# ---- i2s_tx ----
Fig. 1: i2s_tx, met1 routing
Bar = 20 um.
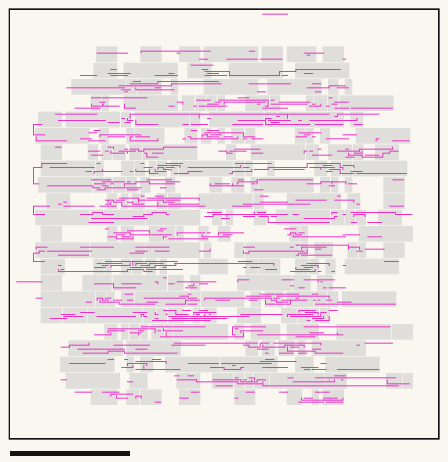

--- src/rtl/i2s_tx_pkg.sv ---
// Shared audio definitions for the I2S transmit path.
// Holds default widths, the word-select encoding and a helper that maps
// a frame bit index to the word-select level carried during that bit.
package i2s_tx_pkg;

  localparam int SAMPLE_WIDTH = 12;
  localparam int SLOT_WIDTH   = 16;
  localparam int SCLK_DIV     = 4;

  typedef enum logic {
    LRCLK_LEFT  = 1'b0,
    LRCLK_RIGHT = 1'b1
  } lrclk_e;

  // Word select leads the slot by one bit: the last bit of each slot already
  // shows the level of the slot that follows.
  function automatic lrclk_e lrclk_for_bit(input int bit_idx, input int slot_w);
    return (((bit_idx + 1) % (2 * slot_w)) >= slot_w) ? LRCLK_RIGHT : LRCLK_LEFT;
  endfunction

endpackage

--- src/rtl/i2s_tx_sclk_gen.sv ---
// Bit clock generator: divides clk_i down to the I2S bit clock.
// Latency: sclk_o toggles on the clock after the divider reaches div_p-1.
// Backpressure: none; free-running, fall_o flags the edge where sclk_o drops.
module i2s_tx_sclk_gen #(
  parameter int div_p = 4
) (
  input  logic clk_i,
  input  logic reset_n_i,
  output logic sclk_o,
  output logic fall_o
);

  localparam int CW = (div_p > 1) ? $clog2(div_p) : 1;
  localparam logic [CW-1:0] DIV_LAST = CW'(div_p - 1);

  logic [CW-1:0] div_cnt;
  logic          sclk_lvl;
  logic          wrap;

  assign wrap = (div_cnt == DIV_LAST);

  // Half-period divider; the bit clock flips each time the divider wraps
  always_ff @(posedge clk_i or negedge reset_n_i) begin
    if (!reset_n_i) begin
      div_cnt  <= '0;
      sclk_lvl <= 1'b0;
    end else if (wrap) begin
      div_cnt  <= '0;
      sclk_lvl <= ~sclk_lvl;
    end else begin
      div_cnt  <= div_cnt + CW'(1);
    end
  end

  assign sclk_o = sclk_lvl;
  // High in the cycle whose closing clock edge drives sclk_o low, so the
  // parent can update its data registers on that very edge.
  assign fall_o = wrap & sclk_lvl;

endmodule

--- src/rtl/i2s_tx.sv ---
// Mono I2S serializer: one accepted sample fills both left and right slots.
// Latency: sample MSB appears on sdata_o at the first frame boundary after acceptance.
// Backpressure: ready_o low while the one-entry holding register is full.
module i2s_tx
  import i2s_tx_pkg::*;
#(
  parameter int width_p      = SAMPLE_WIDTH,
  parameter int slot_width_p = SLOT_WIDTH,
  parameter int sclk_div_p   = SCLK_DIV
) (
  input  logic                      clk_i,
  input  logic                      reset_n_i,
  input  logic signed [width_p-1:0] data_i,
  input  logic                      valid_i,
  output logic                      ready_o,
  output logic                      sclk_o,
  output logic                      lrclk_o,
  output logic                      sdata_o,
  output logic                      underrun_o
);

  localparam int FRAME_BITS = 2 * slot_width_p;
  localparam int BW         = $clog2(FRAME_BITS);
  localparam int PAD        = slot_width_p - width_p;
  localparam logic [BW-1:0] LAST_BIT = BW'(FRAME_BITS - 1);

  logic                    fall;
  logic [BW-1:0]           bit_idx;
  logic [BW-1:0]           next_bit;
  logic                    boundary;
  logic                    xfer;
  logic                    hold_empty;
  logic [width_p-1:0]      hold_data;
  logic [slot_width_p-1:0] slot;
  logic [FRAME_BITS-1:0]   frame;
  lrclk_e                  lrclk;
  logic                    underrun;

  i2s_tx_sclk_gen #(
    .div_p(sclk_div_p)
  ) u_sclk_gen (
    .clk_i    (clk_i),
    .reset_n_i(reset_n_i),
    .sclk_o   (sclk_o),
    .fall_o   (fall)
  );

  // The falling edge that closes the last bit is the frame boundary
  assign boundary = fall && (bit_idx == LAST_BIT);
  assign xfer     = valid_i && hold_empty;
  assign next_bit = boundary ? '0 : bit_idx + BW'(1);
  // Sample MSB-first, zero padded at the LSB end of the slot
  assign slot     = slot_width_p'(hold_data) << PAD;

  // Bit position and word select advance together on each sclk fall
  always_ff @(posedge clk_i or negedge reset_n_i) begin
    if (!reset_n_i) begin
      bit_idx <= '0;
      lrclk   <= LRCLK_LEFT;
    end else if (fall) begin
      bit_idx <= next_bit;
      lrclk   <= lrclk_for_bit(int'(next_bit), slot_width_p);
    end
  end

  // Holding register: drained by the boundary load, refilled by a handshake.
  // A full register keeps ready_o low, so drain and refill never coincide.
  always_ff @(posedge clk_i or negedge reset_n_i) begin
    if (!reset_n_i) begin
      hold_empty <= 1'b1;
      hold_data  <= '0;
    end else if (boundary && !hold_empty) begin
      hold_empty <= 1'b1;
    end else if (xfer) begin
      hold_empty <= 1'b0;
      hold_data  <= data_i;
    end
  end

  // Frame register: reload both slots at the boundary, else shift out MSB-first
  always_ff @(posedge clk_i or negedge reset_n_i) begin
    if (!reset_n_i) begin
      frame <= '0;
    end else if (boundary) begin
      frame <= hold_empty ? '0 : {slot, slot};
    end else if (fall) begin
      frame <= {frame[FRAME_BITS-2:0], 1'b0};
    end
  end

  // Underrun pulse coincides with the boundary edge that loaded silence
  always_ff @(posedge clk_i or negedge reset_n_i) begin
    if (!reset_n_i) begin
      underrun <= 1'b0;
    end else begin
      underrun <= boundary && hold_empty;
    end
  end

  assign ready_o    = hold_empty;
  assign sdata_o    = frame[FRAME_BITS-1];
  assign lrclk_o    = lrclk;
  assign underrun_o = underrun;

endmodule

--- config.mk ---
export PLATFORM = sky130hd
export DESIGN_NAME = i2s_tx
export DESIGN_NICKNAME = d
export VERILOG_FILES = /design/src/rtl/i2s_tx_pkg.sv /design/src/rtl/i2s_tx_sclk_gen.sv /design/src/rtl/i2s_tx.sv
export SDC_FILE = /design/constraint.sdc
export NUM_CORES = 1
export LEC_CHECK = 0
export CORE_MARGIN = 4
export CORE_UTILIZATION = 56
export CTS_CLUSTER_DIAMETER = 30
export DETAILED_ROUTE_END_ITERATION = 6
export PLACE_DENSITY = 0.78
export SLEW_MARGIN = 25
export SYNTH_ARGS = -nofsm -noshare
export SYNTH_HDL_FRONTEND = slang
export SYNTH_SLANG_ARGS = --single-unit
--- constraint.sdc ---
create_clock -name clk_i -period 2 [get_ports clk_i]
set_input_delay 0.4 -clock clk_i [delete_from_list [all_inputs] [get_ports clk_i]]
set_output_delay 0.4 -clock clk_i [all_outputs]
set_load 0.01 [all_outputs]
# ---- axil_reg_slave ----
===== src/rtl/axil_reg_slave.sv =====
// AXI4-Lite responder for a bank of N_REGS 32-bit registers.
// Write address and data are held independently and commit together; reads complete in one cycle.
module axil_reg_slave #(
    parameter int N_REGS = 8,
    parameter int ADDR_W = 12
) (
    input  logic                 clk,
    input  logic                 rst,
    input  logic [ADDR_W-1:0]    s_awaddr,
    input  logic                 s_awvalid,
    output logic                 s_awready,
    input  logic [31:0]          s_wdata,
    input  logic [3:0]           s_wstrb,
    input  logic                 s_wvalid,
    output logic                 s_wready,
    output logic [1:0]           s_bresp,
    output logic                 s_bvalid,
    input  logic                 s_bready,
    input  logic [ADDR_W-1:0]    s_araddr,
    input  logic                 s_arvalid,
    output logic                 s_arready,
    output logic [31:0]          s_rdata,
    output logic [1:0]           s_rresp,
    output logic                 s_rvalid,
    input  logic                 s_rready,
    output logic [N_REGS*32-1:0] regs_o
);

    localparam int IDX_W = ADDR_W - 2;
    localparam logic [IDX_W:0] N_REGS_W = (IDX_W + 1)'(N_REGS);
    localparam logic [1:0] RESP_OKAY   = 2'b00;
    localparam logic [1:0] RESP_SLVERR = 2'b10;

    logic [31:0]      regs_q [N_REGS];
    logic [31:0]      regs_d [N_REGS];
    logic             aw_held_q, aw_held_d;
    logic [IDX_W-1:0] aw_idx_q, aw_idx_d;
    logic             w_held_q, w_held_d;
    logic [31:0]      w_data_q, w_data_d;
    logic [3:0]       w_strb_q, w_strb_d;
    logic             bvalid_q, bvalid_d;
    logic [1:0]       bresp_q, bresp_d;
    logic             rvalid_q, rvalid_d;
    logic [1:0]       rresp_q, rresp_d;
    logic [31:0]      rdata_q, rdata_d;

    logic [IDX_W-1:0] ar_idx;
    logic [31:0]      rd_sel;
    logic             commit;
    logic             unused_addr_lsb;

    assign ar_idx          = s_araddr[ADDR_W-1:2];
    assign unused_addr_lsb = ^{s_awaddr[1:0], s_araddr[1:0]};
    assign commit          = aw_held_q && w_held_q && !bvalid_q;

    assign s_awready = !aw_held_q;
    assign s_wready  = !w_held_q;
    assign s_bvalid  = bvalid_q;
    assign s_bresp   = bresp_q;
    assign s_arready = !rvalid_q;
    assign s_rvalid  = rvalid_q;
    assign s_rresp   = rresp_q;
    assign s_rdata   = rdata_q;

    // Read mux samples regs_q, so a same-edge write commit is not visible to the read.
    always_comb begin
        rd_sel = '0;
        for (int i = 0; i < N_REGS; i++) begin
            if (ar_idx == IDX_W'(i)) rd_sel = regs_q[i];
        end
    end

    always_comb begin
        // NOTE: every variable gets a default first so no path leaves it unassigned (no latches).
        regs_d    = regs_q;
        aw_held_d = aw_held_q;
        aw_idx_d  = aw_idx_q;
        w_held_d  = w_held_q;
        w_data_d  = w_data_q;
        w_strb_d  = w_strb_q;
        bvalid_d  = bvalid_q;
        bresp_d   = bresp_q;
        rvalid_d  = rvalid_q;
        rresp_d   = rresp_q;
        rdata_d   = rdata_q;

        if (s_awvalid && !aw_held_q) begin
            aw_held_d = 1'b1;
            aw_idx_d  = s_awaddr[ADDR_W-1:2];
        end
        if (s_wvalid && !w_held_q) begin
            w_held_d = 1'b1;
            w_data_d = s_wdata;
            w_strb_d = s_wstrb;
        end
        if (bvalid_q && s_bready) begin
            bvalid_d = 1'b0;
            bresp_d  = RESP_OKAY;
        end
        if (commit) begin
            aw_held_d = 1'b0;
            w_held_d  = 1'b0;
            bvalid_d  = 1'b1;
            bresp_d   = ({1'b0, aw_idx_q} < N_REGS_W) ? RESP_OKAY : RESP_SLVERR;
            for (int i = 0; i < N_REGS; i++) begin
                if (aw_idx_q == IDX_W'(i)) begin
                    for (int b = 0; b < 4; b++) begin
                        if (w_strb_q[b]) regs_d[i][8*b +: 8] = w_data_q[8*b +: 8];
                    end
                end
            end
        end

        if (rvalid_q && s_rready) rvalid_d = 1'b0;
        if (s_arvalid && !rvalid_q) begin
            rvalid_d = 1'b1;
            if ({1'b0, ar_idx} < N_REGS_W) begin
                rdata_d = rd_sel;
                rresp_d = RESP_OKAY;
            end else begin
                rdata_d = '0;
                rresp_d = RESP_SLVERR;
            end
        end
    end

    // NOTE: sequential state uses non-blocking assignments only, so all flops update together.
    always_ff @(posedge clk or posedge rst) begin
        if (rst) begin
            // NOTE: the register bank is software-visible state and must read 0 after reset, so it is reset like any flop.
            for (int i = 0; i < N_REGS; i++) regs_q[i] <= '0;
            aw_held_q <= 1'b0;
            aw_idx_q  <= '0;
            w_held_q  <= 1'b0;
            w_data_q  <= '0;
            w_strb_q  <= '0;
            bvalid_q  <= 1'b0;
            bresp_q   <= RESP_OKAY;
            rvalid_q  <= 1'b0;
            rresp_q   <= RESP_OKAY;
            rdata_q   <= '0;
        end else begin
            regs_q    <= regs_d;
            aw_held_q <= aw_held_d;
            aw_idx_q  <= aw_idx_d;
            w_held_q  <= w_held_d;
            w_data_q  <= w_data_d;
            w_strb_q  <= w_strb_d;
            bvalid_q  <= bvalid_d;
            bresp_q   <= bresp_d;
            rvalid_q  <= rvalid_d;
            rresp_q   <= rresp_d;
            rdata_q   <= rdata_d;
        end
    end

    always_comb begin
        regs_o = '0;
        for (int i = 0; i < N_REGS; i++) regs_o[32*i +: 32] = regs_q[i];
    end

endmodule

===== config.mk =====
export PLATFORM = sky130hd
export DESIGN_NAME = axil_reg_slave
export DESIGN_NICKNAME = d
export VERILOG_FILES = /design/src/rtl/axil_reg_slave.sv
export SDC_FILE = /design/constraint.sdc
export NUM_CORES = 1
export LEC_CHECK = 0
export CORE_UTILIZATION = 45
export CTS_CLUSTER_DIAMETER = 150
export DETAILED_ROUTE_END_ITERATION = 16
export PLACE_DENSITY_LB_ADDON = 0.25
export SKIP_CTS_REPAIR_TIMING = 1
export SLEW_MARGIN = 20
export SYNTH_ARGS = -nofsm -noshare
export SYNTH_HDL_FRONTEND = slang
export SYNTH_SLANG_ARGS = --single-unit

===== constraint.sdc =====
create_clock -name clk -period 12.1 [get_ports clk]
set_input_delay 2.42 -clock clk [delete_from_list [all_inputs] [get_ports clk]]
set_output_delay 2.42 -clock clk [all_outputs]
set_load 0.02 [all_outputs]

# ---- apb_slave_regfile_flat ----
===== src/rtl/apb_pkg.sv =====
// Shared definitions for the APB completer slice.
//   - completer state encoding (IDLE / WAIT / DONE)
//   - default bus widths
//   - index-width helper used to size the register-bank index
package apb_pkg;

    localparam int APB_DATA_W = 32;
    localparam int APB_ADDR_W = 32;

    typedef enum logic [1:0] {
        ST_IDLE = 2'b00,
        ST_WAIT = 2'b01,
        ST_DONE = 2'b10
    } apb_state_t;

    // Number of index bits for a bank of 'depth' words (never below 1).
    function automatic int idx_width(input int depth);
        return (depth < 2) ? 1 : $clog2(depth);
    endfunction

endpackage


===== src/rtl/apb_slave_regfile_if.sv =====
// APB bus bundle between the team's APB master and a completer.
//   psel, penable, pwrite, paddr, pwdata : master -> completer
//   pready, prdata, pslverr              : completer -> master
interface apb_slave_regfile_if
    import apb_pkg::*;
#(
    parameter int ADDR = APB_ADDR_W,
    parameter int DATA = APB_DATA_W
) ();

    logic            psel;
    logic            penable;
    logic            pwrite;
    logic [ADDR-1:0] paddr;
    logic [DATA-1:0] pwdata;
    logic            pready;
    logic [DATA-1:0] prdata;
    logic            pslverr;

    modport master (
        output psel, penable, pwrite, paddr, pwdata,
        input  pready, prdata, pslverr
    );

    modport slave (
        input  psel, penable, pwrite, paddr, pwdata,
        output pready, prdata, pslverr
    );

endinterface


===== src/rtl/apb_wait_counter.sv =====
// Loadable down-counter used to time the completer's wait states.
//   pclk     : clock, rising edge
//   presetn  : asynchronous active-low reset (counter -> 0)
//   load     : load load_val (has priority over dec)
//   load_val : value to load
//   dec      : decrement by one; saturates at zero
//   is_one   : counter equals 1
//   is_zero  : counter equals 0
module apb_wait_counter #(
    parameter int CW = 4
) (
    input  logic          pclk,
    input  logic          presetn,
    input  logic          load,
    input  logic [CW-1:0] load_val,
    input  logic          dec,
    output logic          is_one,
    output logic          is_zero
);

    logic [CW-1:0] cnt_reg;

    always_ff @(posedge pclk or negedge presetn) begin
        if (!presetn) begin
            cnt_reg <= '0;
        end else if (load) begin
            cnt_reg <= load_val;
        end else if (dec && !is_zero) begin
            cnt_reg <= cnt_reg - CW'(1);
        end
    end

    assign is_one  = (cnt_reg == CW'(1));
    assign is_zero = (cnt_reg == '0);

endmodule


===== src/rtl/apb_slave_regfile.sv =====
// APB completer with a word-addressed register bank and a fixed number of
// wait states before pready.
//   pclk    : clock, all logic on the rising edge
//   presetn : asynchronous active-low reset; clears state, outputs and bank
//   s       : APB bus (slave modport): psel/penable/pwrite/paddr/pwdata in,
//             pready/prdata/pslverr out (all outputs registered)
// Address/data are sampled when the transfer completes, not at setup: the
// read word is captured on the edge entering DONE, a write is committed on
// the edge leaving DONE.
module apb_slave_regfile
    import apb_pkg::*;
#(
    parameter int DATA        = APB_DATA_W,
    parameter int ADDR        = APB_ADDR_W,
    parameter int DEPTH       = 16,
    parameter int WAIT_CYCLES = 2
) (
    input  logic                pclk,
    input  logic                presetn,
    apb_slave_regfile_if.slave  s
);

    localparam int              IW      = idx_width(DEPTH);
    localparam logic [ADDR-1:0] SPAN    = ADDR'(4 * DEPTH);
    localparam logic [3:0]      WAIT_LD = 4'(WAIT_CYCLES);
    localparam bit              NO_WAIT = (WAIT_CYCLES == 0);

    apb_state_t      state_reg;
    apb_state_t      state_next;

    logic [DATA-1:0] regs_reg [DEPTH];
    logic            pready_reg;
    logic            pslverr_reg;
    logic [DATA-1:0] prdata_reg;

    logic            cnt_load;
    logic            cnt_dec;
    logic            cnt_is_one;
    logic            cnt_is_zero;

    logic            wr_en;
    logic            enter_done;
    logic            legal;
    logic [IW-1:0]   idx;

    // Decode: word index plus legality (aligned and inside the bank).
    assign idx   = s.paddr[IW+1:2];
    assign legal = (s.paddr[1:0] == 2'b00) && (s.paddr < SPAN);

    apb_wait_counter #(
        .CW(4)
    ) u_wait_counter (
        .pclk    (pclk),
        .presetn (presetn),
        .load    (cnt_load),
        .load_val(WAIT_LD),
        .dec     (cnt_dec),
        .is_one  (cnt_is_one),
        .is_zero (cnt_is_zero)
    );

    always_ff @(posedge pclk or negedge presetn) begin
        if (!presetn) begin
            state_reg <= ST_IDLE;
        end else begin
            state_reg <= state_next;
        end
    end

    always_comb begin
        state_next = state_reg;
        cnt_load   = 1'b0;
        cnt_dec    = 1'b0;
        wr_en      = 1'b0;
        case (state_reg)
            ST_IDLE: begin
                // Setup phase, or an access phase whose setup was never seen:
                // both start a transfer.
                if (s.psel) begin
                    if (NO_WAIT) begin
                        state_next = ST_DONE;
                    end else begin
                        state_next = ST_WAIT;
                        cnt_load   = 1'b1;
                    end
                end
            end
            ST_WAIT: begin
                if (!s.psel) begin
                    // Abort: master withdrew, nothing is committed.
                    state_next = ST_IDLE;
                end else if (!s.penable) begin
                    // A fresh setup phase restarts the wait period.
                    cnt_load = 1'b1;
                end else if (cnt_is_one || cnt_is_zero) begin
                    state_next = ST_DONE;
                end else begin
                    cnt_dec = 1'b1;
                end
            end
            ST_DONE: begin
                // The completing cycle closes here whether or not the master
                // has already released psel, so the write does not depend
                // on psel.
                wr_en = s.pwrite && legal;
                if (s.psel && s.penable) begin
                    // Back-to-back transfer without a setup phase.
                    if (NO_WAIT) begin
                        state_next = ST_DONE;
                    end else begin
                        state_next = ST_WAIT;
                        cnt_load   = 1'b1;
                    end
                end else begin
                    state_next = ST_IDLE;
                end
            end
            default: begin
                state_next = ST_IDLE;
            end
        endcase
    end

    assign enter_done = (state_next == ST_DONE);

    always_ff @(posedge pclk or negedge presetn) begin
        if (!presetn) begin
            for (int i = 0; i < DEPTH; i++) begin
                regs_reg[i] <= '0;
            end
        end else if (wr_en) begin
            regs_reg[idx] <= s.pwdata;
        end
    end

    // Response registers: only non-zero in the cycle(s) spent in DONE.
    always_ff @(posedge pclk or negedge presetn) begin
        if (!presetn) begin
            pready_reg  <= 1'b0;
            prdata_reg  <= '0;
            pslverr_reg <= 1'b0;
        end else begin
            pready_reg  <= enter_done;
            pslverr_reg <= enter_done && !legal;
            prdata_reg  <= (enter_done && legal && !s.pwrite) ? regs_reg[idx] : '0;
        end
    end

    assign s.pready  = pready_reg;
    assign s.prdata  = prdata_reg;
    assign s.pslverr = pslverr_reg;

endmodule


===== src/flat_wrapper.sv =====
// flat-port wrapper written by rule: the top's interface ports become plain ports
module apb_slave_regfile_flat import apb_pkg::*;
#(
    parameter int DATA        = APB_DATA_W,
    parameter int ADDR        = APB_ADDR_W,
    parameter int DEPTH       = 16,
    parameter int WAIT_CYCLES = 2
)
  (pclk, presetn, s_psel, s_penable, s_pwrite, s_paddr, s_pwdata, s_pready, s_prdata, s_pslverr);
  apb_slave_regfile_if #(.ADDR(ADDR), .DATA(DATA)) s_i ();
  input  logic pclk;
  input  logic presetn;
  input wire logic [$bits(s_i.psel)-1:0] s_psel;
  input wire logic [$bits(s_i.penable)-1:0] s_penable;
  input wire logic [$bits(s_i.pwrite)-1:0] s_pwrite;
  input wire logic [$bits(s_i.paddr)-1:0] s_paddr;
  input wire logic [$bits(s_i.pwdata)-1:0] s_pwdata;
  output wire logic [$bits(s_i.pready)-1:0] s_pready;
  output wire logic [$bits(s_i.prdata)-1:0] s_prdata;
  output wire logic [$bits(s_i.pslverr)-1:0] s_pslverr;
  assign s_i.psel = s_psel;
  assign s_i.penable = s_penable;
  assign s_i.pwrite = s_pwrite;
  assign s_i.paddr = s_paddr;
  assign s_i.pwdata = s_pwdata;
  assign s_pready = s_i.pready;
  assign s_prdata = s_i.prdata;
  assign s_pslverr = s_i.pslverr;
  apb_slave_regfile #(.DATA(DATA), .ADDR(ADDR), .DEPTH(DEPTH), .WAIT_CYCLES(WAIT_CYCLES)) u_core (.pclk(pclk), .presetn(presetn), .s(s_i));
endmodule

===== config.mk =====
export PLATFORM = sky130hd
export DESIGN_NAME = apb_slave_regfile_flat
export DESIGN_NICKNAME = d
export VERILOG_FILES = /design/src/rtl/apb_pkg.sv /design/src/rtl/apb_slave_regfile_if.sv /design/src/rtl/apb_wait_counter.sv /design/src/rtl/apb_slave_regfile.sv /design/src/flat_wrapper.sv
export SDC_FILE = /design/constraint.sdc
export NUM_CORES = 1
export LEC_CHECK = 0
export ABC_CLOCK_PERIOD_IN_PS = 2300
export CAP_MARGIN = 20
export CORE_MARGIN = 2
export CORE_UTILIZATION = 40
export DETAILED_ROUTE_END_ITERATION = 6
export GPL_TIMING_DRIVEN = 0
export PLACE_DENSITY = 0.61
export SETUP_SLACK_MARGIN = 0.1
export SLEW_MARGIN = 10
export SYNTH_ARGS = -nofsm -noshare
export SYNTH_HDL_FRONTEND = slang
export SYNTH_SLANG_ARGS = --single-unit

===== constraint.sdc =====
create_clock -name pclk -period 2.3 [get_ports pclk]
set_clock_uncertainty 0.2 [all_clocks]
set_input_delay 0.46 -clock pclk [delete_from_list [all_inputs] [get_ports pclk]]
set_output_delay 0.46 -clock pclk [all_outputs]
set_load 0.005 [all_outputs]

# ---- phys_free_list ----
`config.mk`:
```
export PLATFORM = sky130hd
export DESIGN_NAME = phys_free_list
export DESIGN_NICKNAME = d
export VERILOG_FILES = /design/src/rtl/phys_free_list.sv
export SDC_FILE = /design/constraint.sdc
export NUM_CORES = 1
export LEC_CHECK = 0
export CAP_MARGIN = 20
export CORE_MARGIN = 2
export CORE_UTILIZATION = 25
export CTS_CLUSTER_DIAMETER = 200
export DETAILED_ROUTE_END_ITERATION = 7
export GPL_ROUTABILITY_DRIVEN = 0
export MAX_ROUTING_LAYER = met4
export PLACE_DENSITY_LB_ADDON = 0.15
export RECOVER_POWER = 25
export SLEW_MARGIN = 10
export SYNTH_ARGS = -nofsm -noshare
export SYNTH_HDL_FRONTEND = slang
export SYNTH_SLANG_ARGS = --single-unit
```
`constraint.sdc`:
```
create_clock -name clk -period 8.9 [get_ports clk]
set_input_delay 1.78 -clock clk [delete_from_list [all_inputs] [get_ports clk]]
set_output_delay 1.78 -clock clk [all_outputs]
set_load 0.01 [all_outputs]
```
`src/rtl/phys_free_list.sv`:
```
// phys_free_list: circular FIFO of free physical register tags for rename.
// Ports: clk; reset (async, active-low); stall; alloc_req;
//   alloc_tag/alloc_valid (head of list); rel1/rel2 valid+tag (retire releases);
//   free_count, empty, full; err (sticky double-release flag).
// Optional macro FREELIST_CHECK_EN adds a free bitmap that drops and flags
// releases of tags that are already free; without it err is tied 0.
module phys_free_list #(
    parameter int NUM_PHYS = 64,
    parameter int NUM_ARCH = 32,
    parameter int TAG_W    = 6
) (
    input  logic             clk,
    input  logic             reset,
    input  logic             stall,
    input  logic             alloc_req,
    output logic [TAG_W-1:0] alloc_tag,
    output logic             alloc_valid,
    input  logic             rel1_valid,
    input  logic [TAG_W-1:0] rel1_tag,
    input  logic             rel2_valid,
    input  logic [TAG_W-1:0] rel2_tag,
    output logic [TAG_W:0]   free_count,
    output logic             empty,
    output logic             full,
    output logic             err
);

    localparam logic [TAG_W:0]   CNT_MAX  = (TAG_W+1)'(NUM_PHYS);
    localparam logic [TAG_W:0]   CNT_RST  = (TAG_W+1)'(NUM_PHYS - NUM_ARCH);
    localparam logic [TAG_W-1:0] TAIL_RST = TAG_W'(NUM_PHYS - NUM_ARCH);

    logic [TAG_W-1:0] fifo_q [NUM_PHYS];
    logic [TAG_W-1:0] fifo_d [NUM_PHYS];
    logic [TAG_W-1:0] head_q, head_d;
    logic [TAG_W-1:0] tail_q, tail_d;
    logic [TAG_W:0]   count_q, count_d;

    logic             alloc_fire;
    logic             bad1, bad2;
    logic             acc1, acc2;
    logic [TAG_W:0]   count_rel1;
    logic [TAG_W-1:0] slot2;

    assign alloc_valid = (count_q != '0);
    assign alloc_tag   = fifo_q[head_q];
    assign free_count  = count_q;
    assign empty       = (count_q == '0);
    assign full        = (count_q == CNT_MAX);
    assign alloc_fire  = alloc_req && alloc_valid && !stall;

`ifdef FREELIST_CHECK_EN
    logic [NUM_PHYS-1:0] map_q, map_d, map_eff;
    logic                err_q, err_d;

    // The tag leaving the head this cycle counts as no longer free, so
    // releasing it in the same cycle is legal.
    always_comb begin
        map_eff = map_q;
        if (alloc_fire) map_eff[alloc_tag] = 1'b0;
        bad1 = rel1_valid && map_eff[rel1_tag];
        bad2 = rel2_valid &&
               (map_eff[rel2_tag] || (rel1_valid && rel1_tag == rel2_tag));
    end

    always_comb begin
        map_d = map_eff;
        if (acc1) map_d[rel1_tag] = 1'b1;
        if (acc2) map_d[rel2_tag] = 1'b1;
        err_d = err_q | bad1 | bad2;
    end

    always_ff @(posedge clk or negedge reset) begin
        if (!reset) begin
            for (int i = 0; i < NUM_PHYS; i++)
                map_q[i] <= (i >= NUM_ARCH);
            err_q <= 1'b0;
        end else begin
            map_q <= map_d;
            err_q <= err_d;
        end
    end

    assign err = err_q;
`else
    assign bad1 = 1'b0;
    assign bad2 = 1'b0;
    assign err  = 1'b0;
`endif

    // rel2 sees the count already including an accepted rel1.
    always_comb begin
        acc1       = rel1_valid && !bad1 && (count_q < CNT_MAX);
        count_rel1 = count_q + (TAG_W+1)'(acc1);
        acc2       = rel2_valid && !bad2 && (count_rel1 < CNT_MAX);
        slot2      = acc1 ? tail_q + TAG_W'(1) : tail_q;
    end

    always_comb begin
        fifo_d = fifo_q;
        if (acc1) fifo_d[tail_q] = rel1_tag;
        if (acc2) fifo_d[slot2]  = rel2_tag;
        head_d  = head_q + TAG_W'(alloc_fire);
        tail_d  = tail_q + TAG_W'(acc1) + TAG_W'(acc2);
        count_d = count_rel1 + (TAG_W+1)'(acc2)
                  - (TAG_W+1)'(alloc_fire);
    end

    always_ff @(posedge clk or negedge reset) begin
        if (!reset) begin
            for (int i = 0; i < NUM_PHYS; i++)
                fifo_q[i] <= (i < NUM_PHYS - NUM_ARCH) ?
                             TAG_W'(NUM_ARCH + i) : '0;
            head_q  <= '0;
            tail_q  <= TAIL_RST;
            count_q <= CNT_RST;
        end else begin
            fifo_q  <= fifo_d;
            head_q  <= head_d;
            tail_q  <= tail_d;
            count_q <= count_d;
        end
    end

endmodule
```
Fig. 2: apb_slave_regfile_flat, met1 routing
Bar = 100 um.
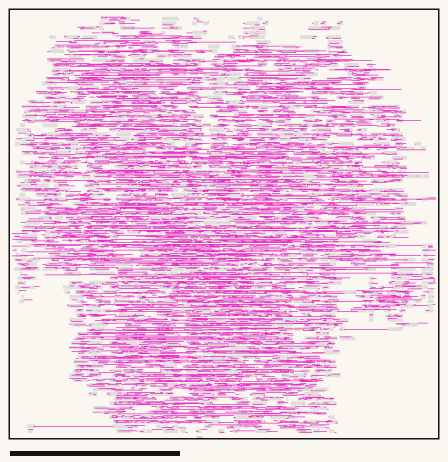
share of all routed wire: 45%
nets with wire on the layer: 1,781
wire length on this layer: 33.3 mm

Fig. 3: apb_slave_regfile_flat, metal 2
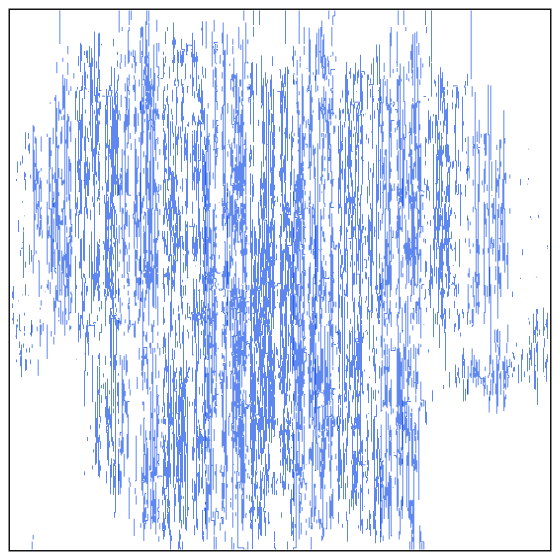
longest straight run: 85.7 um
wire length on this layer: 34.6 mm
share of all routed wire: 47%

==> deck_impl_summary.md, apb_slave_regfile_flat <==
Key Metrics from the Run

Global route
  • M2 GR Usage: 33.2%
  • Initial antenna violation count: 0
  • Met3 usage: 4.12%
  • Vias in the first global route: 15,700
  • First-pass GRT wire length: 99,600 um

Power
  • Logic power comb: 1020 uW
  • Comb power frac: 4.8%

Route
  • DR WL/cell: 28.0 um
  • Via/cell ratio: 5.79
  • Top Layer Used: met4

Layout
  • Final std cells w/o fill: 2,624
  • Biggest Area Class: flip-flops and latches
  • Gate Area: 12,000 um^2
  • Area delta synth->final: 37.3%
  • Max FFs per register: 512
  • Post-layout util: 55.6%
  • Nets: 1,866

Logic synthesis
  • Post-synth cell types: 37
  • Top-area cell share: 56.5%
  • Synth top cell by count: dfrtp_1
  • Top cells by area: dfrtp_1, mux2_2, mux4_2
  • Dominant synthesized flop cell: dfrtp_1
  • Ys cells: 1,491
  • YS warnings: 0
  • Yosys Chip Area: 24,500 um^2
  • Post-Synthesis Cells: 1,491
  • Flops out of synthesis: 552
  • Yosys simple share: 2.35%
  • Ao+oa area frac: 2.88%
  • Cell area after synthesis: 24,500 um^2
  • Seq share, synth: 56.5%

Status
  • Failing checks: negative setup slack
  • Status: finished, violations left

Floorplan
  • DIE WIDTH: 251 um
  • Initial Util: 40.5%
  • Die area: 63,100 um^2

STA
  • Max Transition Viols Final: 0
  • Setup TNS: -69.39 ns
  • Tmin final: 2.58 ns
  • Finish-stage setup viols: 446
  • Final hold slack: 0.0734 ns
  • Rel. slew slack: 51.0%
  • Setup WS post-layout: -0.283 ns

Critical path
  • Critical path destination: u_core.regs_reg[125]
  • Worst reg-to-reg path cell count: 9
  • Worst path arrival time: 2.90 ns
  • CP startpoint: s_paddr[31]

Clock tree
  • CTS tree: done

Place
  • Placed inst area: 26,800 um^2
  • GP Congestion: 0.768
  • # port buffers: 101

Hold path
  • Worst Hold Class: in2reg

Flow run
  • Max Cap Viol: 0
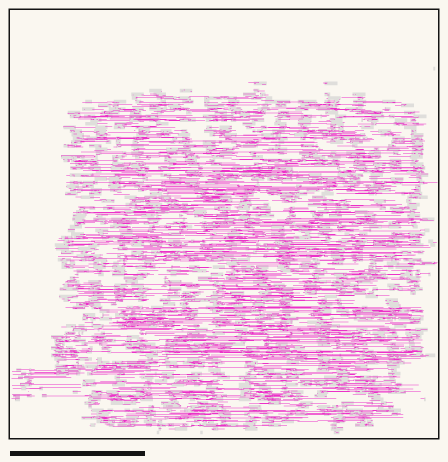
Fig. 4. Met1 routing (phys_free_list).
Bar = 100 um.
nets with wire on the layer: 1,698
main direction: horizontal
longest straight run: 128 um

==> deck_impl_summary.md, phys_free_list <==
Key Metrics from the Run

Status
  • Status: finished, violations left
  • Failing checks: max-capacitance violations, max-slew violations

Global route
  • Initial antenna violation count: 1
  • GRT Max-Usage Layer: met2
  • M2 GR Usage: 28.3%

Critical path
  • Critical path endpoint category: output port
  • CP startpoint: head_q[2]
  • Critical path destination: alloc_tag[1]

Logic synthesis
  • Post-Synthesis Cells: 1,817
  • Ao+oa area frac: 2.56%
  • Syn nets: 1,850
  • Top cells by area: mux2_2, dfrtp_1, dfstp_2
  • Top-area cell share: 30.4%

Flow run
  • Max Cap Viol: 1

Clock tree
  • CTS tree: done
  • Late-Pin Clk Latency: 0.61 ns

STA
  • Setup WS post-layout: 2.90 ns
  • Max Transition Viols Final: 66
  • Final hold viol count: 0

Floorplan
  • Initial Util: 25.2%

Power
  • Clock net power: 2070 uW
  • Flop pwr share: 35.3%

Place
  • Placement Setup Slack: 2.94 ns

Route
  • Met2 WL: 40,500 um

Layout
  • Ratio of cells with drive above 1 in the final layout: 58.4%
  • Number of clock buffers in the layout: 82
Fig. 5: i2s_tx, drive-strength map
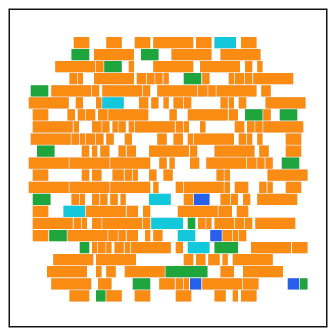
legend:
  x3 and x4:
    colour: blue
    cells: 4
    share: 1.7%
    most_used: buf_4
  x2:
    colour: green
    cells: 18
    share: 7.6%
    most_used: mux2_2
  x1 and smaller:
    colour: orange
    cells: 207
    share: 88%
    most_used: dfrtp_1
  x6 and larger:
    colour: cyan
    cells: 7
    share: 3.0%
    most_used: clkbuf_8

## Picture notes: Fig. 1
nets with wire on the layer: 234
share of all routed wire: 49%
wire length on this layer: 1,790 um
longest straight run: 33.1 um

==> deck_impl_summary.md, i2s_tx <==
Key Metrics from the Run

Critical path
  • Flop2flop setup slack: 0.20 ns
  • Worst EP required: 1.60 ns
  • Critical path destination: ready_o
  • CP max stage delay: 0.58 ns
  • Critical path endpoint category: output port

Floorplan
  • Rows: 22
  • IO Count: 20

Place
  • GP Congestion: 0.741
  • DP HPWL: 2340 um
  • Inst Count DP: 276

Layout
  • Clk tree area frac: 3.17%
  • Ratio of cells with drive above 1 in the final layout: 12.3%
  • Nets: 253
  • Largest registers: frame (28), hold_data (12), bit_idx (5)
  • Gate Area: 905 um^2
  • Sequential cell area share: 49.9%

Logic synthesis
  • Avg Cell Area, Syn: 10.4 um^2
  • Top cells by area: dfrtp_1, mux2_2, a21oi_1
  • Yosys Chip Area: 2240 um^2
  • Post-Synthesis Cells: 216
  • Post-synth ARST share: 100%
  • Dominant synthesized flop cell: dfrtp_1
  • Ys cells: 216

STA
  • F_max: 547 MHz
  • Final hold viol count: 0
  • Final hold slack: 0.196 ns
  • Final period util: 91.4%

Route
  • Via/cell ratio: 5.26
  • Routed WL: 3620 um

Global route
  • Total track usage: 16.4%
  • GRT Max-Usage Layer: met2
  • Met1 global-route usage: 22.5%

Flow run
  • Total tool warning count: 26

Power
  • Logic power comb: 135 uW
  • P per Cell Area: 726 nW/um^2

Clock tree
  • Clk buf depth: 2

Status
  • Status: finished clean
Fig. 6: axil_reg_slave, clock nets
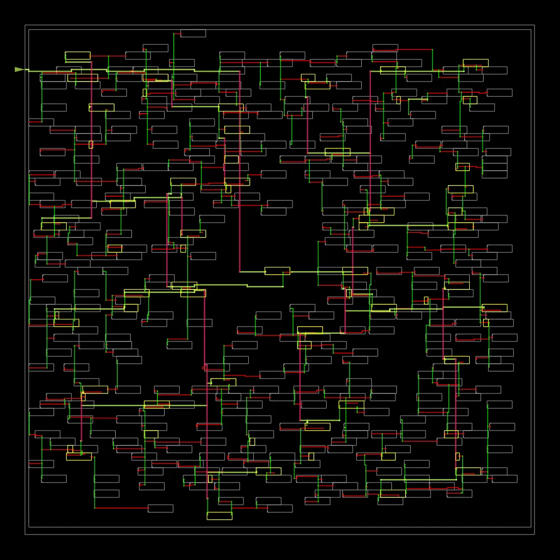
number of clock buffers in the layout: 59
Late-Pin Clk Latency: 0.52 ns
Clock net power: 1140 uW

Fig. 7: axil_reg_slave, metal 2
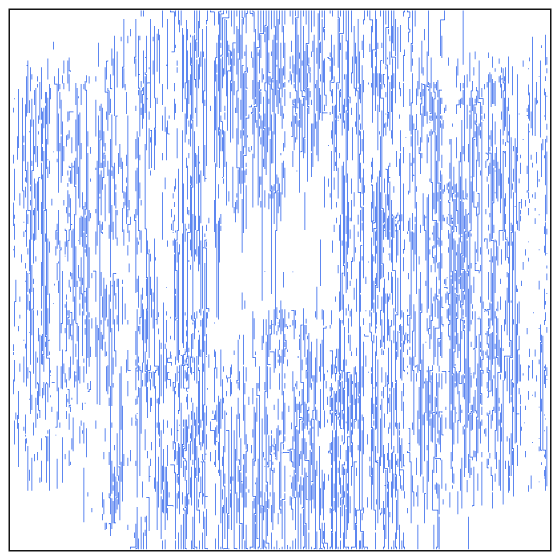
longest straight run: 80.7 um
wire length on this layer: 23.7 mm
main direction: vertical
nets with wire on the layer: 1,420
share of all routed wire: 47%

==> deck_impl_summary.md, axil_reg_slave <==
Key Metrics from the Run

Layout
  • Top cell excl fill/tap: clkdlybuf4s50_1
  • Fillers: 2,727
  • Final std cells w/o fill: 1,940
  • Inverter count: 6
  • Sequential cell area share: 41.3%
  • Max FFs per register: 256
  • Area delta synth->final: 34.2%
  • Gate Area: 6570 um^2
  • FF/Latch Area: 8510 um^2
  • Antenna cells: 1
  • Logic share of the area: 31.9%

Logic synthesis
  • Ys cells: 1,114
  • XOR/XNOR Area Share: 0%
  • Post-synth cell types: 50
  • Adder-cell share of the synthesized area: 0%
  • Seq share, synth: 55.5%
  • Yosys Chip Area: 15,300 um^2
  • Top non-seq family: multiplexers
  • Synth top cells by count: dfrtp_1, mux2_2, nor2_1
  • Cell area after synthesis: 15,300 um^2
  • Mux area share: 27.1%
  • Yosys simple share: 7.09%

Place
  • Placed inst area: 19,300 um^2
  • Placement Setup Slack: 6.47 ns
  • DP HPWL: 32,600 um

Floorplan
  • Core area: 33,500 um^2
  • Rows: 67
  • Die Ht: 187 um
  • IO Count: 364
  • Die area: 34,800 um^2

STA
  • Worst Skew: 0.0207 ns
  • Setup WS post-layout: 6.97 ns
  • Rel. slew slack: 24.2%
  • F_max: 195 MHz
  • Final hold viol count: 0

Power
  • Sequential power: 1470 uW
  • Tot Pwr: 3120 uW
  • P_leak: 0.00912 uW
  • Switch share: 29.4%

Critical path
  • Critical path destination: s_rdata[5]
  • CP top delay family: simple AND/OR/NAND/NOR gates
  • Startpoint class of the critical path: primary input
  • End of the worst register-to-register path: regs_o[21]
  • Worst reg-to-reg path cell count: 4
  • Flop2flop setup slack: 9.32 ns
  • R2R Path Start: aw_idx_q[3]
  • Cell breakdown of the critical path: buf_4, buf_4, nand3_1, nor3_2, a21oi_1, o22ai_1
  • Crit Path Max Fanout: 66

Global route
  • Initial antenna violation count: 2
  • Vias in the first global route: 11,500
  • GRT Max-Usage Layer: met2

Route
  • Routed WL: 50,000 um
  • DRT Pass-1 Iters: 5
  • Met3 wire length: 4580 um
  • DR iter-0 viols: 711

Hold path
  • Worst Hold Class: reg2reg
  • Min-delay src: s_rdata[29]
  • Hold path depth: 1

Clock tree
  • Clock sinks: 340
  • Cts bufs inserted: 38
  • Root Driver: clkbuf_16
  • Clock transition at path regs: 0.06 ns

Status
  • Status: finished clean

Flow run
  • Max Cap Viol: 0
  • Total tool warning count: 32

# ---- riscv_lsu ----
Fig. 8: riscv_lsu, metal 2
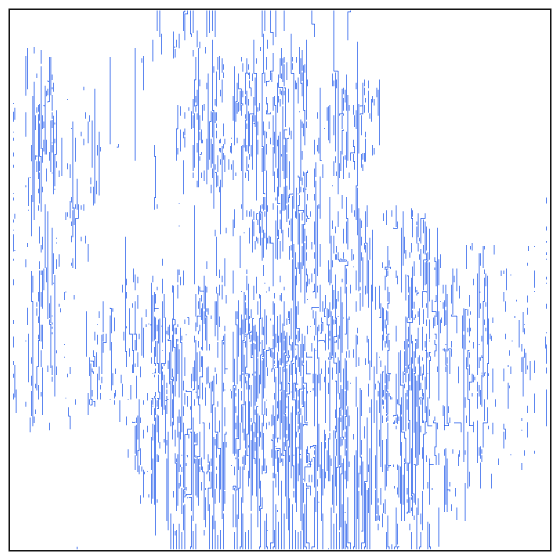

### src/rtl/riscv_pkg.sv
// rtl/riscv_pkg.sv - shared load/store type encodings and LSU state enum
//
// Contents: dm_select load codes, store_select store codes, LSU FSM states.

package riscv_pkg;

  localparam logic [2:0] DM_LB  = 3'b000;
  localparam logic [2:0] DM_LH  = 3'b001;
  localparam logic [2:0] DM_LW  = 3'b010;
  localparam logic [2:0] DM_LBU = 3'b011;
  localparam logic [2:0] DM_LHU = 3'b100;

  localparam logic [1:0] ST_SW = 2'b00;
  localparam logic [1:0] ST_SH = 2'b01;
  localparam logic [1:0] ST_SB = 2'b10;

  typedef enum logic [1:0] {
    LSU_IDLE = 2'b00,
    LSU_RD   = 2'b01,
    LSU_WR   = 2'b10,
    LSU_DONE = 2'b11
  } lsu_state_e;

endpackage

### src/rtl/riscv_lsu_align.sv
// rtl/riscv_lsu_align.sv - lane select, load extension, store merge, alignment check
//
// Ports:
//   is_store     in  1   selects which type field drives the alignment check
//   dm_select    in  3   load type
//   store_select in  2   store type
//   addr_lo      in  2   byte offset within the word
//   mem_word     in  32  word read from memory
//   store_data   in  32  rs2 store data
//   load_val     out 32  aligned and extended load result
//   merge_word   out 32  word to write back (read word with the store lanes replaced)
//   misaligned   out 1   access crosses its natural alignment

module riscv_lsu_align
  import riscv_pkg::*;
(
  input  logic        is_store,
  input  logic [2:0]  dm_select,
  input  logic [1:0]  store_select,
  input  logic [1:0]  addr_lo,
  input  logic [31:0] mem_word,
  input  logic [31:0] store_data,
  output logic [31:0] load_val,
  output logic [31:0] merge_word,
  output logic        misaligned
);

  logic [7:0]  byte_sel;
  logic [15:0] half_sel;

  always_comb begin
    byte_sel = mem_word[{addr_lo, 3'b000} +: 8];
    half_sel = addr_lo[1] ? mem_word[31:16] : mem_word[15:0];

    load_val = mem_word;
    case (dm_select)
      DM_LB:   load_val = {{24{byte_sel[7]}}, byte_sel};
      DM_LH:   load_val = {{16{half_sel[15]}}, half_sel};
      DM_LBU:  load_val = {24'h000000, byte_sel};
      DM_LHU:  load_val = {16'h0000, half_sel};
      default: load_val = mem_word;
    endcase

    merge_word = mem_word;
    case (store_select)
      ST_SB: merge_word[{addr_lo, 3'b000} +: 8] = store_data[7:0];
      ST_SH: begin
        if (addr_lo[1]) merge_word[31:16] = store_data[15:0];
        else            merge_word[15:0]  = store_data[15:0];
      end
      default: merge_word = store_data;
    endcase

    misaligned = 1'b0;
    if (is_store) begin
      case (store_select)
        ST_SW:   misaligned = |addr_lo;
        ST_SH:   misaligned = addr_lo[0];
        default: misaligned = 1'b0;
      endcase
    end else begin
      case (dm_select)
        DM_LW:         misaligned = |addr_lo;
        DM_LH, DM_LHU: misaligned = addr_lo[0];
        default:       misaligned = 1'b0;
      endcase
    end
  end

endmodule

### src/rtl/riscv_lsu.sv
// rtl/riscv_lsu.sv - multi-cycle load/store unit with req/ack word memory port
//
// Ports:
//   clk, rst                     clock, synchronous active-high reset
//   req_valid, mem_read,         access request from the decoder; operands
//   mem_write, dm_select,        are held stable by the core while stall=1
//   store_select, addr, wdata
//   stall                        freeze PC / register file (combinational)
//   done, fault, rdata           completion pulse, error flag, load result
//   m_req, m_we, m_addr,         word-wide memory request (registered)
//   m_wdata
//   m_ack, m_rdata               memory acknowledge and read data

module riscv_lsu
  import riscv_pkg::*;
#(
  parameter int unsigned TIMEOUT_CYCLES = 255
) (
  input  logic        clk,
  input  logic        rst,
  input  logic        req_valid,
  input  logic        mem_read,
  input  logic        mem_write,
  input  logic [2:0]  dm_select,
  input  logic [1:0]  store_select,
  input  logic [31:0] addr,
  input  logic [31:0] wdata,
  output logic        stall,
  output logic        done,
  output logic        fault,
  output logic [31:0] rdata,
  output logic        m_req,
  output logic        m_we,
  output logic [31:0] m_addr,
  output logic [31:0] m_wdata,
  input  logic        m_ack,
  input  logic [31:0] m_rdata
);

  lsu_state_e  state;
  logic        op_store;
  logic [2:0]  op_dm;
  logic [1:0]  op_st;
  logic [1:0]  op_lo;
  logic [31:0] op_wdata;
  logic [31:0] wait_cnt;

  // The aligner sees the live inputs while deciding in IDLE and the latched
  // operands once the access is under way.
  logic        sel_store;
  logic [2:0]  sel_dm;
  logic [1:0]  sel_st;
  logic [1:0]  sel_lo;
  logic [31:0] sel_wdata;
  logic [31:0] load_val;
  logic [31:0] merge_word;
  logic        misaligned;

  logic        bad_type;
  logic        req_fault;
  logic        ack;
  logic        timed_out;

  assign sel_store = (state == LSU_IDLE) ? mem_write    : op_store;
  assign sel_dm    = (state == LSU_IDLE) ? dm_select    : op_dm;
  assign sel_st    = (state == LSU_IDLE) ? store_select : op_st;
  assign sel_lo    = (state == LSU_IDLE) ? addr[1:0]    : op_lo;
  assign sel_wdata = (state == LSU_IDLE) ? wdata        : op_wdata;

  riscv_lsu_align u_align (
    .is_store     (sel_store),
    .dm_select    (sel_dm),
    .store_select (sel_st),
    .addr_lo      (sel_lo),
    .mem_word     (m_rdata),
    .store_data   (sel_wdata),
    .load_val     (load_val),
    .merge_word   (merge_word),
    .misaligned   (misaligned)
  );

  // Only the type field belonging to the requested direction is checked.
  assign bad_type  = mem_read ? (dm_select > DM_LHU) : (store_select == 2'b11);
  assign req_fault = (mem_read == mem_write) | bad_type | misaligned;
  assign ack       = m_req & m_ack;
  assign timed_out = (TIMEOUT_CYCLES != 0) && (wait_cnt == TIMEOUT_CYCLES - 1);

  assign stall = !rst && ((state == LSU_IDLE && req_valid) ||
                          state == LSU_RD || state == LSU_WR);

  always_ff @(posedge clk) begin
    if (rst) begin
      state    <= LSU_IDLE;
      op_store <= 1'b0;
      op_dm    <= 3'b000;
      op_st    <= 2'b00;
      op_lo    <= 2'b00;
      op_wdata <= 32'h0;
      wait_cnt <= 32'h0;
      done     <= 1'b0;
      fault    <= 1'b0;
      rdata    <= 32'h0;
      m_req    <= 1'b0;
      m_we     <= 1'b0;
      m_addr   <= 32'h0;
      m_wdata  <= 32'h0;
    end else begin
      case (state)
        LSU_IDLE: begin
          if (req_valid) begin
            op_store <= mem_write;
            op_dm    <= dm_select;
            op_st    <= store_select;
            op_lo    <= addr[1:0];
            op_wdata <= wdata;
            wait_cnt <= 32'h0;
            if (req_fault) begin
              state <= LSU_DONE;
              done  <= 1'b1;
              fault <= 1'b1;
              if (mem_read) rdata <= 32'h0;
            end else begin
              m_req  <= 1'b1;
              m_addr <= {addr[31:2], 2'b00};
              if (mem_write && store_select == ST_SW) begin
                state   <= LSU_WR;
                m_we    <= 1'b1;
                m_wdata <= wdata;
              end else begin
                // Loads and sub-word stores both start with a read.
                state <= LSU_RD;
                m_we  <= 1'b0;
              end
            end
          end
        end

        LSU_RD: begin
          if (ack) begin
            if (op_store) begin
              state    <= LSU_WR;
              m_we     <= 1'b1;
              m_wdata  <= merge_word;
              wait_cnt <= 32'h0;
            end else begin
              state <= LSU_DONE;
              m_req <= 1'b0;
              done  <= 1'b1;
              fault <= 1'b0;
              rdata <= load_val;
            end
          end else if (timed_out) begin
            state <= LSU_DONE;
            m_req <= 1'b0;
            done  <= 1'b1;
            fault <= 1'b1;
            if (!op_store) rdata <= 32'h0;
          end else begin
            wait_cnt <= wait_cnt + 32'd1;
          end
        end

        LSU_WR: begin
          if (ack || timed_out) begin
            state <= LSU_DONE;
            m_req <= 1'b0;
            m_we  <= 1'b0;
            done  <= 1'b1;
            fault <= !ack;
          end else begin
            wait_cnt <= wait_cnt + 32'd1;
          end
        end

        default: begin
          state <= LSU_IDLE;
          done  <= 1'b0;
          fault <= 1'b0;
          m_we  <= 1'b0;
        end
      endcase
    end
  end

endmodule

### config.mk
export PLATFORM = sky130hd
export DESIGN_NAME = riscv_lsu
export DESIGN_NICKNAME = d
export VERILOG_FILES = /design/src/rtl/riscv_pkg.sv /design/src/rtl/riscv_lsu_align.sv /design/src/rtl/riscv_lsu.sv
export SDC_FILE = /design/constraint.sdc
export NUM_CORES = 1
export LEC_CHECK = 0
export CORE_MARGIN = 5
export CORE_UTILIZATION = 30
export DETAILED_ROUTE_END_ITERATION = 6
export GPL_ROUTABILITY_DRIVEN = 0
export PLACE_DENSITY = 0.57
export SETUP_SLACK_MARGIN = 0.02
export SLEW_MARGIN = 40
export SYNTH_ARGS = -nofsm -noshare
export SYNTH_HDL_FRONTEND = slang
export SYNTH_SLANG_ARGS = --single-unit
### constraint.sdc
create_clock -name clk -period 3.9 [get_ports clk]
set_input_delay 0.585 -clock clk [delete_from_list [all_inputs] [get_ports clk]]
set_output_delay 0.585 -clock clk [all_outputs]
set_load 0.02 [all_outputs]
# ---- dmem_arbiter ----
--- src/rtl/dmem_arbiter.sv ---
`default_nettype none
// ============================================================================
// Module   : dmem_arbiter
// Brief    : Shares a single-port 256x8 data memory between the CPU port (0)
//            and the loader/DMA port (1), one access at a time.
// Revision : 1.0 - initial release
// ============================================================================
module dmem_arbiter #(
    parameter int RR_EN      = 1,
    parameter int STARVE_LIM = 8
) (
    input  logic       clk,
    input  logic       rst_n,

    input  logic       p0_req,
    input  logic       p0_we,
    input  logic [7:0] p0_addr,
    input  logic [7:0] p0_wdata,
    output logic       p0_gnt,
    output logic       p0_rvalid,

    input  logic       p1_req,
    input  logic       p1_we,
    input  logic [7:0] p1_addr,
    input  logic [7:0] p1_wdata,
    output logic       p1_gnt,
    output logic       p1_rvalid,

    output logic [7:0] rdata,

    output logic [7:0] mem_addr,
    output logic [7:0] mem_wdata,
    output logic       mem_read,
    output logic       mem_write,
    input  logic [7:0] mem_rdata,

    output logic       busy
);

    localparam int              c_CNT_W  = (STARVE_LIM < 1) ? 1 : $clog2(STARVE_LIM + 1);
    localparam logic [c_CNT_W-1:0] c_LIM = c_CNT_W'(STARVE_LIM);

    localparam logic [1:0] c_IDLE   = 2'd0;
    localparam logic [1:0] c_ACCESS = 2'd1;
    localparam logic [1:0] c_RDWAIT = 2'd2;
    localparam logic [1:0] c_RDRET  = 2'd3;

    logic [1:0]         r_state,       w_state_nxt;
    logic               r_owner,       w_owner_nxt;
    logic               r_last_owner,  w_last_owner_nxt;
    logic [c_CNT_W-1:0] r_starve_cnt,  w_starve_cnt_nxt;
    logic [7:0]         r_rdata,       w_rdata_nxt;
    logic [7:0]         r_mem_addr,    w_mem_addr_nxt;
    logic [7:0]         r_mem_wdata,   w_mem_wdata_nxt;
    logic               r_mem_read,    w_mem_read_nxt;
    logic               r_mem_write,   w_mem_write_nxt;
    logic               r_p0_gnt,      w_p0_gnt_nxt;
    logic               r_p1_gnt,      w_p1_gnt_nxt;
    logic               r_p0_rvalid,   w_p0_rvalid_nxt;
    logic               r_p1_rvalid,   w_p1_rvalid_nxt;

    logic               w_any_req;
    logic               w_tie_winner;
    logic               w_winner;

    assign w_any_req = p0_req | p1_req;

    // Tie-break policy when both ports request in the same IDLE cycle
    if (RR_EN != 0) begin : g_rr
        assign w_tie_winner = ~r_last_owner;
    end else begin : g_fixed
        assign w_tie_winner = (r_starve_cnt >= c_LIM);
    end

    always_comb begin
        w_winner = 1'b0;
        if (p1_req && !p0_req) begin
            w_winner = 1'b1;
        end else if (p0_req && p1_req) begin
            w_winner = w_tie_winner;
        end
    end

    always_comb begin
        w_state_nxt      = r_state;
        w_owner_nxt      = r_owner;
        w_last_owner_nxt = r_last_owner;
        w_starve_cnt_nxt = r_starve_cnt;
        w_rdata_nxt      = r_rdata;
        w_mem_addr_nxt   = r_mem_addr;
        w_mem_wdata_nxt  = r_mem_wdata;
        w_mem_read_nxt   = 1'b0;
        w_mem_write_nxt  = 1'b0;
        w_p0_gnt_nxt     = 1'b0;
        w_p1_gnt_nxt     = 1'b0;
        w_p0_rvalid_nxt  = 1'b0;
        w_p1_rvalid_nxt  = 1'b0;

        case (r_state)
            c_IDLE: begin
                if (w_any_req) begin
                    w_owner_nxt = w_winner;
                    w_state_nxt = c_ACCESS;
                    if (w_winner) begin
                        w_mem_addr_nxt  = p1_addr;
                        w_mem_wdata_nxt = p1_wdata;
                        w_mem_read_nxt  = ~p1_we;
                        w_mem_write_nxt = p1_we;
                        w_p1_gnt_nxt    = 1'b1;
                    end else begin
                        w_mem_addr_nxt  = p0_addr;
                        w_mem_wdata_nxt = p0_wdata;
                        w_mem_read_nxt  = ~p0_we;
                        w_mem_write_nxt = p0_we;
                        w_p0_gnt_nxt    = 1'b1;
                    end
                end
            end
            c_ACCESS: begin
                w_last_owner_nxt = r_owner;
                w_state_nxt      = r_mem_read ? c_RDWAIT : c_IDLE;
            end
            c_RDWAIT: begin
                // Memory read data lands one edge after the strobe was sampled
                w_rdata_nxt     = mem_rdata;
                w_p0_rvalid_nxt = ~r_owner;
                w_p1_rvalid_nxt = r_owner;
                w_state_nxt     = c_RDRET;
            end
            c_RDRET: begin
                w_state_nxt = c_IDLE;
            end
            default: begin
                w_state_nxt = c_IDLE;
            end
        endcase

        if (!p1_req) begin
            w_starve_cnt_nxt = '0;
        end else if ((r_state == c_IDLE) && w_any_req) begin
            if (w_winner) begin
                w_starve_cnt_nxt = '0;
            end else if (r_starve_cnt < c_LIM) begin
                w_starve_cnt_nxt = r_starve_cnt + 1'b1;
            end
        end
    end

    always_ff @(posedge clk or negedge rst_n) begin
        if (!rst_n) begin
            r_state      <= c_IDLE;
            r_owner      <= 1'b0;
            r_last_owner <= 1'b1;
            r_starve_cnt <= '0;
            r_rdata      <= 8'd0;
            r_mem_addr   <= 8'd0;
            r_mem_wdata  <= 8'd0;
            r_mem_read   <= 1'b0;
            r_mem_write  <= 1'b0;
            r_p0_gnt     <= 1'b0;
            r_p1_gnt     <= 1'b0;
            r_p0_rvalid  <= 1'b0;
            r_p1_rvalid  <= 1'b0;
        end else begin
            r_state      <= w_state_nxt;
            r_owner      <= w_owner_nxt;
            r_last_owner <= w_last_owner_nxt;
            r_starve_cnt <= w_starve_cnt_nxt;
            r_rdata      <= w_rdata_nxt;
            r_mem_addr   <= w_mem_addr_nxt;
            r_mem_wdata  <= w_mem_wdata_nxt;
            r_mem_read   <= w_mem_read_nxt;
            r_mem_write  <= w_mem_write_nxt;
            r_p0_gnt     <= w_p0_gnt_nxt;
            r_p1_gnt     <= w_p1_gnt_nxt;
            r_p0_rvalid  <= w_p0_rvalid_nxt;
            r_p1_rvalid  <= w_p1_rvalid_nxt;
        end
    end

    assign p0_gnt    = r_p0_gnt;
    assign p1_gnt    = r_p1_gnt;
    assign p0_rvalid = r_p0_rvalid;
    assign p1_rvalid = r_p1_rvalid;
    assign rdata     = r_rdata;
    assign mem_addr  = r_mem_addr;
    assign mem_wdata = r_mem_wdata;
    assign mem_read  = r_mem_read;
    assign mem_write = r_mem_write;
    assign busy      = (r_state != c_IDLE);

endmodule
`default_nettype wire

--- config.mk ---
export PLATFORM = sky130hd
export DESIGN_NAME = dmem_arbiter
export DESIGN_NICKNAME = d
export VERILOG_FILES = /design/src/rtl/dmem_arbiter.sv
export SDC_FILE = /design/constraint.sdc
export NUM_CORES = 1
export LEC_CHECK = 0
export CAP_MARGIN = 20
export CORE_MARGIN = 5
export CORE_UTILIZATION = 35
export CTS_CLUSTER_DIAMETER = 30
export DETAILED_ROUTE_END_ITERATION = 8
export PLACE_DENSITY = 0.78
export SYNTH_ARGS = -nofsm -noshare
export SYNTH_HDL_FRONTEND = slang
export SYNTH_SLANG_ARGS = --single-unit
--- constraint.sdc ---
create_clock -name clk -period 1.3 [get_ports clk]
set_input_delay 0.26 -clock clk [delete_from_list [all_inputs] [get_ports clk]]
set_output_delay 0.26 -clock clk [all_outputs]
set_load 0.05 [all_outputs]
# ---- lpc_reg_bank ----
[src/rtl/lpc_reg_pkg.sv]
// lpc_reg_pkg: register map, reset/mask tables and lock key shared by the LPC register bank.
package lpc_reg_pkg;

  localparam int STATUS_IDX = 1;
  localparam int IRQEN_IDX  = 2;
  localparam int LOCK_IDX   = 3;
  localparam int ERRCNT_IDX = 4;
  localparam int PROT_LO    = 5;
  localparam int PROT_HI    = 6;
  localparam int BASE_REGS  = 8;

  localparam logic [7:0] UNLOCK_KEY   = 8'hA5;
  localparam logic [3:0] FPGAID_CODE  = 4'hA;
  localparam logic [3:0] VERSION_CODE = 4'h3;

  // Entries 0..7 are the fixed map; indexes above that are generic scratch registers.
  localparam logic [7:0] RESET_VAL [BASE_REGS] = '{
    {FPGAID_CODE, VERSION_CODE}, 8'h00, 8'h00, 8'h00, 8'h00, 8'h5A, 8'h3C, 8'h00
  };
  localparam logic [7:0] WR_MASK [BASE_REGS] = '{
    8'h00, 8'hFF, 8'hFF, 8'h00, 8'h00, 8'hFF, 8'hFF, 8'h1B
  };
  localparam logic [7:0] HW_MASK [BASE_REGS] = '{
    8'h00, 8'h00, 8'h00, 8'h00, 8'h00, 8'h00, 8'h00, 8'h03
  };

  function automatic logic [7:0] resetVal(int idx);
    logic [31:0] v;
    v = idx;
    return (idx < BASE_REGS) ? RESET_VAL[v[2:0]] : v[7:0];
  endfunction

  function automatic logic [7:0] wrMask(int idx);
    logic [31:0] v;
    v = idx;
    return (idx < BASE_REGS) ? WR_MASK[v[2:0]] : 8'hFF;
  endfunction

  function automatic logic [7:0] hwMask(int idx);
    logic [31:0] v;
    v = idx;
    return (idx < BASE_REGS) ? HW_MASK[v[2:0]] : 8'hF0;
  endfunction

endpackage

[src/rtl/lpc_reg_wrlock.sv]
// lpc_reg_wrlock: write-protect lock, dropped-write pulse and saturating error counter.
// Instantiated by lpc_reg_bank only when LPC_REG_WRLOCK_EN is defined.
module lpc_reg_wrlock
  import lpc_reg_pkg::*;
#(
  parameter int ADDR_W = 8
) (
  input  logic              i_clk,
  input  logic              i_rst_n,
  input  logic              i_wr,
  input  logic [ADDR_W-1:0] i_addr,
  input  logic [7:0]        i_data,
  output logic              o_drop,
  output logic              o_unlocked,
  output logic [7:0]        o_errCnt,
  output logic              o_wrBlocked
);

  logic       r_locked;
  logic [7:0] r_errCnt;
  logic       r_wrBlocked;
  logic       w_inProt;

  assign w_inProt   = (int'(i_addr) >= PROT_LO) && (int'(i_addr) <= PROT_HI);
  assign o_drop     = i_wr && r_locked && w_inProt;
  assign o_unlocked = ~r_locked;
  assign o_errCnt   = r_errCnt;
  assign o_wrBlocked = r_wrBlocked;

  // Any write other than the key re-locks; the counter saturates instead of wrapping.
  always_ff @(posedge i_clk or negedge i_rst_n) begin
    if (!i_rst_n) begin
      r_locked    <= 1'b1;
      r_errCnt    <= 8'h00;
      r_wrBlocked <= 1'b0;
    end else begin
      r_wrBlocked <= o_drop;
      if (i_wr && int'(i_addr) == LOCK_IDX) begin
        r_locked <= (i_data != UNLOCK_KEY);
      end
      if (i_wr && int'(i_addr) == ERRCNT_IDX) begin
        r_errCnt <= 8'h00;
      end else if (o_drop && r_errCnt != 8'hFF) begin
        r_errCnt <= r_errCnt + 8'h01;
      end
    end
  end

endmodule

[src/rtl/lpc_reg_bank.sv]
// lpc_reg_bank: LPC register bank with masked SW/HW updates, W1C status and registered IRQ.
// Define LPC_REG_WRLOCK_EN to build the write-lock and error counter (lpc_reg_wrlock).
module lpc_reg_bank
  import lpc_reg_pkg::*;
#(
  parameter int NUM_REGS = 32,
  parameter int DATA_W   = 8,
  parameter int ADDR_W   = 8
) (
  input  logic                       LpcClock,
  input  logic                       PciReset,
  input  logic [ADDR_W-1:0]          Addr,
  input  logic                       Wr,
  input  logic                       Rd,
  input  logic [DATA_W-1:0]          DataWrSW,
  input  logic [NUM_REGS-1:0]        HwWrEn,
  input  logic [NUM_REGS*DATA_W-1:0] HwWrData,
  input  logic [DATA_W-1:0]          HwSet,
  output logic [NUM_REGS*DATA_W-1:0] RegFlat,
  output logic [DATA_W-1:0]          DataRd,
  output logic                       RdValid,
  output logic                       Irq,
  output logic                       WrBlocked
);

  logic [DATA_W-1:0] r_regs [NUM_REGS];
  logic [DATA_W-1:0] w_next [NUM_REGS];
  logic [DATA_W-1:0] w_view [NUM_REGS];
  logic [DATA_W-1:0] w_rdData;
  logic [DATA_W-1:0] r_dataRd;
  logic [DATA_W-1:0] w_lockView;
  logic [DATA_W-1:0] w_errView;
  logic              r_armed;
  logic              r_rdValid;
  logic              r_irq;
  logic              w_wr;
  logic              w_rd;
  logic              w_drop;

  // Strobes are masked on the first edge after reset release.
  assign w_wr = Wr & r_armed;
  assign w_rd = Rd & r_armed;

`ifdef LPC_REG_WRLOCK_EN
  logic       w_unlocked;
  logic [7:0] w_errCnt;

  lpc_reg_wrlock #(.ADDR_W(ADDR_W)) u_wrlock (
    .i_clk       (LpcClock),
    .i_rst_n     (PciReset),
    .i_wr        (w_wr),
    .i_addr      (Addr),
    .i_data      (DataWrSW[7:0]),
    .o_drop      (w_drop),
    .o_unlocked  (w_unlocked),
    .o_errCnt    (w_errCnt),
    .o_wrBlocked (WrBlocked)
  );

  assign w_lockView = DATA_W'(w_unlocked);
  assign w_errView  = DATA_W'(w_errCnt);
`else
  assign w_drop     = 1'b0;
  assign w_lockView = '0;
  assign w_errView  = '0;
  assign WrBlocked  = 1'b0;
`endif

  // SW update applied first, then HW overlays its masked bits so HW wins on overlap.
  always_comb begin
    w_next = r_regs;
    for (int i = 0; i < NUM_REGS; i++) begin
      if (i == STATUS_IDX) begin
        w_next[i] = (r_regs[i] & ~((w_wr && int'(Addr) == i) ? DataWrSW : '0)) | HwSet;
      end else begin
        if (w_wr && !w_drop && int'(Addr) == i) begin
          w_next[i] = (DATA_W'(wrMask(i)) & DataWrSW) | (~(DATA_W'(wrMask(i))) & r_regs[i]);
        end
        if (HwWrEn[i]) begin
          w_next[i] = (DATA_W'(hwMask(i)) & HwWrData[i*DATA_W +: DATA_W])
                    | (~(DATA_W'(hwMask(i))) & w_next[i]);
        end
      end
    end
  end

  always_comb begin
    w_view   = '{default: '0};
    RegFlat  = '0;
    w_rdData = '0;
    for (int i = 0; i < NUM_REGS; i++) begin
      if (i == LOCK_IDX) begin
        w_view[i] = w_lockView;
      end else if (i == ERRCNT_IDX) begin
        w_view[i] = w_errView;
      end else begin
        w_view[i] = r_regs[i];
      end
      RegFlat[i*DATA_W +: DATA_W] = w_view[i];
      if (int'(Addr) == i) begin
        w_rdData = w_view[i];
      end
    end
  end

  always_ff @(posedge LpcClock or negedge PciReset) begin
    if (!PciReset) begin
      for (int i = 0; i < NUM_REGS; i++) begin
        r_regs[i] <= DATA_W'(resetVal(i));
      end
      r_armed   <= 1'b0;
      r_dataRd  <= '0;
      r_rdValid <= 1'b0;
      r_irq     <= 1'b0;
    end else begin
      for (int i = 0; i < NUM_REGS; i++) begin
        r_regs[i] <= w_next[i];
      end
      r_armed   <= 1'b1;
      r_rdValid <= w_rd;
      if (w_rd) begin
        r_dataRd <= w_rdData;
      end
      r_irq <= |(r_regs[STATUS_IDX] & r_regs[IRQEN_IDX]);
    end
  end

  assign DataRd  = r_dataRd;
  assign RdValid = r_rdValid;
  assign Irq     = r_irq;

endmodule

[config.mk]
export PLATFORM = sky130hd
export DESIGN_NAME = lpc_reg_bank
export DESIGN_NICKNAME = d
export VERILOG_FILES = /design/src/rtl/lpc_reg_pkg.sv /design/src/rtl/lpc_reg_wrlock.sv /design/src/rtl/lpc_reg_bank.sv
export SDC_FILE = /design/constraint.sdc
export NUM_CORES = 1
export LEC_CHECK = 0
export ABC_AREA = 1
export CORE_AREA = 10 10 218 220
export CTS_CLUSTER_SIZE = 10
export DETAILED_ROUTE_END_ITERATION = 16
export DIE_AREA = 0 0 228 230
export HOLD_SLACK_MARGIN = 0.08
export PLACE_DENSITY = 0.58
export SETUP_SLACK_MARGIN = 0.15
export SYNTH_ARGS = -nofsm -noshare
export SYNTH_HDL_FRONTEND = slang
export SYNTH_SLANG_ARGS = --single-unit
[constraint.sdc]
create_clock -name LpcClock -period 2.4 [get_ports LpcClock]
set_input_delay 0.36 -clock LpcClock [delete_from_list [all_inputs] [get_ports LpcClock]]
set_output_delay 0.36 -clock LpcClock [all_outputs]
set_load 0.03 [all_outputs]
# ---- hbridge_pwm_driver ----
**src/rtl/motor_pkg.sv**
```systemverilog
// Shared channel state type and default timing constants for the H-bridge PWM driver.
package motor_pkg;

  typedef enum logic [1:0] {IDLE, RUN, DEAD} ch_state_t;

  localparam int DEF_PERIOD   = 100;
  localparam int DEF_PRESCALE = 51;
  localparam int DEF_DEADTIME = 4;

endpackage

```
**src/rtl/hbridge_channel.sv**
```systemverilog
// One H-bridge channel: boundary-evaluated FSM, slew-limited duty ramp, dead-time
// counter and registered PWM compare driving en/ina/inb.
module hbridge_channel
  import motor_pkg::*;
#(
  parameter int DUTY_W    = 7,
  parameter int PERIOD    = DEF_PERIOD,
  parameter int DEADTIME  = DEF_DEADTIME,
  parameter int RAMP_STEP = 1,
  parameter int CNT_W     = 7
) (
  input  logic              clk_i,
  input  logic              rst_i,
  input  logic              bnd_i,
  input  logic              sign_i,
  input  logic [DUTY_W:0]   tgt_i,
  input  logic [CNT_W-1:0]  cnt_nxt_i,
  input  logic              brake_nxt_i,
  output logic              en_o,
  output logic              ina_o,
  output logic              inb_o,
  output logic              dead_busy_o
);

  localparam int AW = DUTY_W + 1;
  localparam int DW = $clog2(DEADTIME + 1);

  ch_state_t         state_q, state_d;
  logic [AW-1:0]     act_q, act_d;
  logic              dir_q, dir_d;
  logic [DW-1:0]     dead_q, dead_d;
  logic              en_q, en_d, ina_q, ina_d, inb_q, inb_d, busy_q, busy_d;

  // Arithmetic is done in 32 bits so the step can never wrap past 0 or PERIOD.
  function automatic logic [AW-1:0] ramp_toward(input logic [AW-1:0] cur, input logic [AW-1:0] tgt);
    int unsigned c, t;
    c = 32'(cur);
    t = 32'(tgt);
    if (c < t) return (t - c > RAMP_STEP) ? AW'(c + RAMP_STEP) : tgt;
    return (c - t > RAMP_STEP) ? AW'(c - RAMP_STEP) : tgt;
  endfunction

  always_comb begin
    state_d = state_q;
    act_d   = act_q;
    dir_d   = dir_q;
    dead_d  = dead_q;
    if (bnd_i) begin
      case (state_q)
        IDLE: begin
          act_d = '0;
          if (tgt_i != '0) begin
            dir_d   = sign_i;
            act_d   = ramp_toward('0, tgt_i);
            state_d = RUN;
          end
        end
        RUN: begin
          if (sign_i != dir_q && act_q != '0) begin
            act_d   = '0;
            dead_d  = DW'(DEADTIME - 1);
            state_d = DEAD;
          end else begin
            act_d = ramp_toward(act_q, tgt_i);
            if (tgt_i == '0 && act_d == '0) state_d = IDLE;
          end
        end
        DEAD: begin
          if (dead_q == '0) begin
            dir_d   = sign_i;
            act_d   = ramp_toward('0, tgt_i);
            state_d = (tgt_i == '0) ? IDLE : RUN;
          end else begin
            dead_d = dead_q - DW'(1);
          end
        end
        default: state_d = IDLE;
      endcase
    end
  end

  // Outputs are computed from the post-edge state and counter so they are glitch-free registers.
  always_comb begin
    en_d   = 1'b0;
    ina_d  = 1'b0;
    inb_d  = 1'b0;
    busy_d = 1'b0;
    case (state_d)
      RUN: begin
        en_d  = (AW'(cnt_nxt_i) < act_d);
        ina_d = dir_d;
        inb_d = ~dir_d;
      end
      DEAD:    busy_d = 1'b1;
      default: en_d = brake_nxt_i;
    endcase
  end

  always_ff @(posedge clk_i or posedge rst_i) begin
    if (rst_i) begin
      state_q <= IDLE;
      act_q   <= '0;
      dir_q   <= 1'b0;
      dead_q  <= '0;
      en_q    <= 1'b0;
      ina_q   <= 1'b0;
      inb_q   <= 1'b0;
      busy_q  <= 1'b0;
    end else begin
      state_q <= state_d;
      act_q   <= act_d;
      dir_q   <= dir_d;
      dead_q  <= dead_d;
      en_q    <= en_d;
      ina_q   <= ina_d;
      inb_q   <= inb_d;
      busy_q  <= busy_d;
    end
  end

  assign en_o        = en_q;
  assign ina_o       = ina_q;
  assign inb_o       = inb_q;
  assign dead_busy_o = busy_q;

endmodule

```
**src/rtl/hbridge_pwm_driver.sv**
```systemverilog
// N-channel H-bridge PWM driver: shared prescaler, PWM counter, period strobe and
// pending command registers feeding one hbridge_channel per motor.
module hbridge_pwm_driver
  import motor_pkg::*;
#(
  parameter int NUM_CH    = 2,
  parameter int DUTY_W    = 7,
  parameter int PERIOD    = DEF_PERIOD,
  parameter int PRESCALE  = DEF_PRESCALE,
  parameter int DEADTIME  = DEF_DEADTIME,
  parameter int RAMP_STEP = 1
) (
  input  logic                     clk,
  input  logic                     reset,
  input  logic [NUM_CH-1:0]        cmd_sign,
  input  logic [NUM_CH*DUTY_W-1:0] cmd_mag,
  input  logic                     cmd_valid,
  input  logic                     brake_mode,
  output logic [NUM_CH-1:0]        en,
  output logic [NUM_CH-1:0]        ina,
  output logic [NUM_CH-1:0]        inb,
  output logic                     period_strb,
  output logic [NUM_CH-1:0]        dead_busy
);

  localparam int AW    = DUTY_W + 1;
  localparam int CNT_W = (PERIOD > 1) ? $clog2(PERIOD) : 1;
  localparam int PS_W  = (PRESCALE > 1) ? $clog2(PRESCALE) : 1;

  logic [PS_W-1:0]          presc_q, presc_d;
  logic [CNT_W-1:0]         cnt_q, cnt_d;
  logic                     tick, bnd;
  logic                     strb_q;
  logic                     brake_q, brake_d;
  logic [NUM_CH-1:0]        pend_sign_q;
  logic [NUM_CH*DUTY_W-1:0] pend_mag_q;

  assign tick = (presc_q == PS_W'(PRESCALE - 1));
  assign bnd  = tick && (cnt_q == CNT_W'(PERIOD - 1));

  always_comb begin
    presc_d = tick ? '0 : presc_q + PS_W'(1);
    cnt_d   = cnt_q;
    if (bnd)       cnt_d = '0;
    else if (tick) cnt_d = cnt_q + CNT_W'(1);
    brake_d = bnd ? brake_mode : brake_q;
  end

  // A strobe coinciding with bnd lands after the channels have sampled the old pending values.
  always_ff @(posedge clk or posedge reset) begin
    if (reset) begin
      presc_q     <= '0;
      cnt_q       <= '0;
      strb_q      <= 1'b0;
      brake_q     <= 1'b0;
      pend_sign_q <= '0;
      pend_mag_q  <= '0;
    end else begin
      presc_q <= presc_d;
      cnt_q   <= cnt_d;
      strb_q  <= bnd;
      brake_q <= brake_d;
      if (cmd_valid) begin
        pend_sign_q <= cmd_sign;
        pend_mag_q  <= cmd_mag;
      end
    end
  end

  assign period_strb = strb_q;

  for (genvar gi = 0; gi < NUM_CH; gi++) begin : g_ch
    logic [DUTY_W-1:0] mag;
    logic [AW-1:0]     tgt;

    assign mag = pend_mag_q[gi*DUTY_W +: DUTY_W];
    assign tgt = ({1'b0, mag} > AW'(PERIOD)) ? AW'(PERIOD) : {1'b0, mag};

    hbridge_channel #(
      .DUTY_W    (DUTY_W),
      .PERIOD    (PERIOD),
      .DEADTIME  (DEADTIME),
      .RAMP_STEP (RAMP_STEP),
      .CNT_W     (CNT_W)
    ) u_ch (
      .clk_i       (clk),
      .rst_i       (reset),
      .bnd_i       (bnd),
      .sign_i      (pend_sign_q[gi]),
      .tgt_i       (tgt),
      .cnt_nxt_i   (cnt_d),
      .brake_nxt_i (brake_d),
      .en_o        (en[gi]),
      .ina_o       (ina[gi]),
      .inb_o       (inb[gi]),
      .dead_busy_o (dead_busy[gi])
    );
  end

endmodule

```
**config.mk**
```make
export PLATFORM = sky130hd
export DESIGN_NAME = hbridge_pwm_driver
export DESIGN_NICKNAME = d
export VERILOG_FILES = /design/src/rtl/motor_pkg.sv /design/src/rtl/hbridge_channel.sv /design/src/rtl/hbridge_pwm_driver.sv
export SDC_FILE = /design/constraint.sdc
export NUM_CORES = 1
export LEC_CHECK = 0
export CAP_MARGIN = 10
export CORE_MARGIN = 5
export CORE_UTILIZATION = 45
export DETAILED_ROUTE_END_ITERATION = 16
export HOLD_SLACK_MARGIN = 0.08
export PLACE_DENSITY = 0.59
export SETUP_SLACK_MARGIN = 0.5
export SYNTH_ARGS = -nofsm -noshare
export SYNTH_HDL_FRONTEND = slang
export SYNTH_SLANG_ARGS = --single-unit
```
**constraint.sdc**
```tcl
create_clock -name clk -period 9.5 [get_ports clk]
set_input_delay 2.85 -clock clk [delete_from_list [all_inputs] [get_ports clk]]
set_output_delay 2.85 -clock clk [all_outputs]
set_load 0.1 [all_outputs]
```
Fig. 9: hbridge_pwm_driver, metal 2
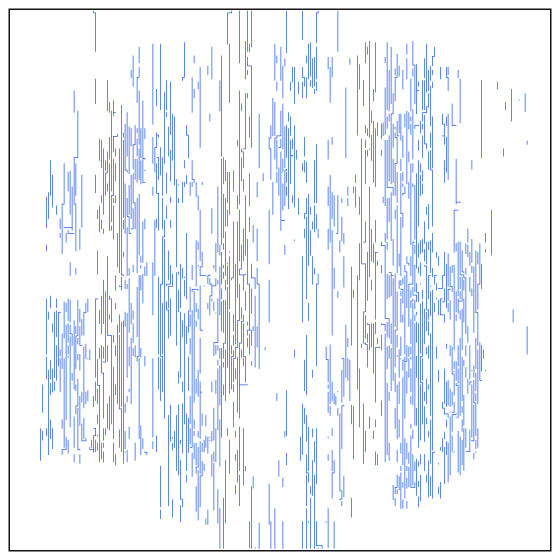
nets with wire on the layer: 668
wire length on this layer: 7,300 um
longest straight run: 41.8 um

==> deck_impl_summary.md, hbridge_pwm_driver <==
Key Metrics from the Run

Clock tree
  • Cts bufs inserted: 9
  • Postcts setup bufs: 0
  • Clk buf depth: 2

Logic synthesis
  • Dominant synthesized flop cell: dfrtp_1
  • Ys cells: 710
  • Adder-cell share of the synthesized area: 15.3%
  • Post-Synthesis Cells: 710
  • Top non-seq family: AND-OR/OR-AND gates
  • Post-synth cell types: 81
  • Synth top cells by count: ha_1, nand2_1, dfrtp_1
  • Top cells by area: dfrtp_1, ha_1, nand2_1

Critical path
  • Worst EP required: 9.72 ns
  • WS Path Type: reg2reg
  • Worst reg-to-reg path cell count: 21
  • CP top delay family: AND-OR/OR-AND gates
  • Slowest-stage cell, CP: o311ai_0

STA
  • Worst Skew: 0.00494 ns
  • Finish-stage setup viols: 0
  • Tmin final: 5.21 ns
  • Final period util: 54.9%

Floorplan
  • Initial Util: 45.8%
  • IO Count: 29
  • Die area: 15,900 um^2
  • Rows: 42
  • DIE WIDTH: 126 um

Global route
  • GRT overflow: 0

Status
  • Status: finished clean

Flow run
  • Max Cap Viol: 0

Hold path
  • Hold path depth: 1
  • Hold Path End: g_ch[0].u_ch.dead_q[2]

Power
  • Clock Power Share: 41.6%

Layout
  • Sequential cell area share: 25.2%
  • Number of clock buffers in the layout: 9
  • Final std cells w/o fill: 897
  • Gate Area: 3950 um^2
  • Most flop-heavy register: g_ch.u_ch.act_q
  • Fillers: 1,281
  • Most common logic cells in the final layout: nand2_1, ha_1, dfrtp_1

Route
  • DRT Pass-1 Iters: 6
  • DR WL/cell: 16.9 um

Place
  • # port buffers: 28
Fig. 10: lpc_reg_bank, met4 routing
Bar = 50 um.
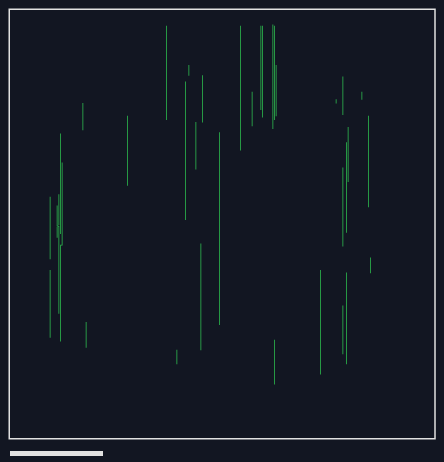
share of all routed wire: 2.3%
wire length on this layer: 1,380 um
nets with wire on the layer: 24
longest straight run: 103 um
main direction: vertical

==> deck_impl_summary.md, lpc_reg_bank <==
Key Metrics from the Run

Status
  • Status: finished, violations left
  • Failing checks: negative setup slack

Power
  • Cell-internal power: 7870 uW
  • Pwr top: sequential cells
  • Switch share: 29.8%
  • Tot Pwr: 11,200 uW
  • P_leak: 0.00827 uW

Critical path
  • Worst path arrival time: 2.96 ns
  • Startpoint class of the critical path: flop
  • Critical path destination: DataRd[5]
  • End of the worst register-to-register path: DataRd[5]
  • Most common cell on crit path: nand2_1
  • WS Path Type: reg2reg

Hold path
  • Min-delay src: DataWrSW[4]

Clock tree
  • Hold buffers post-CTS: 1
  • Clk buf depth: 3
  • H-tree depth: 1
  • Postcts setup bufs: 9
  • Clock transition at path regs: 0.06 ns
  • Resized Gates After CTS: 97

Layout
  • Fillers: 4,301
  • Top cell excl fill/tap: nand2_1
  • Clk tree area frac: 5.02%
  • Comb_multi_in: 1,159
  • Antenna cells: 1
  • Final std cells w/o fill: 2,769
  • Max FFs per register: 228
  • Seq cells: 239
  • Biggest Area Class: flip-flops and latches
  • Sequential cell area share: 32.0%

STA
  • Finish-stage setup viols: 2
  • Worst Skew: 0.0138 ns
  • Final hold slack: 0.177 ns
  • Tmin final: 2.51 ns
  • Setup WS post-layout: -0.106 ns

Logic synthesis
  • XOR/XNOR Area Share: 0%
  • Avg Cell Area, Syn: 7.54 um^2
  • Mux area share: 0%
  • Cell area after synthesis: 12,000 um^2
  • Synth top cells by count: nand2_1, o21ai_0, dfrtp_1
  • YS warnings: 0
  • Top cells by area: dfrtp_1, nand2_1, dfstp_2
  • EDFF count, synth: 0

Route
  • DRT Pass-1 Iters: 5
  • Routed Antenna Nets: 0
  • WL met1: 26,400 um
  • Via/cell ratio: 4.74
  • Top Layer Used: met5

Global route
  • First-pass GRT wire length: 87,800 um
  • Met1 global-route usage: 28.8%
  • Vias in the first global route: 13,400
  • GRT overflow: 0
  • Total track usage: 21.9%

Place
  • # port buffers: 388
  • DP HPWL: 47,700 um

Floorplan
  • N_taps: 585
  • Rows: 76
  • IO Count: 583
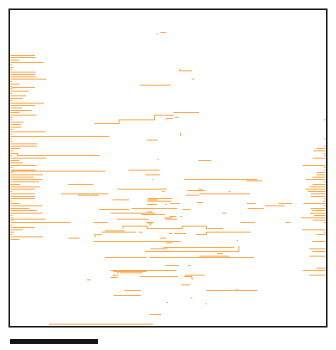
Fig. 11. Signal wires on met3 (riscv_lsu).
Bar = 50 um.
nets with wire on the layer: 187
wire length on this layer: 2,320 um
longest straight run: 59.1 um

Fig. 12: riscv_lsu, met4 routing
Bar = 50 um.
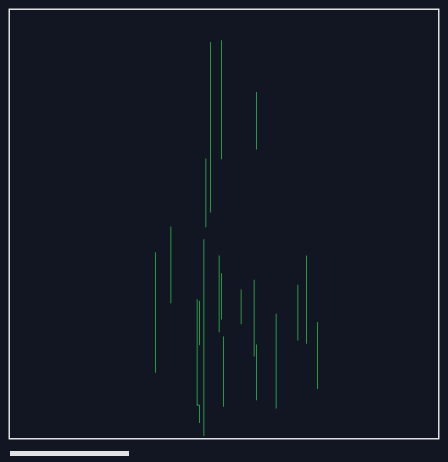
longest straight run: 82.3 um
share of all routed wire: 2.2%
main direction: vertical

About Fig. 8:
main direction: vertical
wire length on this layer: 13,200 um
longest straight run: 59.3 um

==> deck_impl_summary.md, riscv_lsu <==
Key Metrics from the Run

STA
  • Final hold slack: 0.453 ns
  • Max Transition Viols Final: 0
  • Final hold viol count: 0
  • Worst slew pin tran: 0.720 ns
  • F_max: 287 MHz
  • Worst Skew: 0.0169 ns

Global route
  • GRT Max-Usage Layer: met2
  • Total track usage: 18.3%
  • Initial antenna violation count: 0
  • M2 GR Usage: 27.3%

Layout
  • Clk tree area frac: 4.90%
  • Area delta synth->final: 34.6%
  • Logic share of the area: 41.6%
  • Fillers: 2,875
  • Seq cells: 172
  • Comb_multi_in: 825
  • Layout Cell Area excl Fill: 11,600 um^2
  • Number of clock buffers in the layout: 18
  • Top cell excl fill/tap: clkdlybuf4s50_1
  • Gate Area: 4850 um^2
  • Most common logic cells in the final layout: clkdlybuf4s50_1, dfxtp_1, nand2_1
  • Non-CTS buffers: 226
  • Signal buf overhead: 19.1%
  • Biggest Area Class: combinational gates
  • Final std cells w/o fill: 1,660
  • FF/Latch Area: 3440 um^2

Logic synthesis
  • Post-synth cell types: 62
  • Ys cells: 1,092
  • Top cells by area: dfxtp_1, nand2_1, nor2_1
  • Mux area share: 7.67%
  • Adder-cell share of the synthesized area: 1.88%
  • XOR/XNOR Area Share: 2.63%
  • Avg Cell Area, Syn: 7.92 um^2
  • Ao+oa area frac: 19.8%
  • YS warnings: 0
  • Synth top cells by count: dfxtp_1, nand2_1, nor2_1

Route
  • DR iter-0 viols: 924
  • Met3 wire length: 2320 um
  • DRT Pass-1 Iters: 6
  • DR WL/cell: 18.5 um
  • Top Layer Used: met4

Clock tree
  • CTS tree: done
  • H-tree depth: 4
  • Clock transition at path regs: 0.07 ns
  • Clk buf depth: 2

Power
  • Tot Pwr: 6840 uW
  • Clock Power Share: 24.6%
  • Sequential power: 2070 uW
  • P per Cell Area: 588 nW/um^2
  • Maximum vdd drop: 0.000291 V
  • Comb power frac: 45.2%
  • Switch share: 42.7%

Critical path
  • CP top delay family: buffers and inverters
  • Critical path destination: stall
  • Worst EP required: 3.31 ns
  • R2R Path Start: state[0]
  • Critical path endpoint category: output port

Floorplan
  • IO Count: 208
  • DIE WIDTH: 180 um

Hold path
  • Min-delay src: op_wdata[6]

Place
  • # port buffers: 205
  • Inst Count DP: 1,627

Status
  • Status: finished clean
Fig. 13: dmem_arbiter, drive-strength map
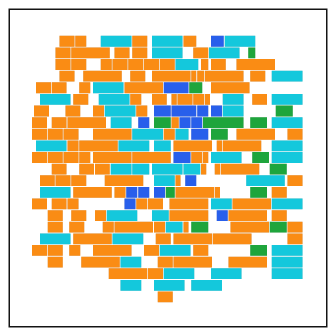
legend:
  x1 and smaller:
    colour: orange
    cells: 125
    share: 61%
    most_used: clkdlybuf4s50_1
  x3 and x4:
    colour: blue
    cells: 17
    share: 8.3%
    most_used: buf_4
  x6 and larger:
    colour: cyan
    cells: 48
    share: 24%
    most_used: buf_12
  x2:
    colour: green
    cells: 14
    share: 6.9%
    most_used: mux2_2

==> deck_impl_summary.md, dmem_arbiter <==
Key Metrics from the Run

Status
  • Status: finished, violations left
  • Failing checks: negative setup slack

Clock tree
  • CTS tree: done
  • Hold buffers post-CTS: 1
  • Resized Gates After CTS: 10
  • Clock transition at path regs: 0.06 ns
  • Clk buf depth: 2

Power
  • Maximum vdd drop: 0.00145 V
  • P per Cell Area: 2890 nW/um^2
  • Flop pwr share: 25.2%
  • Sequential power: 2080 uW
  • Pwr top: combinational logic
  • Clock Power Share: 10.8%
  • Clock net power: 894 uW

Layout
  • Non-CTS buffers: 96
  • Comb_multi_in: 63
  • Antenna cells: 0
  • FF/Latch Area: 852 um^2
  • Clk tree area frac: 3.85%
  • Signal buf overhead: 44.6%
  • Biggest Area Class: non-clock buffers
  • Post-layout util: 72.0%
  • Layout Cell Area excl Fill: 2860 um^2

STA
  • Final period util: 110%
  • Tmin final: 1.43 ns
  • F_max: 700 MHz
  • Worst slew pin tran: 0.281 ns
  • Finish-stage setup viols: 26
  • Rel. slew slack: 81.2%
  • Final hold viol count: 0
  • Setup WS post-layout: -0.129 ns
  • Max Transition Viols Final: 0

Place
  • Placement Setup Slack: -0.411 ns
  • # port buffers: 76
  • DP HPWL: 3330 um
  • GP Congestion: 0.777

Floorplan
  • N_taps: 50
  • Initial Util: 36.0%
  • IO Count: 77
  • Die area: 5470 um^2
  • Rows: 23

Global route
  • Met3 usage: 4.32%
  • GRT overflow: 0
  • Total track usage: 16.4%

Route
  • DR WL/cell: 16.8 um
  • DRT Pass-1 Iters: 4
  • Routed Antenna Nets: 0
  • Via/cell ratio: 4.98
  • Top Layer Used: met4
  • DR iter-0 viols: 33
  • Routed WL: 4270 um

Critical path
  • Critical path endpoint category: output port
  • Crit Path Max Fanout: 3
  • Slowest-stage cell, CP: dfrtp_1
  • Worst reg-to-reg path cell count: 4

Logic synthesis
  • Post-synth cell types: 24
  • Cell type with the largest total area after synthesis: dfrtp_1
  • Top-area cell share: 57.7%
  • Ao+oa area frac: 21.8%
  • Synth top cells by count: dfrtp_1, a21boi_0, a221o_1
  • Post-Synthesis Cells: 106
  • Ys cells: 106
  • Yosys simple share: 8.13%

Hold path
  • Worst Hold Class: in2async

# ---- magic_packet_tracker_mc_flat ----
Fig. 14: magic_packet_tracker_mc_flat, drive-strength map
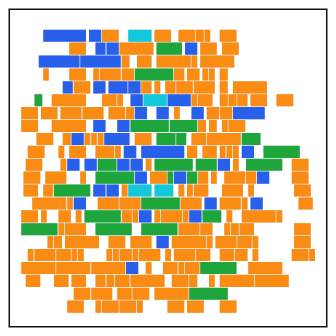

`src/rtl/magic_packet_tracker_mc_if.sv`:
```
// Bus bundle for magic_packet_tracker_mc: per-channel push/pop strobes and
// capture request in, occupancy / tracking status out.
interface magic_packet_tracker_mc_if #(
  parameter int DEPTH  = 8,
  parameter int NUM_CH = 4,
  parameter int CNTWID = $clog2(DEPTH) + 1,
  parameter int CHWID  = (NUM_CH > 1) ? $clog2(NUM_CH) : 1
);
  logic [NUM_CH-1:0]        push;
  logic [NUM_CH-1:0]        pop;
  logic                     capture;
  logic [CHWID-1:0]         capture_ch;
  logic [NUM_CH*CNTWID-1:0] occ;
  logic [CNTWID-1:0]        pos;
  logic [CHWID-1:0]         trk_ch;
  logic [1:0]               state;
  logic                     exited;
  logic                     err;

  modport master (
    output push, pop, capture, capture_ch,
    input  occ, pos, trk_ch, state, exited, err
  );

  modport slave (
    input  push, pop, capture, capture_ch,
    output occ, pos, trk_ch, state, exited, err
  );
endinterface

```
`src/rtl/magic_packet_tracker_mc.sv`:
```
// magic_packet_tracker_mc: tracks occupancy of NUM_CH parallel FIFOs and
// follows one captured "magic" packet until it pops out of its channel.
// Optional protocol checking is enabled by defining MPT_ERR_CHECK_EN;
// without it err is tied low.
module magic_packet_tracker_mc #(
  parameter int DEPTH  = 8,
  parameter int NUM_CH = 4,
  parameter int CNTWID = $clog2(DEPTH) + 1,
  parameter int CHWID  = (NUM_CH > 1) ? $clog2(NUM_CH) : 1
) (
  input  logic                     clk,
  input  logic                     rst,
  magic_packet_tracker_mc_if.slave bus
);

  typedef enum logic [1:0] {
    ST_IDLE  = 2'b00,
    ST_TRACK = 2'b01,
    ST_DONE  = 2'b10
  } state_e;

  state_e            state_q, state_d;
  logic [CNTWID-1:0] occ_q [NUM_CH];
  logic [CNTWID-1:0] occ_d [NUM_CH];
  logic [CNTWID-1:0] pos_q, pos_d;
  logic [CHWID-1:0]  trk_ch_q, trk_ch_d;
  logic              exited_q, exited_d;

  logic              cap_ok;
  logic              cap_push;
  logic              cap_pop;
  logic [CNTWID-1:0] cap_occ;
  logic              trk_pop;
  logic              valid_cap;

  // Per-channel occupancy update, modulo 2^CNTWID.
  always_comb begin
    for (int unsigned i = 0; i < NUM_CH; i++) begin
      occ_d[i] = occ_q[i] + CNTWID'(bus.push[i]) - CNTWID'(bus.pop[i]);
    end
  end

  // Select strobes of the capture channel and the tracked channel; the
  // compare loop doubles as the capture_ch < NUM_CH range check.
  always_comb begin
    cap_ok   = 1'b0;
    cap_push = 1'b0;
    cap_pop  = 1'b0;
    cap_occ  = '0;
    trk_pop  = 1'b0;
    for (int unsigned i = 0; i < NUM_CH; i++) begin
      if (bus.capture_ch == CHWID'(i)) begin
        cap_ok   = 1'b1;
        cap_push = bus.push[i];
        cap_pop  = bus.pop[i];
        cap_occ  = occ_q[i];
      end
      if (trk_ch_q == CHWID'(i)) begin
        trk_pop = bus.pop[i];
      end
    end
  end

  assign valid_cap = bus.capture && (state_q == ST_IDLE) && cap_ok && cap_push;

  // Tracking FSM: next state, magic position and exit pulse.
  always_comb begin
    state_d  = state_q;
    pos_d    = pos_q;
    trk_ch_d = trk_ch_q;
    exited_d = 1'b0;
    case (state_q)
      ST_IDLE: begin
        if (valid_cap) begin
          pos_d    = cap_occ - CNTWID'(cap_pop);
          trk_ch_d = bus.capture_ch;
          state_d  = ST_TRACK;
        end
      end
      ST_TRACK: begin
        if (trk_pop) begin
          if (pos_q != '0) begin
            pos_d = pos_q - CNTWID'(1);
          end else begin
            state_d  = ST_DONE;
            exited_d = 1'b1;
          end
        end
      end
      ST_DONE: begin
        state_d = ST_DONE;
      end
      default: begin
        state_d = ST_IDLE;
      end
    endcase
  end

  // State registers with synchronous reset.
  always_ff @(posedge clk) begin
    if (rst) begin
      state_q  <= ST_IDLE;
      pos_q    <= '0;
      trk_ch_q <= '0;
      exited_q <= 1'b0;
      for (int unsigned i = 0; i < NUM_CH; i++) begin
        occ_q[i] <= '0;
      end
    end else begin
      state_q  <= state_d;
      pos_q    <= pos_d;
      trk_ch_q <= trk_ch_d;
      exited_q <= exited_d;
      for (int unsigned i = 0; i < NUM_CH; i++) begin
        occ_q[i] <= occ_d[i];
      end
    end
  end

  for (genvar g = 0; g < NUM_CH; g++) begin : g_occ
    assign bus.occ[g*CNTWID +: CNTWID] = occ_q[g];
  end

  assign bus.pos    = pos_q;
  assign bus.trk_ch = trk_ch_q;
  assign bus.state  = state_q;
  assign bus.exited = exited_q;

`ifdef MPT_ERR_CHECK_EN
  logic err_q, err_d;

  // Sticky protocol error: underflow, overflow, or malformed capture in IDLE.
  always_comb begin
    err_d = err_q;
    for (int unsigned i = 0; i < NUM_CH; i++) begin
      if (bus.pop[i] && (occ_q[i] == '0)) begin
        err_d = 1'b1;
      end
      if (bus.push[i] && !bus.pop[i] && (occ_q[i] == CNTWID'(DEPTH))) begin
        err_d = 1'b1;
      end
    end
    if (bus.capture && (state_q == ST_IDLE) && !valid_cap) begin
      err_d = 1'b1;
    end
  end

  // Error flag register.
  always_ff @(posedge clk) begin
    if (rst) begin
      err_q <= 1'b0;
    end else begin
      err_q <= err_d;
    end
  end

  assign bus.err = err_q;
`else
  assign bus.err = 1'b0;
`endif

endmodule

```
`src/flat_wrapper.sv`:
```
// flat-port wrapper written by rule: the top's interface ports become plain ports
module magic_packet_tracker_mc_flat 
#(
  parameter int DEPTH  = 8,
  parameter int NUM_CH = 4,
  parameter int CNTWID = $clog2(DEPTH) + 1,
  parameter int CHWID  = (NUM_CH > 1) ? $clog2(NUM_CH) : 1
)
  (clk, rst, bus_push, bus_pop, bus_capture, bus_capture_ch, bus_occ, bus_pos, bus_trk_ch, bus_state, bus_exited, bus_err);
  magic_packet_tracker_mc_if #(.DEPTH(DEPTH), .NUM_CH(NUM_CH), .CNTWID(CNTWID), .CHWID(CHWID)) bus_i ();
  input  logic clk;
  input  logic rst;
  input wire logic [$bits(bus_i.push)-1:0] bus_push;
  input wire logic [$bits(bus_i.pop)-1:0] bus_pop;
  input wire logic [$bits(bus_i.capture)-1:0] bus_capture;
  input wire logic [$bits(bus_i.capture_ch)-1:0] bus_capture_ch;
  output wire logic [$bits(bus_i.occ)-1:0] bus_occ;
  output wire logic [$bits(bus_i.pos)-1:0] bus_pos;
  output wire logic [$bits(bus_i.trk_ch)-1:0] bus_trk_ch;
  output wire logic [$bits(bus_i.state)-1:0] bus_state;
  output wire logic [$bits(bus_i.exited)-1:0] bus_exited;
  output wire logic [$bits(bus_i.err)-1:0] bus_err;
  assign bus_i.push = bus_push;
  assign bus_i.pop = bus_pop;
  assign bus_i.capture = bus_capture;
  assign bus_i.capture_ch = bus_capture_ch;
  assign bus_occ = bus_i.occ;
  assign bus_pos = bus_i.pos;
  assign bus_trk_ch = bus_i.trk_ch;
  assign bus_state = bus_i.state;
  assign bus_exited = bus_i.exited;
  assign bus_err = bus_i.err;
  magic_packet_tracker_mc #(.DEPTH(DEPTH), .NUM_CH(NUM_CH), .CNTWID(CNTWID), .CHWID(CHWID)) u_core (.clk(clk), .rst(rst), .bus(bus_i));
endmodule
```
`config.mk`:
```
export PLATFORM = sky130hd
export DESIGN_NAME = magic_packet_tracker_mc_flat
export DESIGN_NICKNAME = d
export VERILOG_FILES = /design/src/rtl/magic_packet_tracker_mc_if.sv /design/src/rtl/magic_packet_tracker_mc.sv /design/src/flat_wrapper.sv
export SDC_FILE = /design/constraint.sdc
export NUM_CORES = 1
export LEC_CHECK = 0
export CORE_MARGIN = 2
export CORE_UTILIZATION = 46
export CTS_CLUSTER_DIAMETER = 30
export CTS_CLUSTER_SIZE = 24
export DETAILED_ROUTE_END_ITERATION = 12
export PLACE_DENSITY = 0.88
export SETUP_SLACK_MARGIN = 0.1
export SLEW_MARGIN = 20
export SYNTH_ARGS = -nofsm -noshare
export SYNTH_HDL_FRONTEND = slang
export SYNTH_SLANG_ARGS = --single-unit
```
`constraint.sdc`:
```
create_clock -name clk -period 1.9 [get_ports clk]
set_input_delay 0.285 -clock clk [delete_from_list [all_inputs] [get_ports clk]]
set_output_delay 0.285 -clock clk [all_outputs]
set_load 0.02 [all_outputs]
```
# ---- rr_hold_arbiter ----
### config.mk
export PLATFORM = sky130hd
export DESIGN_NAME = rr_hold_arbiter
export DESIGN_NICKNAME = d
export VERILOG_FILES = /design/src/rtl/rr_hold_arbiter.sv
export SDC_FILE = /design/constraint.sdc
export NUM_CORES = 1
export LEC_CHECK = 0
export CORE_MARGIN = 2
export CORE_UTILIZATION = 32
export DETAILED_ROUTE_END_ITERATION = 6
export GPL_TIMING_DRIVEN = 0
export SLEW_MARGIN = 10
export SYNTH_ARGS = -nofsm -noshare
export SYNTH_HDL_FRONTEND = slang
export SYNTH_SLANG_ARGS = --single-unit
### constraint.sdc
create_clock -name clk -period 1.9 [get_ports clk]
set_clock_uncertainty 0.1 [all_clocks]
set_input_delay 0.475 -clock clk [delete_from_list [all_inputs] [get_ports clk]]
set_output_delay 0.475 -clock clk [all_outputs]
set_load 0.01 [all_outputs]
### src/rtl/rr_hold_arbiter.sv
// Round-robin arbiter with grant locking. The owner keeps the grant until it
// signals its last beat, drops its request, or runs into the hold limit.
// Priority then rotates to the requester after the owner. All outputs are
// registered so gnt can drive a slave mux select directly.
module rr_hold_arbiter #(
  parameter int NUM      = 4,
  parameter int ID_W     = 2,
  parameter int MAX_HOLD = 16,
  parameter int HOLD_W   = 5
) (
  input  logic            clk,
  input  logic            reset,
  input  logic [NUM-1:0]  req,
  input  logic [NUM-1:0]  last,
  output logic [NUM-1:0]  gnt,
  output logic [ID_W-1:0] gnt_id,
  output logic            busy,
  output logic            preempt
);

  // Elaboration-time sanity checks on the parameter set.
  if (NUM < 2 || NUM > 16) begin : g_bad_num
    $error("rr_hold_arbiter: NUM must be in 2..16");
  end
  if (ID_W != $clog2(NUM)) begin : g_bad_id_w
    $error("rr_hold_arbiter: ID_W must equal clog2(NUM)");
  end
  if (MAX_HOLD < 0 || MAX_HOLD > (2**HOLD_W) - 1) begin : g_bad_hold
    $error("rr_hold_arbiter: HOLD_W too narrow for MAX_HOLD");
  end

  typedef enum logic {IDLE, BUSY} state_t;

  state_t            state_q, state_d;
  logic [NUM-1:0]    gnt_q, gnt_d;
  logic [ID_W-1:0]   gnt_id_q, gnt_id_d;
  logic              busy_q;
  logic              preempt_q, preempt_d;
  logic [NUM-1:0]    ptr_q, ptr_d;
  logic [HOLD_W-1:0] hold_cnt_q, hold_cnt_d;

  logic [NUM-1:0]    ptr_next;
  logic [NUM-1:0]    win;
  logic              own_req;
  logic              own_last;
  logic              hit_limit;

  // First set bit of cand, scanning upward from the one-hot ptr with wrap.
  function automatic logic [NUM-1:0] rr_pick(input logic [NUM-1:0] cand,
                                             input logic [NUM-1:0] ptr);
    logic [NUM-1:0] pick;
    logic           found;
    int             k;
    pick  = '0;
    found = 1'b0;
    for (int s = 0; s < NUM; s++) begin
      if (ptr[s]) begin
        for (int off = 0; off < NUM; off++) begin
          k = (s + off) % NUM;
          if (!found && cand[k]) begin
            pick[k] = 1'b1;
            found   = 1'b1;
          end
        end
      end
    end
    return pick;
  endfunction

  // Binary index of a one-hot vector; zero when the vector is empty.
  function automatic logic [ID_W-1:0] to_id(input logic [NUM-1:0] onehot);
    logic [ID_W-1:0] id;
    id = '0;
    for (int i = 0; i < NUM; i++) begin
      if (onehot[i]) id = ID_W'(i);
    end
    return id;
  endfunction

  // Next-state logic: arbitration on entry from IDLE and on every transaction end.
  always_comb begin
    // NOTE: every signal written here gets a default first so no path can
    // leave it unassigned, which would otherwise infer a latch.
    state_d    = state_q;
    gnt_d      = gnt_q;
    gnt_id_d   = gnt_id_q;
    ptr_d      = ptr_q;
    hold_cnt_d = hold_cnt_q;
    preempt_d  = 1'b0;
    win        = '0;
    ptr_next   = {gnt_q[NUM-2:0], gnt_q[NUM-1]};
    own_req    = |(gnt_q & req);
    own_last   = |(gnt_q & req & last);
    hit_limit  = (MAX_HOLD != 0) && (hold_cnt_q == HOLD_W'(MAX_HOLD));

    unique case (state_q)
      IDLE: begin
        if (|req) begin
          win        = rr_pick(req, ptr_q);
          gnt_d      = win;
          gnt_id_d   = to_id(win);
          state_d    = BUSY;
          hold_cnt_d = HOLD_W'(1);
        end
      end
      BUSY: begin
        if (own_last || !own_req || hit_limit) begin
          // Owner sits just below the new ptr, so it only wins if nobody else asks.
          ptr_d     = ptr_next;
          win       = rr_pick(req, ptr_next);
          preempt_d = hit_limit && own_req && !own_last;
          if (|win) begin
            gnt_d      = win;
            gnt_id_d   = to_id(win);
            hold_cnt_d = HOLD_W'(1);
          end else begin
            gnt_d      = '0;
            gnt_id_d   = '0;
            hold_cnt_d = '0;
            state_d    = IDLE;
          end
        end else if (hold_cnt_q != {HOLD_W{1'b1}}) begin
          hold_cnt_d = hold_cnt_q + HOLD_W'(1);
        end
      end
      default: state_d = IDLE;
    endcase
  end

  // State and output registers; reset acts immediately, even mid-transaction.
  always_ff @(posedge clk or posedge reset) begin
    // NOTE: sequential state uses non-blocking assignments so every flop
    // samples the pre-edge values regardless of statement order.
    if (reset) begin
      state_q    <= IDLE;
      gnt_q      <= '0;
      gnt_id_q   <= '0;
      busy_q     <= 1'b0;
      preempt_q  <= 1'b0;
      ptr_q      <= NUM'(1);
      hold_cnt_q <= '0;
    end else begin
      state_q    <= state_d;
      gnt_q      <= gnt_d;
      gnt_id_q   <= gnt_id_d;
      busy_q     <= |gnt_d;
      preempt_q  <= preempt_d;
      ptr_q      <= ptr_d;
      hold_cnt_q <= hold_cnt_d;
    end
  end

  assign gnt     = gnt_q;
  assign gnt_id  = gnt_id_q;
  assign busy    = busy_q;
  assign preempt = preempt_q;

endmodule


==> notes/layouts.md <==
Pictures saved along the way, in no particular order.

Signal wires on met3.
Bar = 20 um.
panel A
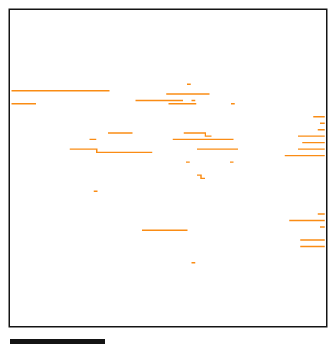
panel B
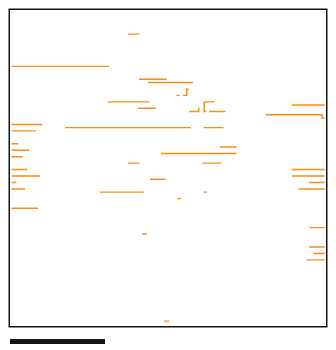
Panel A is rr_hold_arbiter.
Panel B is magic_packet_tracker_mc_flat.

Fig. 15: rr_hold_arbiter, metal 2
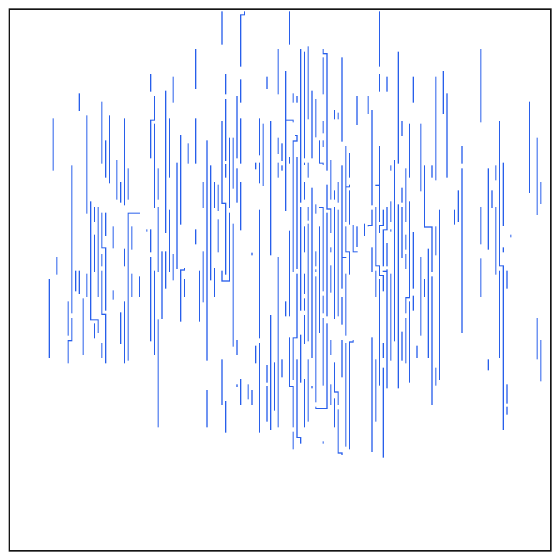
wire length on this layer: 1,770 um
longest straight run: 26.9 um
main direction: vertical
share of all routed wire: 49%

==> deck_impl_summary.md, rr_hold_arbiter <==
Key Metrics from the Run

Global route
  • First-pass GRT wire length: 5680 um
  • Met3 usage: 3.75%

Logic synthesis
  • Dominant synthesized flop cell: dfrtp_1

Place
  • Placement Setup Slack: -0.701 ns
  • Placed inst area: 1460 um^2

Route
  • # DRC: 0
  • Met2 WL: 1770 um
  • DR WL/cell: 16.0 um

Status
  • Status: finished, violations left
  • Failing checks: negative setup slack

Layout
  • Gate Area: 888 um^2

STA
  • Setup WS post-layout: -0.0267 ns
  • Finish-stage setup viols: 2

Critical path
  • Critical path destination: hold_cnt_q[0]

Power
  • Clock Power Share: 12.2%

Hold path
  • Hold Path End: gnt_id[1]

Clock tree
  • Postcts setup bufs: 5
Fig. 16: magic_packet_tracker_mc_flat, metal 2
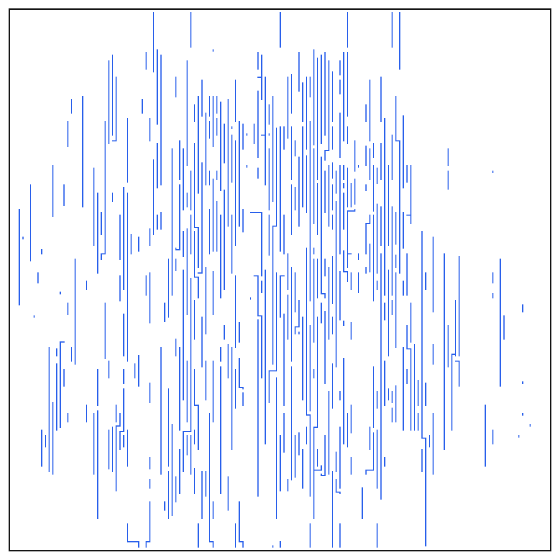
main direction: vertical
share of all routed wire: 51%
longest straight run: 30.3 um

## Picture notes: Fig. 14
legend:
  x1 and smaller:
    colour: orange
    cells: 189
    share: 73%
    most_used: inv_1
  x3 and x4:
    colour: blue
    cells: 41
    share: 16%
    most_used: buf_4
  x6 and larger:
    colour: cyan
    cells: 4
    share: 1.5%
    most_used: clkbuf_8
  x2:
    colour: green
    cells: 25
    share: 9.7%
    most_used: dfxtp_2

==> deck_impl_summary.md, magic_packet_tracker_mc_flat <==
Key Metrics from the Run

Logic synthesis
  • Mux area share: 14.7%
  • Post-synth ARST share: 0%
  • Syn nets: 233
  • Adder-cell share of the synthesized area: 19.7%
  • Post-Synthesis Cells: 194
  • Top non-seq family: adder cells
  • Top-area cell share: 27.7%
  • Yosys Chip Area: 1800 um^2
  • Cell area after synthesis: 1800 um^2

Critical path
  • WS Path Type: in2reg
  • Cell breakdown of the critical path: clkdlybuf4s15_2, buf_6, mux4_2, ha_4, nand2b_1, o22ai_2, a211o_1, a211o_1, o311ai_1
  • CP top delay family: AND-OR/OR-AND gates
  • CP max stage delay: 0.32 ns
  • Slowest-stage cell, CP: mux4_2
  • Critical path endpoint category: flop
  • Flop2flop setup slack: 0.10 ns

Global route
  • Largest net degree at the start of global routing: 16
  • Met1 global-route usage: 26.5%
  • First-pass GRT wire length: 7380 um
  • GRT overflow: 0
  • GRT Max-Usage Layer: met2

Layout
  • Inverter count: 33
  • Sequential cell area share: 20.2%
  • Max FFs per register: 16
  • Signal buf overhead: 23.5%
  • Biggest Area Class: combinational gates
  • Logic share of the area: 47.0%
  • Post-layout util: 68.9%

Clock tree
  • Clk buf depth: 2
  • Clock sinks: 25
  • Resized Gates After CTS: 32
  • Root Driver: clkbuf_8

Status
  • Status: finished clean

Power
  • Logic power comb: 2130 uW
  • Sequential power: 920 uW
  • Switch share: 41.8%
  • Cell-internal power: 1970 uW
  • Comb power frac: 63.0%
  • Tot Pwr: 3380 uW
  • Flop pwr share: 27.2%
  • P_leak: 0.00115 uW
  • Clock Power Share: 9.8%

STA
  • Final period util: 95.4%
  • Tmin final: 1.81 ns
  • F_max: 552 MHz
  • Max Transition Viols Final: 0
  • Final hold viol count: 0

Place
  • Placement Setup Slack: -0.517 ns
  • # port buffers: 37
  • Placed inst area: 2390 um^2

Route
  • # DRC: 0
  • Top Layer Used: met4

Floorplan
  • Initial Util: 48.6%

Hold path
  • Worst Hold Class: reg2reg

# ---- d_cache_control ----
Fig. 17: d_cache_control, met1 routing
Bar = 20 um.
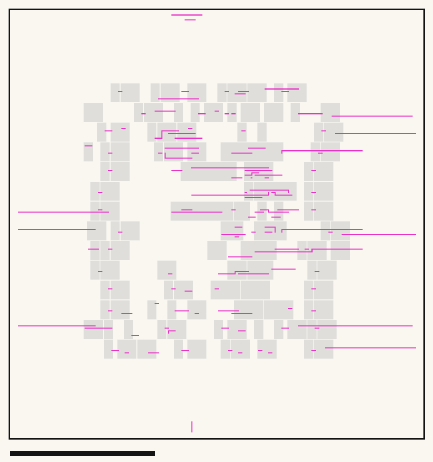
Fig. 18: d_cache_control, metal 2
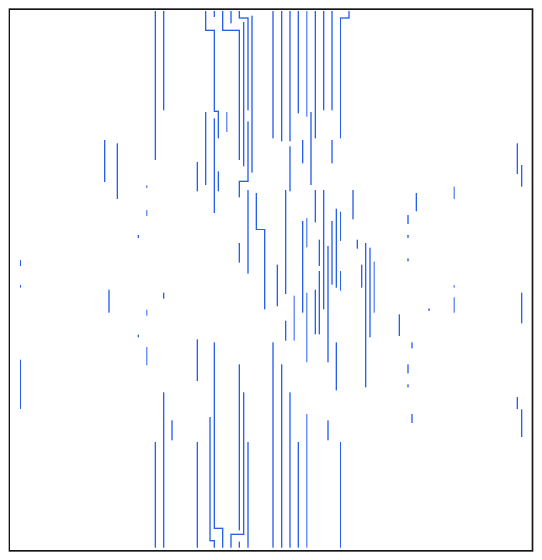
Fig. 19: d_cache_control, signal wires on met3
Bar = 20 um.
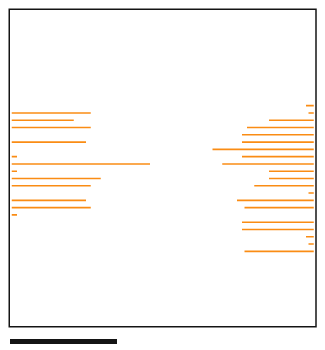
[config.mk]
export PLATFORM = sky130hd
export DESIGN_NAME = d_cache_control
export DESIGN_NICKNAME = d
export VERILOG_FILES = /design/src/rtl/lc3b_types.sv /design/src/rtl/sat_counter.sv /design/src/rtl/d_cache_control.sv
export SDC_FILE = /design/constraint.sdc
export NUM_CORES = 1
export LEC_CHECK = 0
export ABC_CLOCK_PERIOD_IN_PS = 1000
export CAP_MARGIN = 5
export CORE_AREA = 10 10 47 49
export CTS_CLUSTER_DIAMETER = 100
export DETAILED_ROUTE_END_ITERATION = 16
export DIE_AREA = 0 0 57 59
export DONT_BUFFER_PORTS = 1
export GPL_TIMING_DRIVEN = 0
export HOLD_SLACK_MARGIN = 0.02
export SETUP_SLACK_MARGIN = 0.02
export SYNTH_ARGS = -nofsm -noshare
export SYNTH_HDL_FRONTEND = slang
export SYNTH_SLANG_ARGS = --single-unit
[constraint.sdc]
create_clock -name clk -period 1 [get_ports clk]
set_input_delay 0.2 -clock clk [delete_from_list [all_inputs] [get_ports clk]]
set_output_delay 0.2 -clock clk [all_outputs]
set_load 0.01 [all_outputs]
[src/rtl/lc3b_types.sv]
// Shared LC-3b types: data-cache controller state encoding and perf counter width.
package lc3b_types;

  typedef enum logic [1:0] {
    IDLE,
    WRITEBACK,
    ALLOCATE
  } lc3b_dcache_state;

  localparam int DCACHE_PERF_CNT_WIDTH = 16;

endpackage

[src/rtl/sat_counter.sv]
// Saturating up-counter with synchronous active-low reset and synchronous clear.
module sat_counter #(
  parameter int width = 16
) (
  input  logic             clk,
  input  logic             rst_n,
  input  logic             clr,
  input  logic             inc,
  output logic [width-1:0] count
);

  // Clear beats increment; the count sticks at all-ones once reached.
  always_ff @(posedge clk) begin
    if (!rst_n || clr) begin
      count <= '0;
    end else if (inc && (count != {width{1'b1}})) begin
      count <= count + width'(1);
    end
  end

endmodule

[src/rtl/d_cache_control.sv]
// Controller FSM for the 2-way write-back data cache: hit path, victim writeback, line allocate.
// Optional saturating perf counters are built only when D_CACHE_PERF_CNT_EN is defined.
module d_cache_control
  import lc3b_types::*;
#(
  parameter int CNT_WIDTH = DCACHE_PERF_CNT_WIDTH
) (
  input  logic                 clk,
  input  logic                 rst_n,
  input  logic                 mem_read,
  input  logic                 mem_write,
  input  logic                 hit,
  input  logic                 dirty,
  input  logic                 pmem_resp,
  input  logic                 perf_clr,
  output logic                 mem_resp,
  output logic                 pmem_read,
  output logic                 pmem_write,
  output logic                 writemux_sel,
  output logic                 datamux_sel,
  output logic                 lru_write,
  output logic                 write_back,
  output logic [CNT_WIDTH-1:0] hit_count,
  output logic [CNT_WIDTH-1:0] miss_count,
  output logic [CNT_WIDTH-1:0] wb_count
);

  lc3b_dcache_state state, next_state;
  logic             request;

  assign request = mem_read | mem_write;

  always_ff @(posedge clk) begin
    if (!rst_n) begin
      state <= IDLE;
    end else begin
      state <= next_state;
    end
  end

  // Hit acknowledgement is gated by rst_n so a reset cycle never completes a request.
  always_comb begin
    next_state   = state;
    mem_resp     = 1'b0;
    pmem_read    = 1'b0;
    pmem_write   = 1'b0;
    writemux_sel = 1'b0;
    datamux_sel  = 1'b0;
    lru_write    = 1'b0;
    write_back   = 1'b0;
    case (state)
      IDLE: begin
        if (request && rst_n) begin
          if (hit) begin
            mem_resp  = 1'b1;
            lru_write = 1'b1;
          end else if (dirty) begin
            next_state = WRITEBACK;
          end else begin
            next_state = ALLOCATE;
          end
        end
      end
      WRITEBACK: begin
        pmem_write = 1'b1;
        write_back = 1'b1;
        if (pmem_resp) next_state = ALLOCATE;
      end
      ALLOCATE: begin
        pmem_read    = 1'b1;
        datamux_sel  = 1'b1;
        writemux_sel = 1'b1;
        if (pmem_resp) next_state = IDLE;
      end
      default: next_state = IDLE;
    endcase
  end

`ifndef SYNTHESIS
  a_no_read_and_write: assert property (@(posedge clk) disable iff (!rst_n)
    !(mem_read && mem_write));
`endif

`ifdef D_CACHE_PERF_CNT_EN
  logic miss_inc, wb_inc;

  assign miss_inc = (state == IDLE) && (next_state != IDLE);
  assign wb_inc   = (state == WRITEBACK) && pmem_resp;

  sat_counter #(.width(CNT_WIDTH)) u_hit_cnt (
    .clk(clk), .rst_n(rst_n), .clr(perf_clr), .inc(mem_resp), .count(hit_count)
  );
  sat_counter #(.width(CNT_WIDTH)) u_miss_cnt (
    .clk(clk), .rst_n(rst_n), .clr(perf_clr), .inc(miss_inc), .count(miss_count)
  );
  sat_counter #(.width(CNT_WIDTH)) u_wb_cnt (
    .clk(clk), .rst_n(rst_n), .clr(perf_clr), .inc(wb_inc), .count(wb_count)
  );
`else
  logic unused_perf_clr;

  assign unused_perf_clr = perf_clr;
  assign hit_count       = '0;
  assign miss_count      = '0;
  assign wb_count        = '0;
`endif

endmodule

==> deck_impl_summary.md <==
Key Metrics from the Run

Status
  • Status: finished, violations left
  • Failing checks: negative setup slack

Flow run
  • Total tool warning count: 30

Power
  • Comb power frac: 55.4%
  • Sequential power: 91.2 uW
  • Cell-internal power: 396 uW

STA
  • Finish-stage setup viols: 9
  • Setup WS post-layout: -0.370 ns

Layout
  • Seq cells: 2
  • Comb_multi_in: 57
  • Clk tree area frac: 2.77%

Clock tree
  • Root Driver: clkbuf_4

Logic synthesis
  • Top cells by area: buf_4, dfxtp_1, nand2b_4
  • Post-synth ARST share: 0%

Critical path
  • WP buf/inv: 1
  • Worst path arrival time: 1.17 ns
  • Cell breakdown of the critical path: nand2b_4, nor4b_4, buf_4

Global route
  • Vias in the first global route: 428

Place
  • GP Congestion: 0.740

Floorplan
  • Core area: 1400 um^2
## Picture notes: Fig. 17
main direction: horizontal
longest straight run: 15.6 um

## Picture notes: Fig. 18
wire length on this layer: 721 um
main direction: vertical

## Picture notes: Fig. 19
nets with wire on the layer: 32
share of all routed wire: 24%
main direction: horizontal
wire length on this layer: 332 um
longest straight run: 25.5 um



==> gallery <==
Met4 routing.
Plate I
Bar = 50 um.
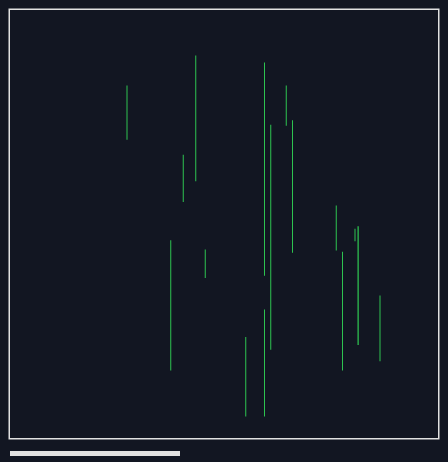
Plate II
Bar = 100 um.
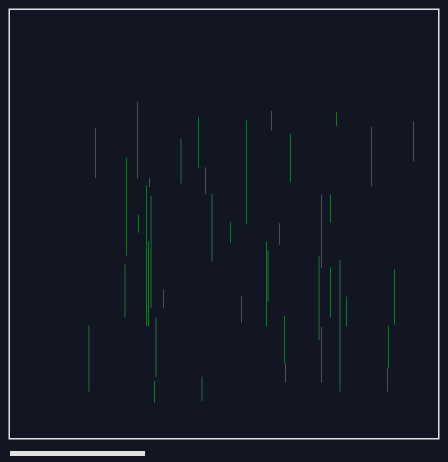
Plate III
Bar = 100 um.
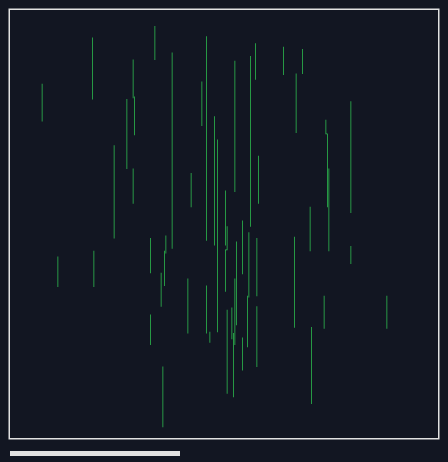
Plate IV
Bar = 50 um.
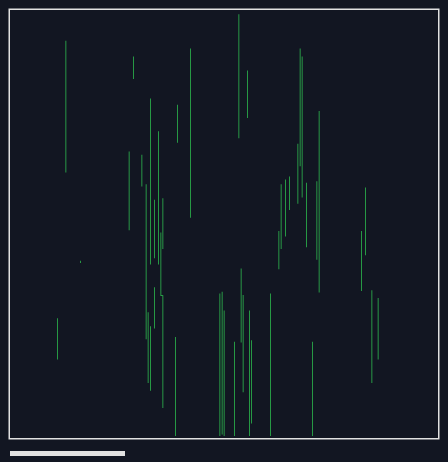
Of these, smallest die: Plate I
Of these, largest die: Plate II
| picture | from |
|---|---|
| Plate IV | axil_reg_slave |
| Plate II | phys_free_list |
| Plate III | apb_slave_regfile_flat |
| Plate I | hbridge_pwm_driver |

Key to Plate III:
share of all routed wire: 2.7%
main direction: vertical
nets with wire on the layer: 32


## Gallery

Met1 routing.
image #1
Bar = 20 um.
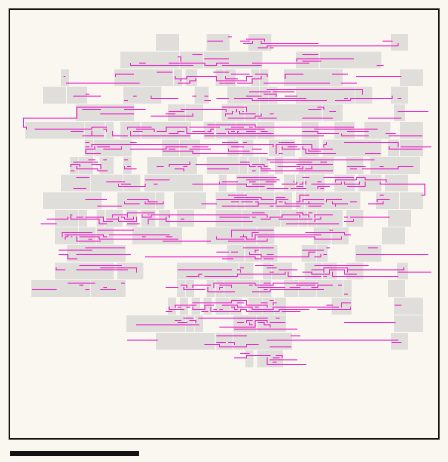
image #2
Bar = 50 um.
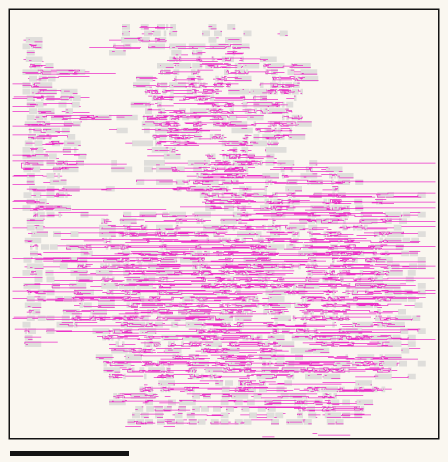
image #3
Bar = 50 um.
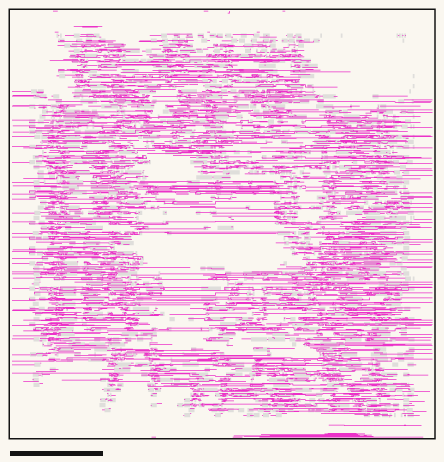
image #4
Bar = 20 um.
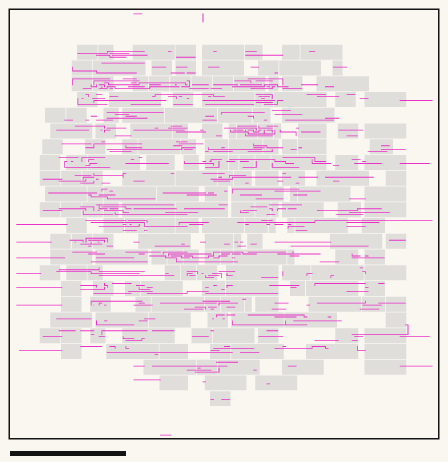
image #5
Bar = 20 um.
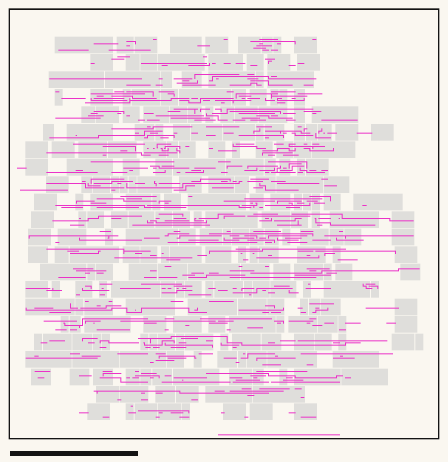
image #6
Bar = 50 um.
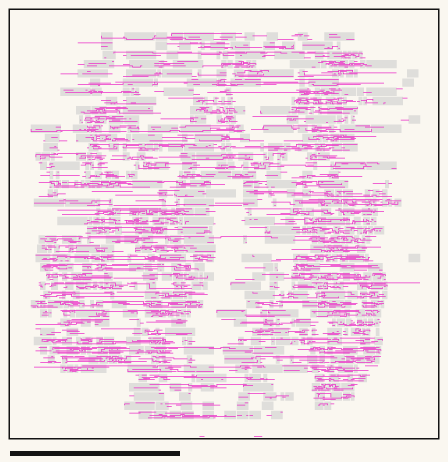
| from | picture |
|---|---|
| lpc_reg_bank | image #3 |
| dmem_arbiter | image #4 |
| riscv_lsu | image #2 |
| rr_hold_arbiter | image #1 |
| magic_packet_tracker_mc_flat | image #5 |
| hbridge_pwm_driver | image #6 |
The one with the largest die is image #3.

Key to image #1:
wire length on this layer: 1,600 um
share of all routed wire: 44%
nets with wire on the layer: 170
longest straight run: 28.1 um

Power is estimated from default activity; no workload was simulated.
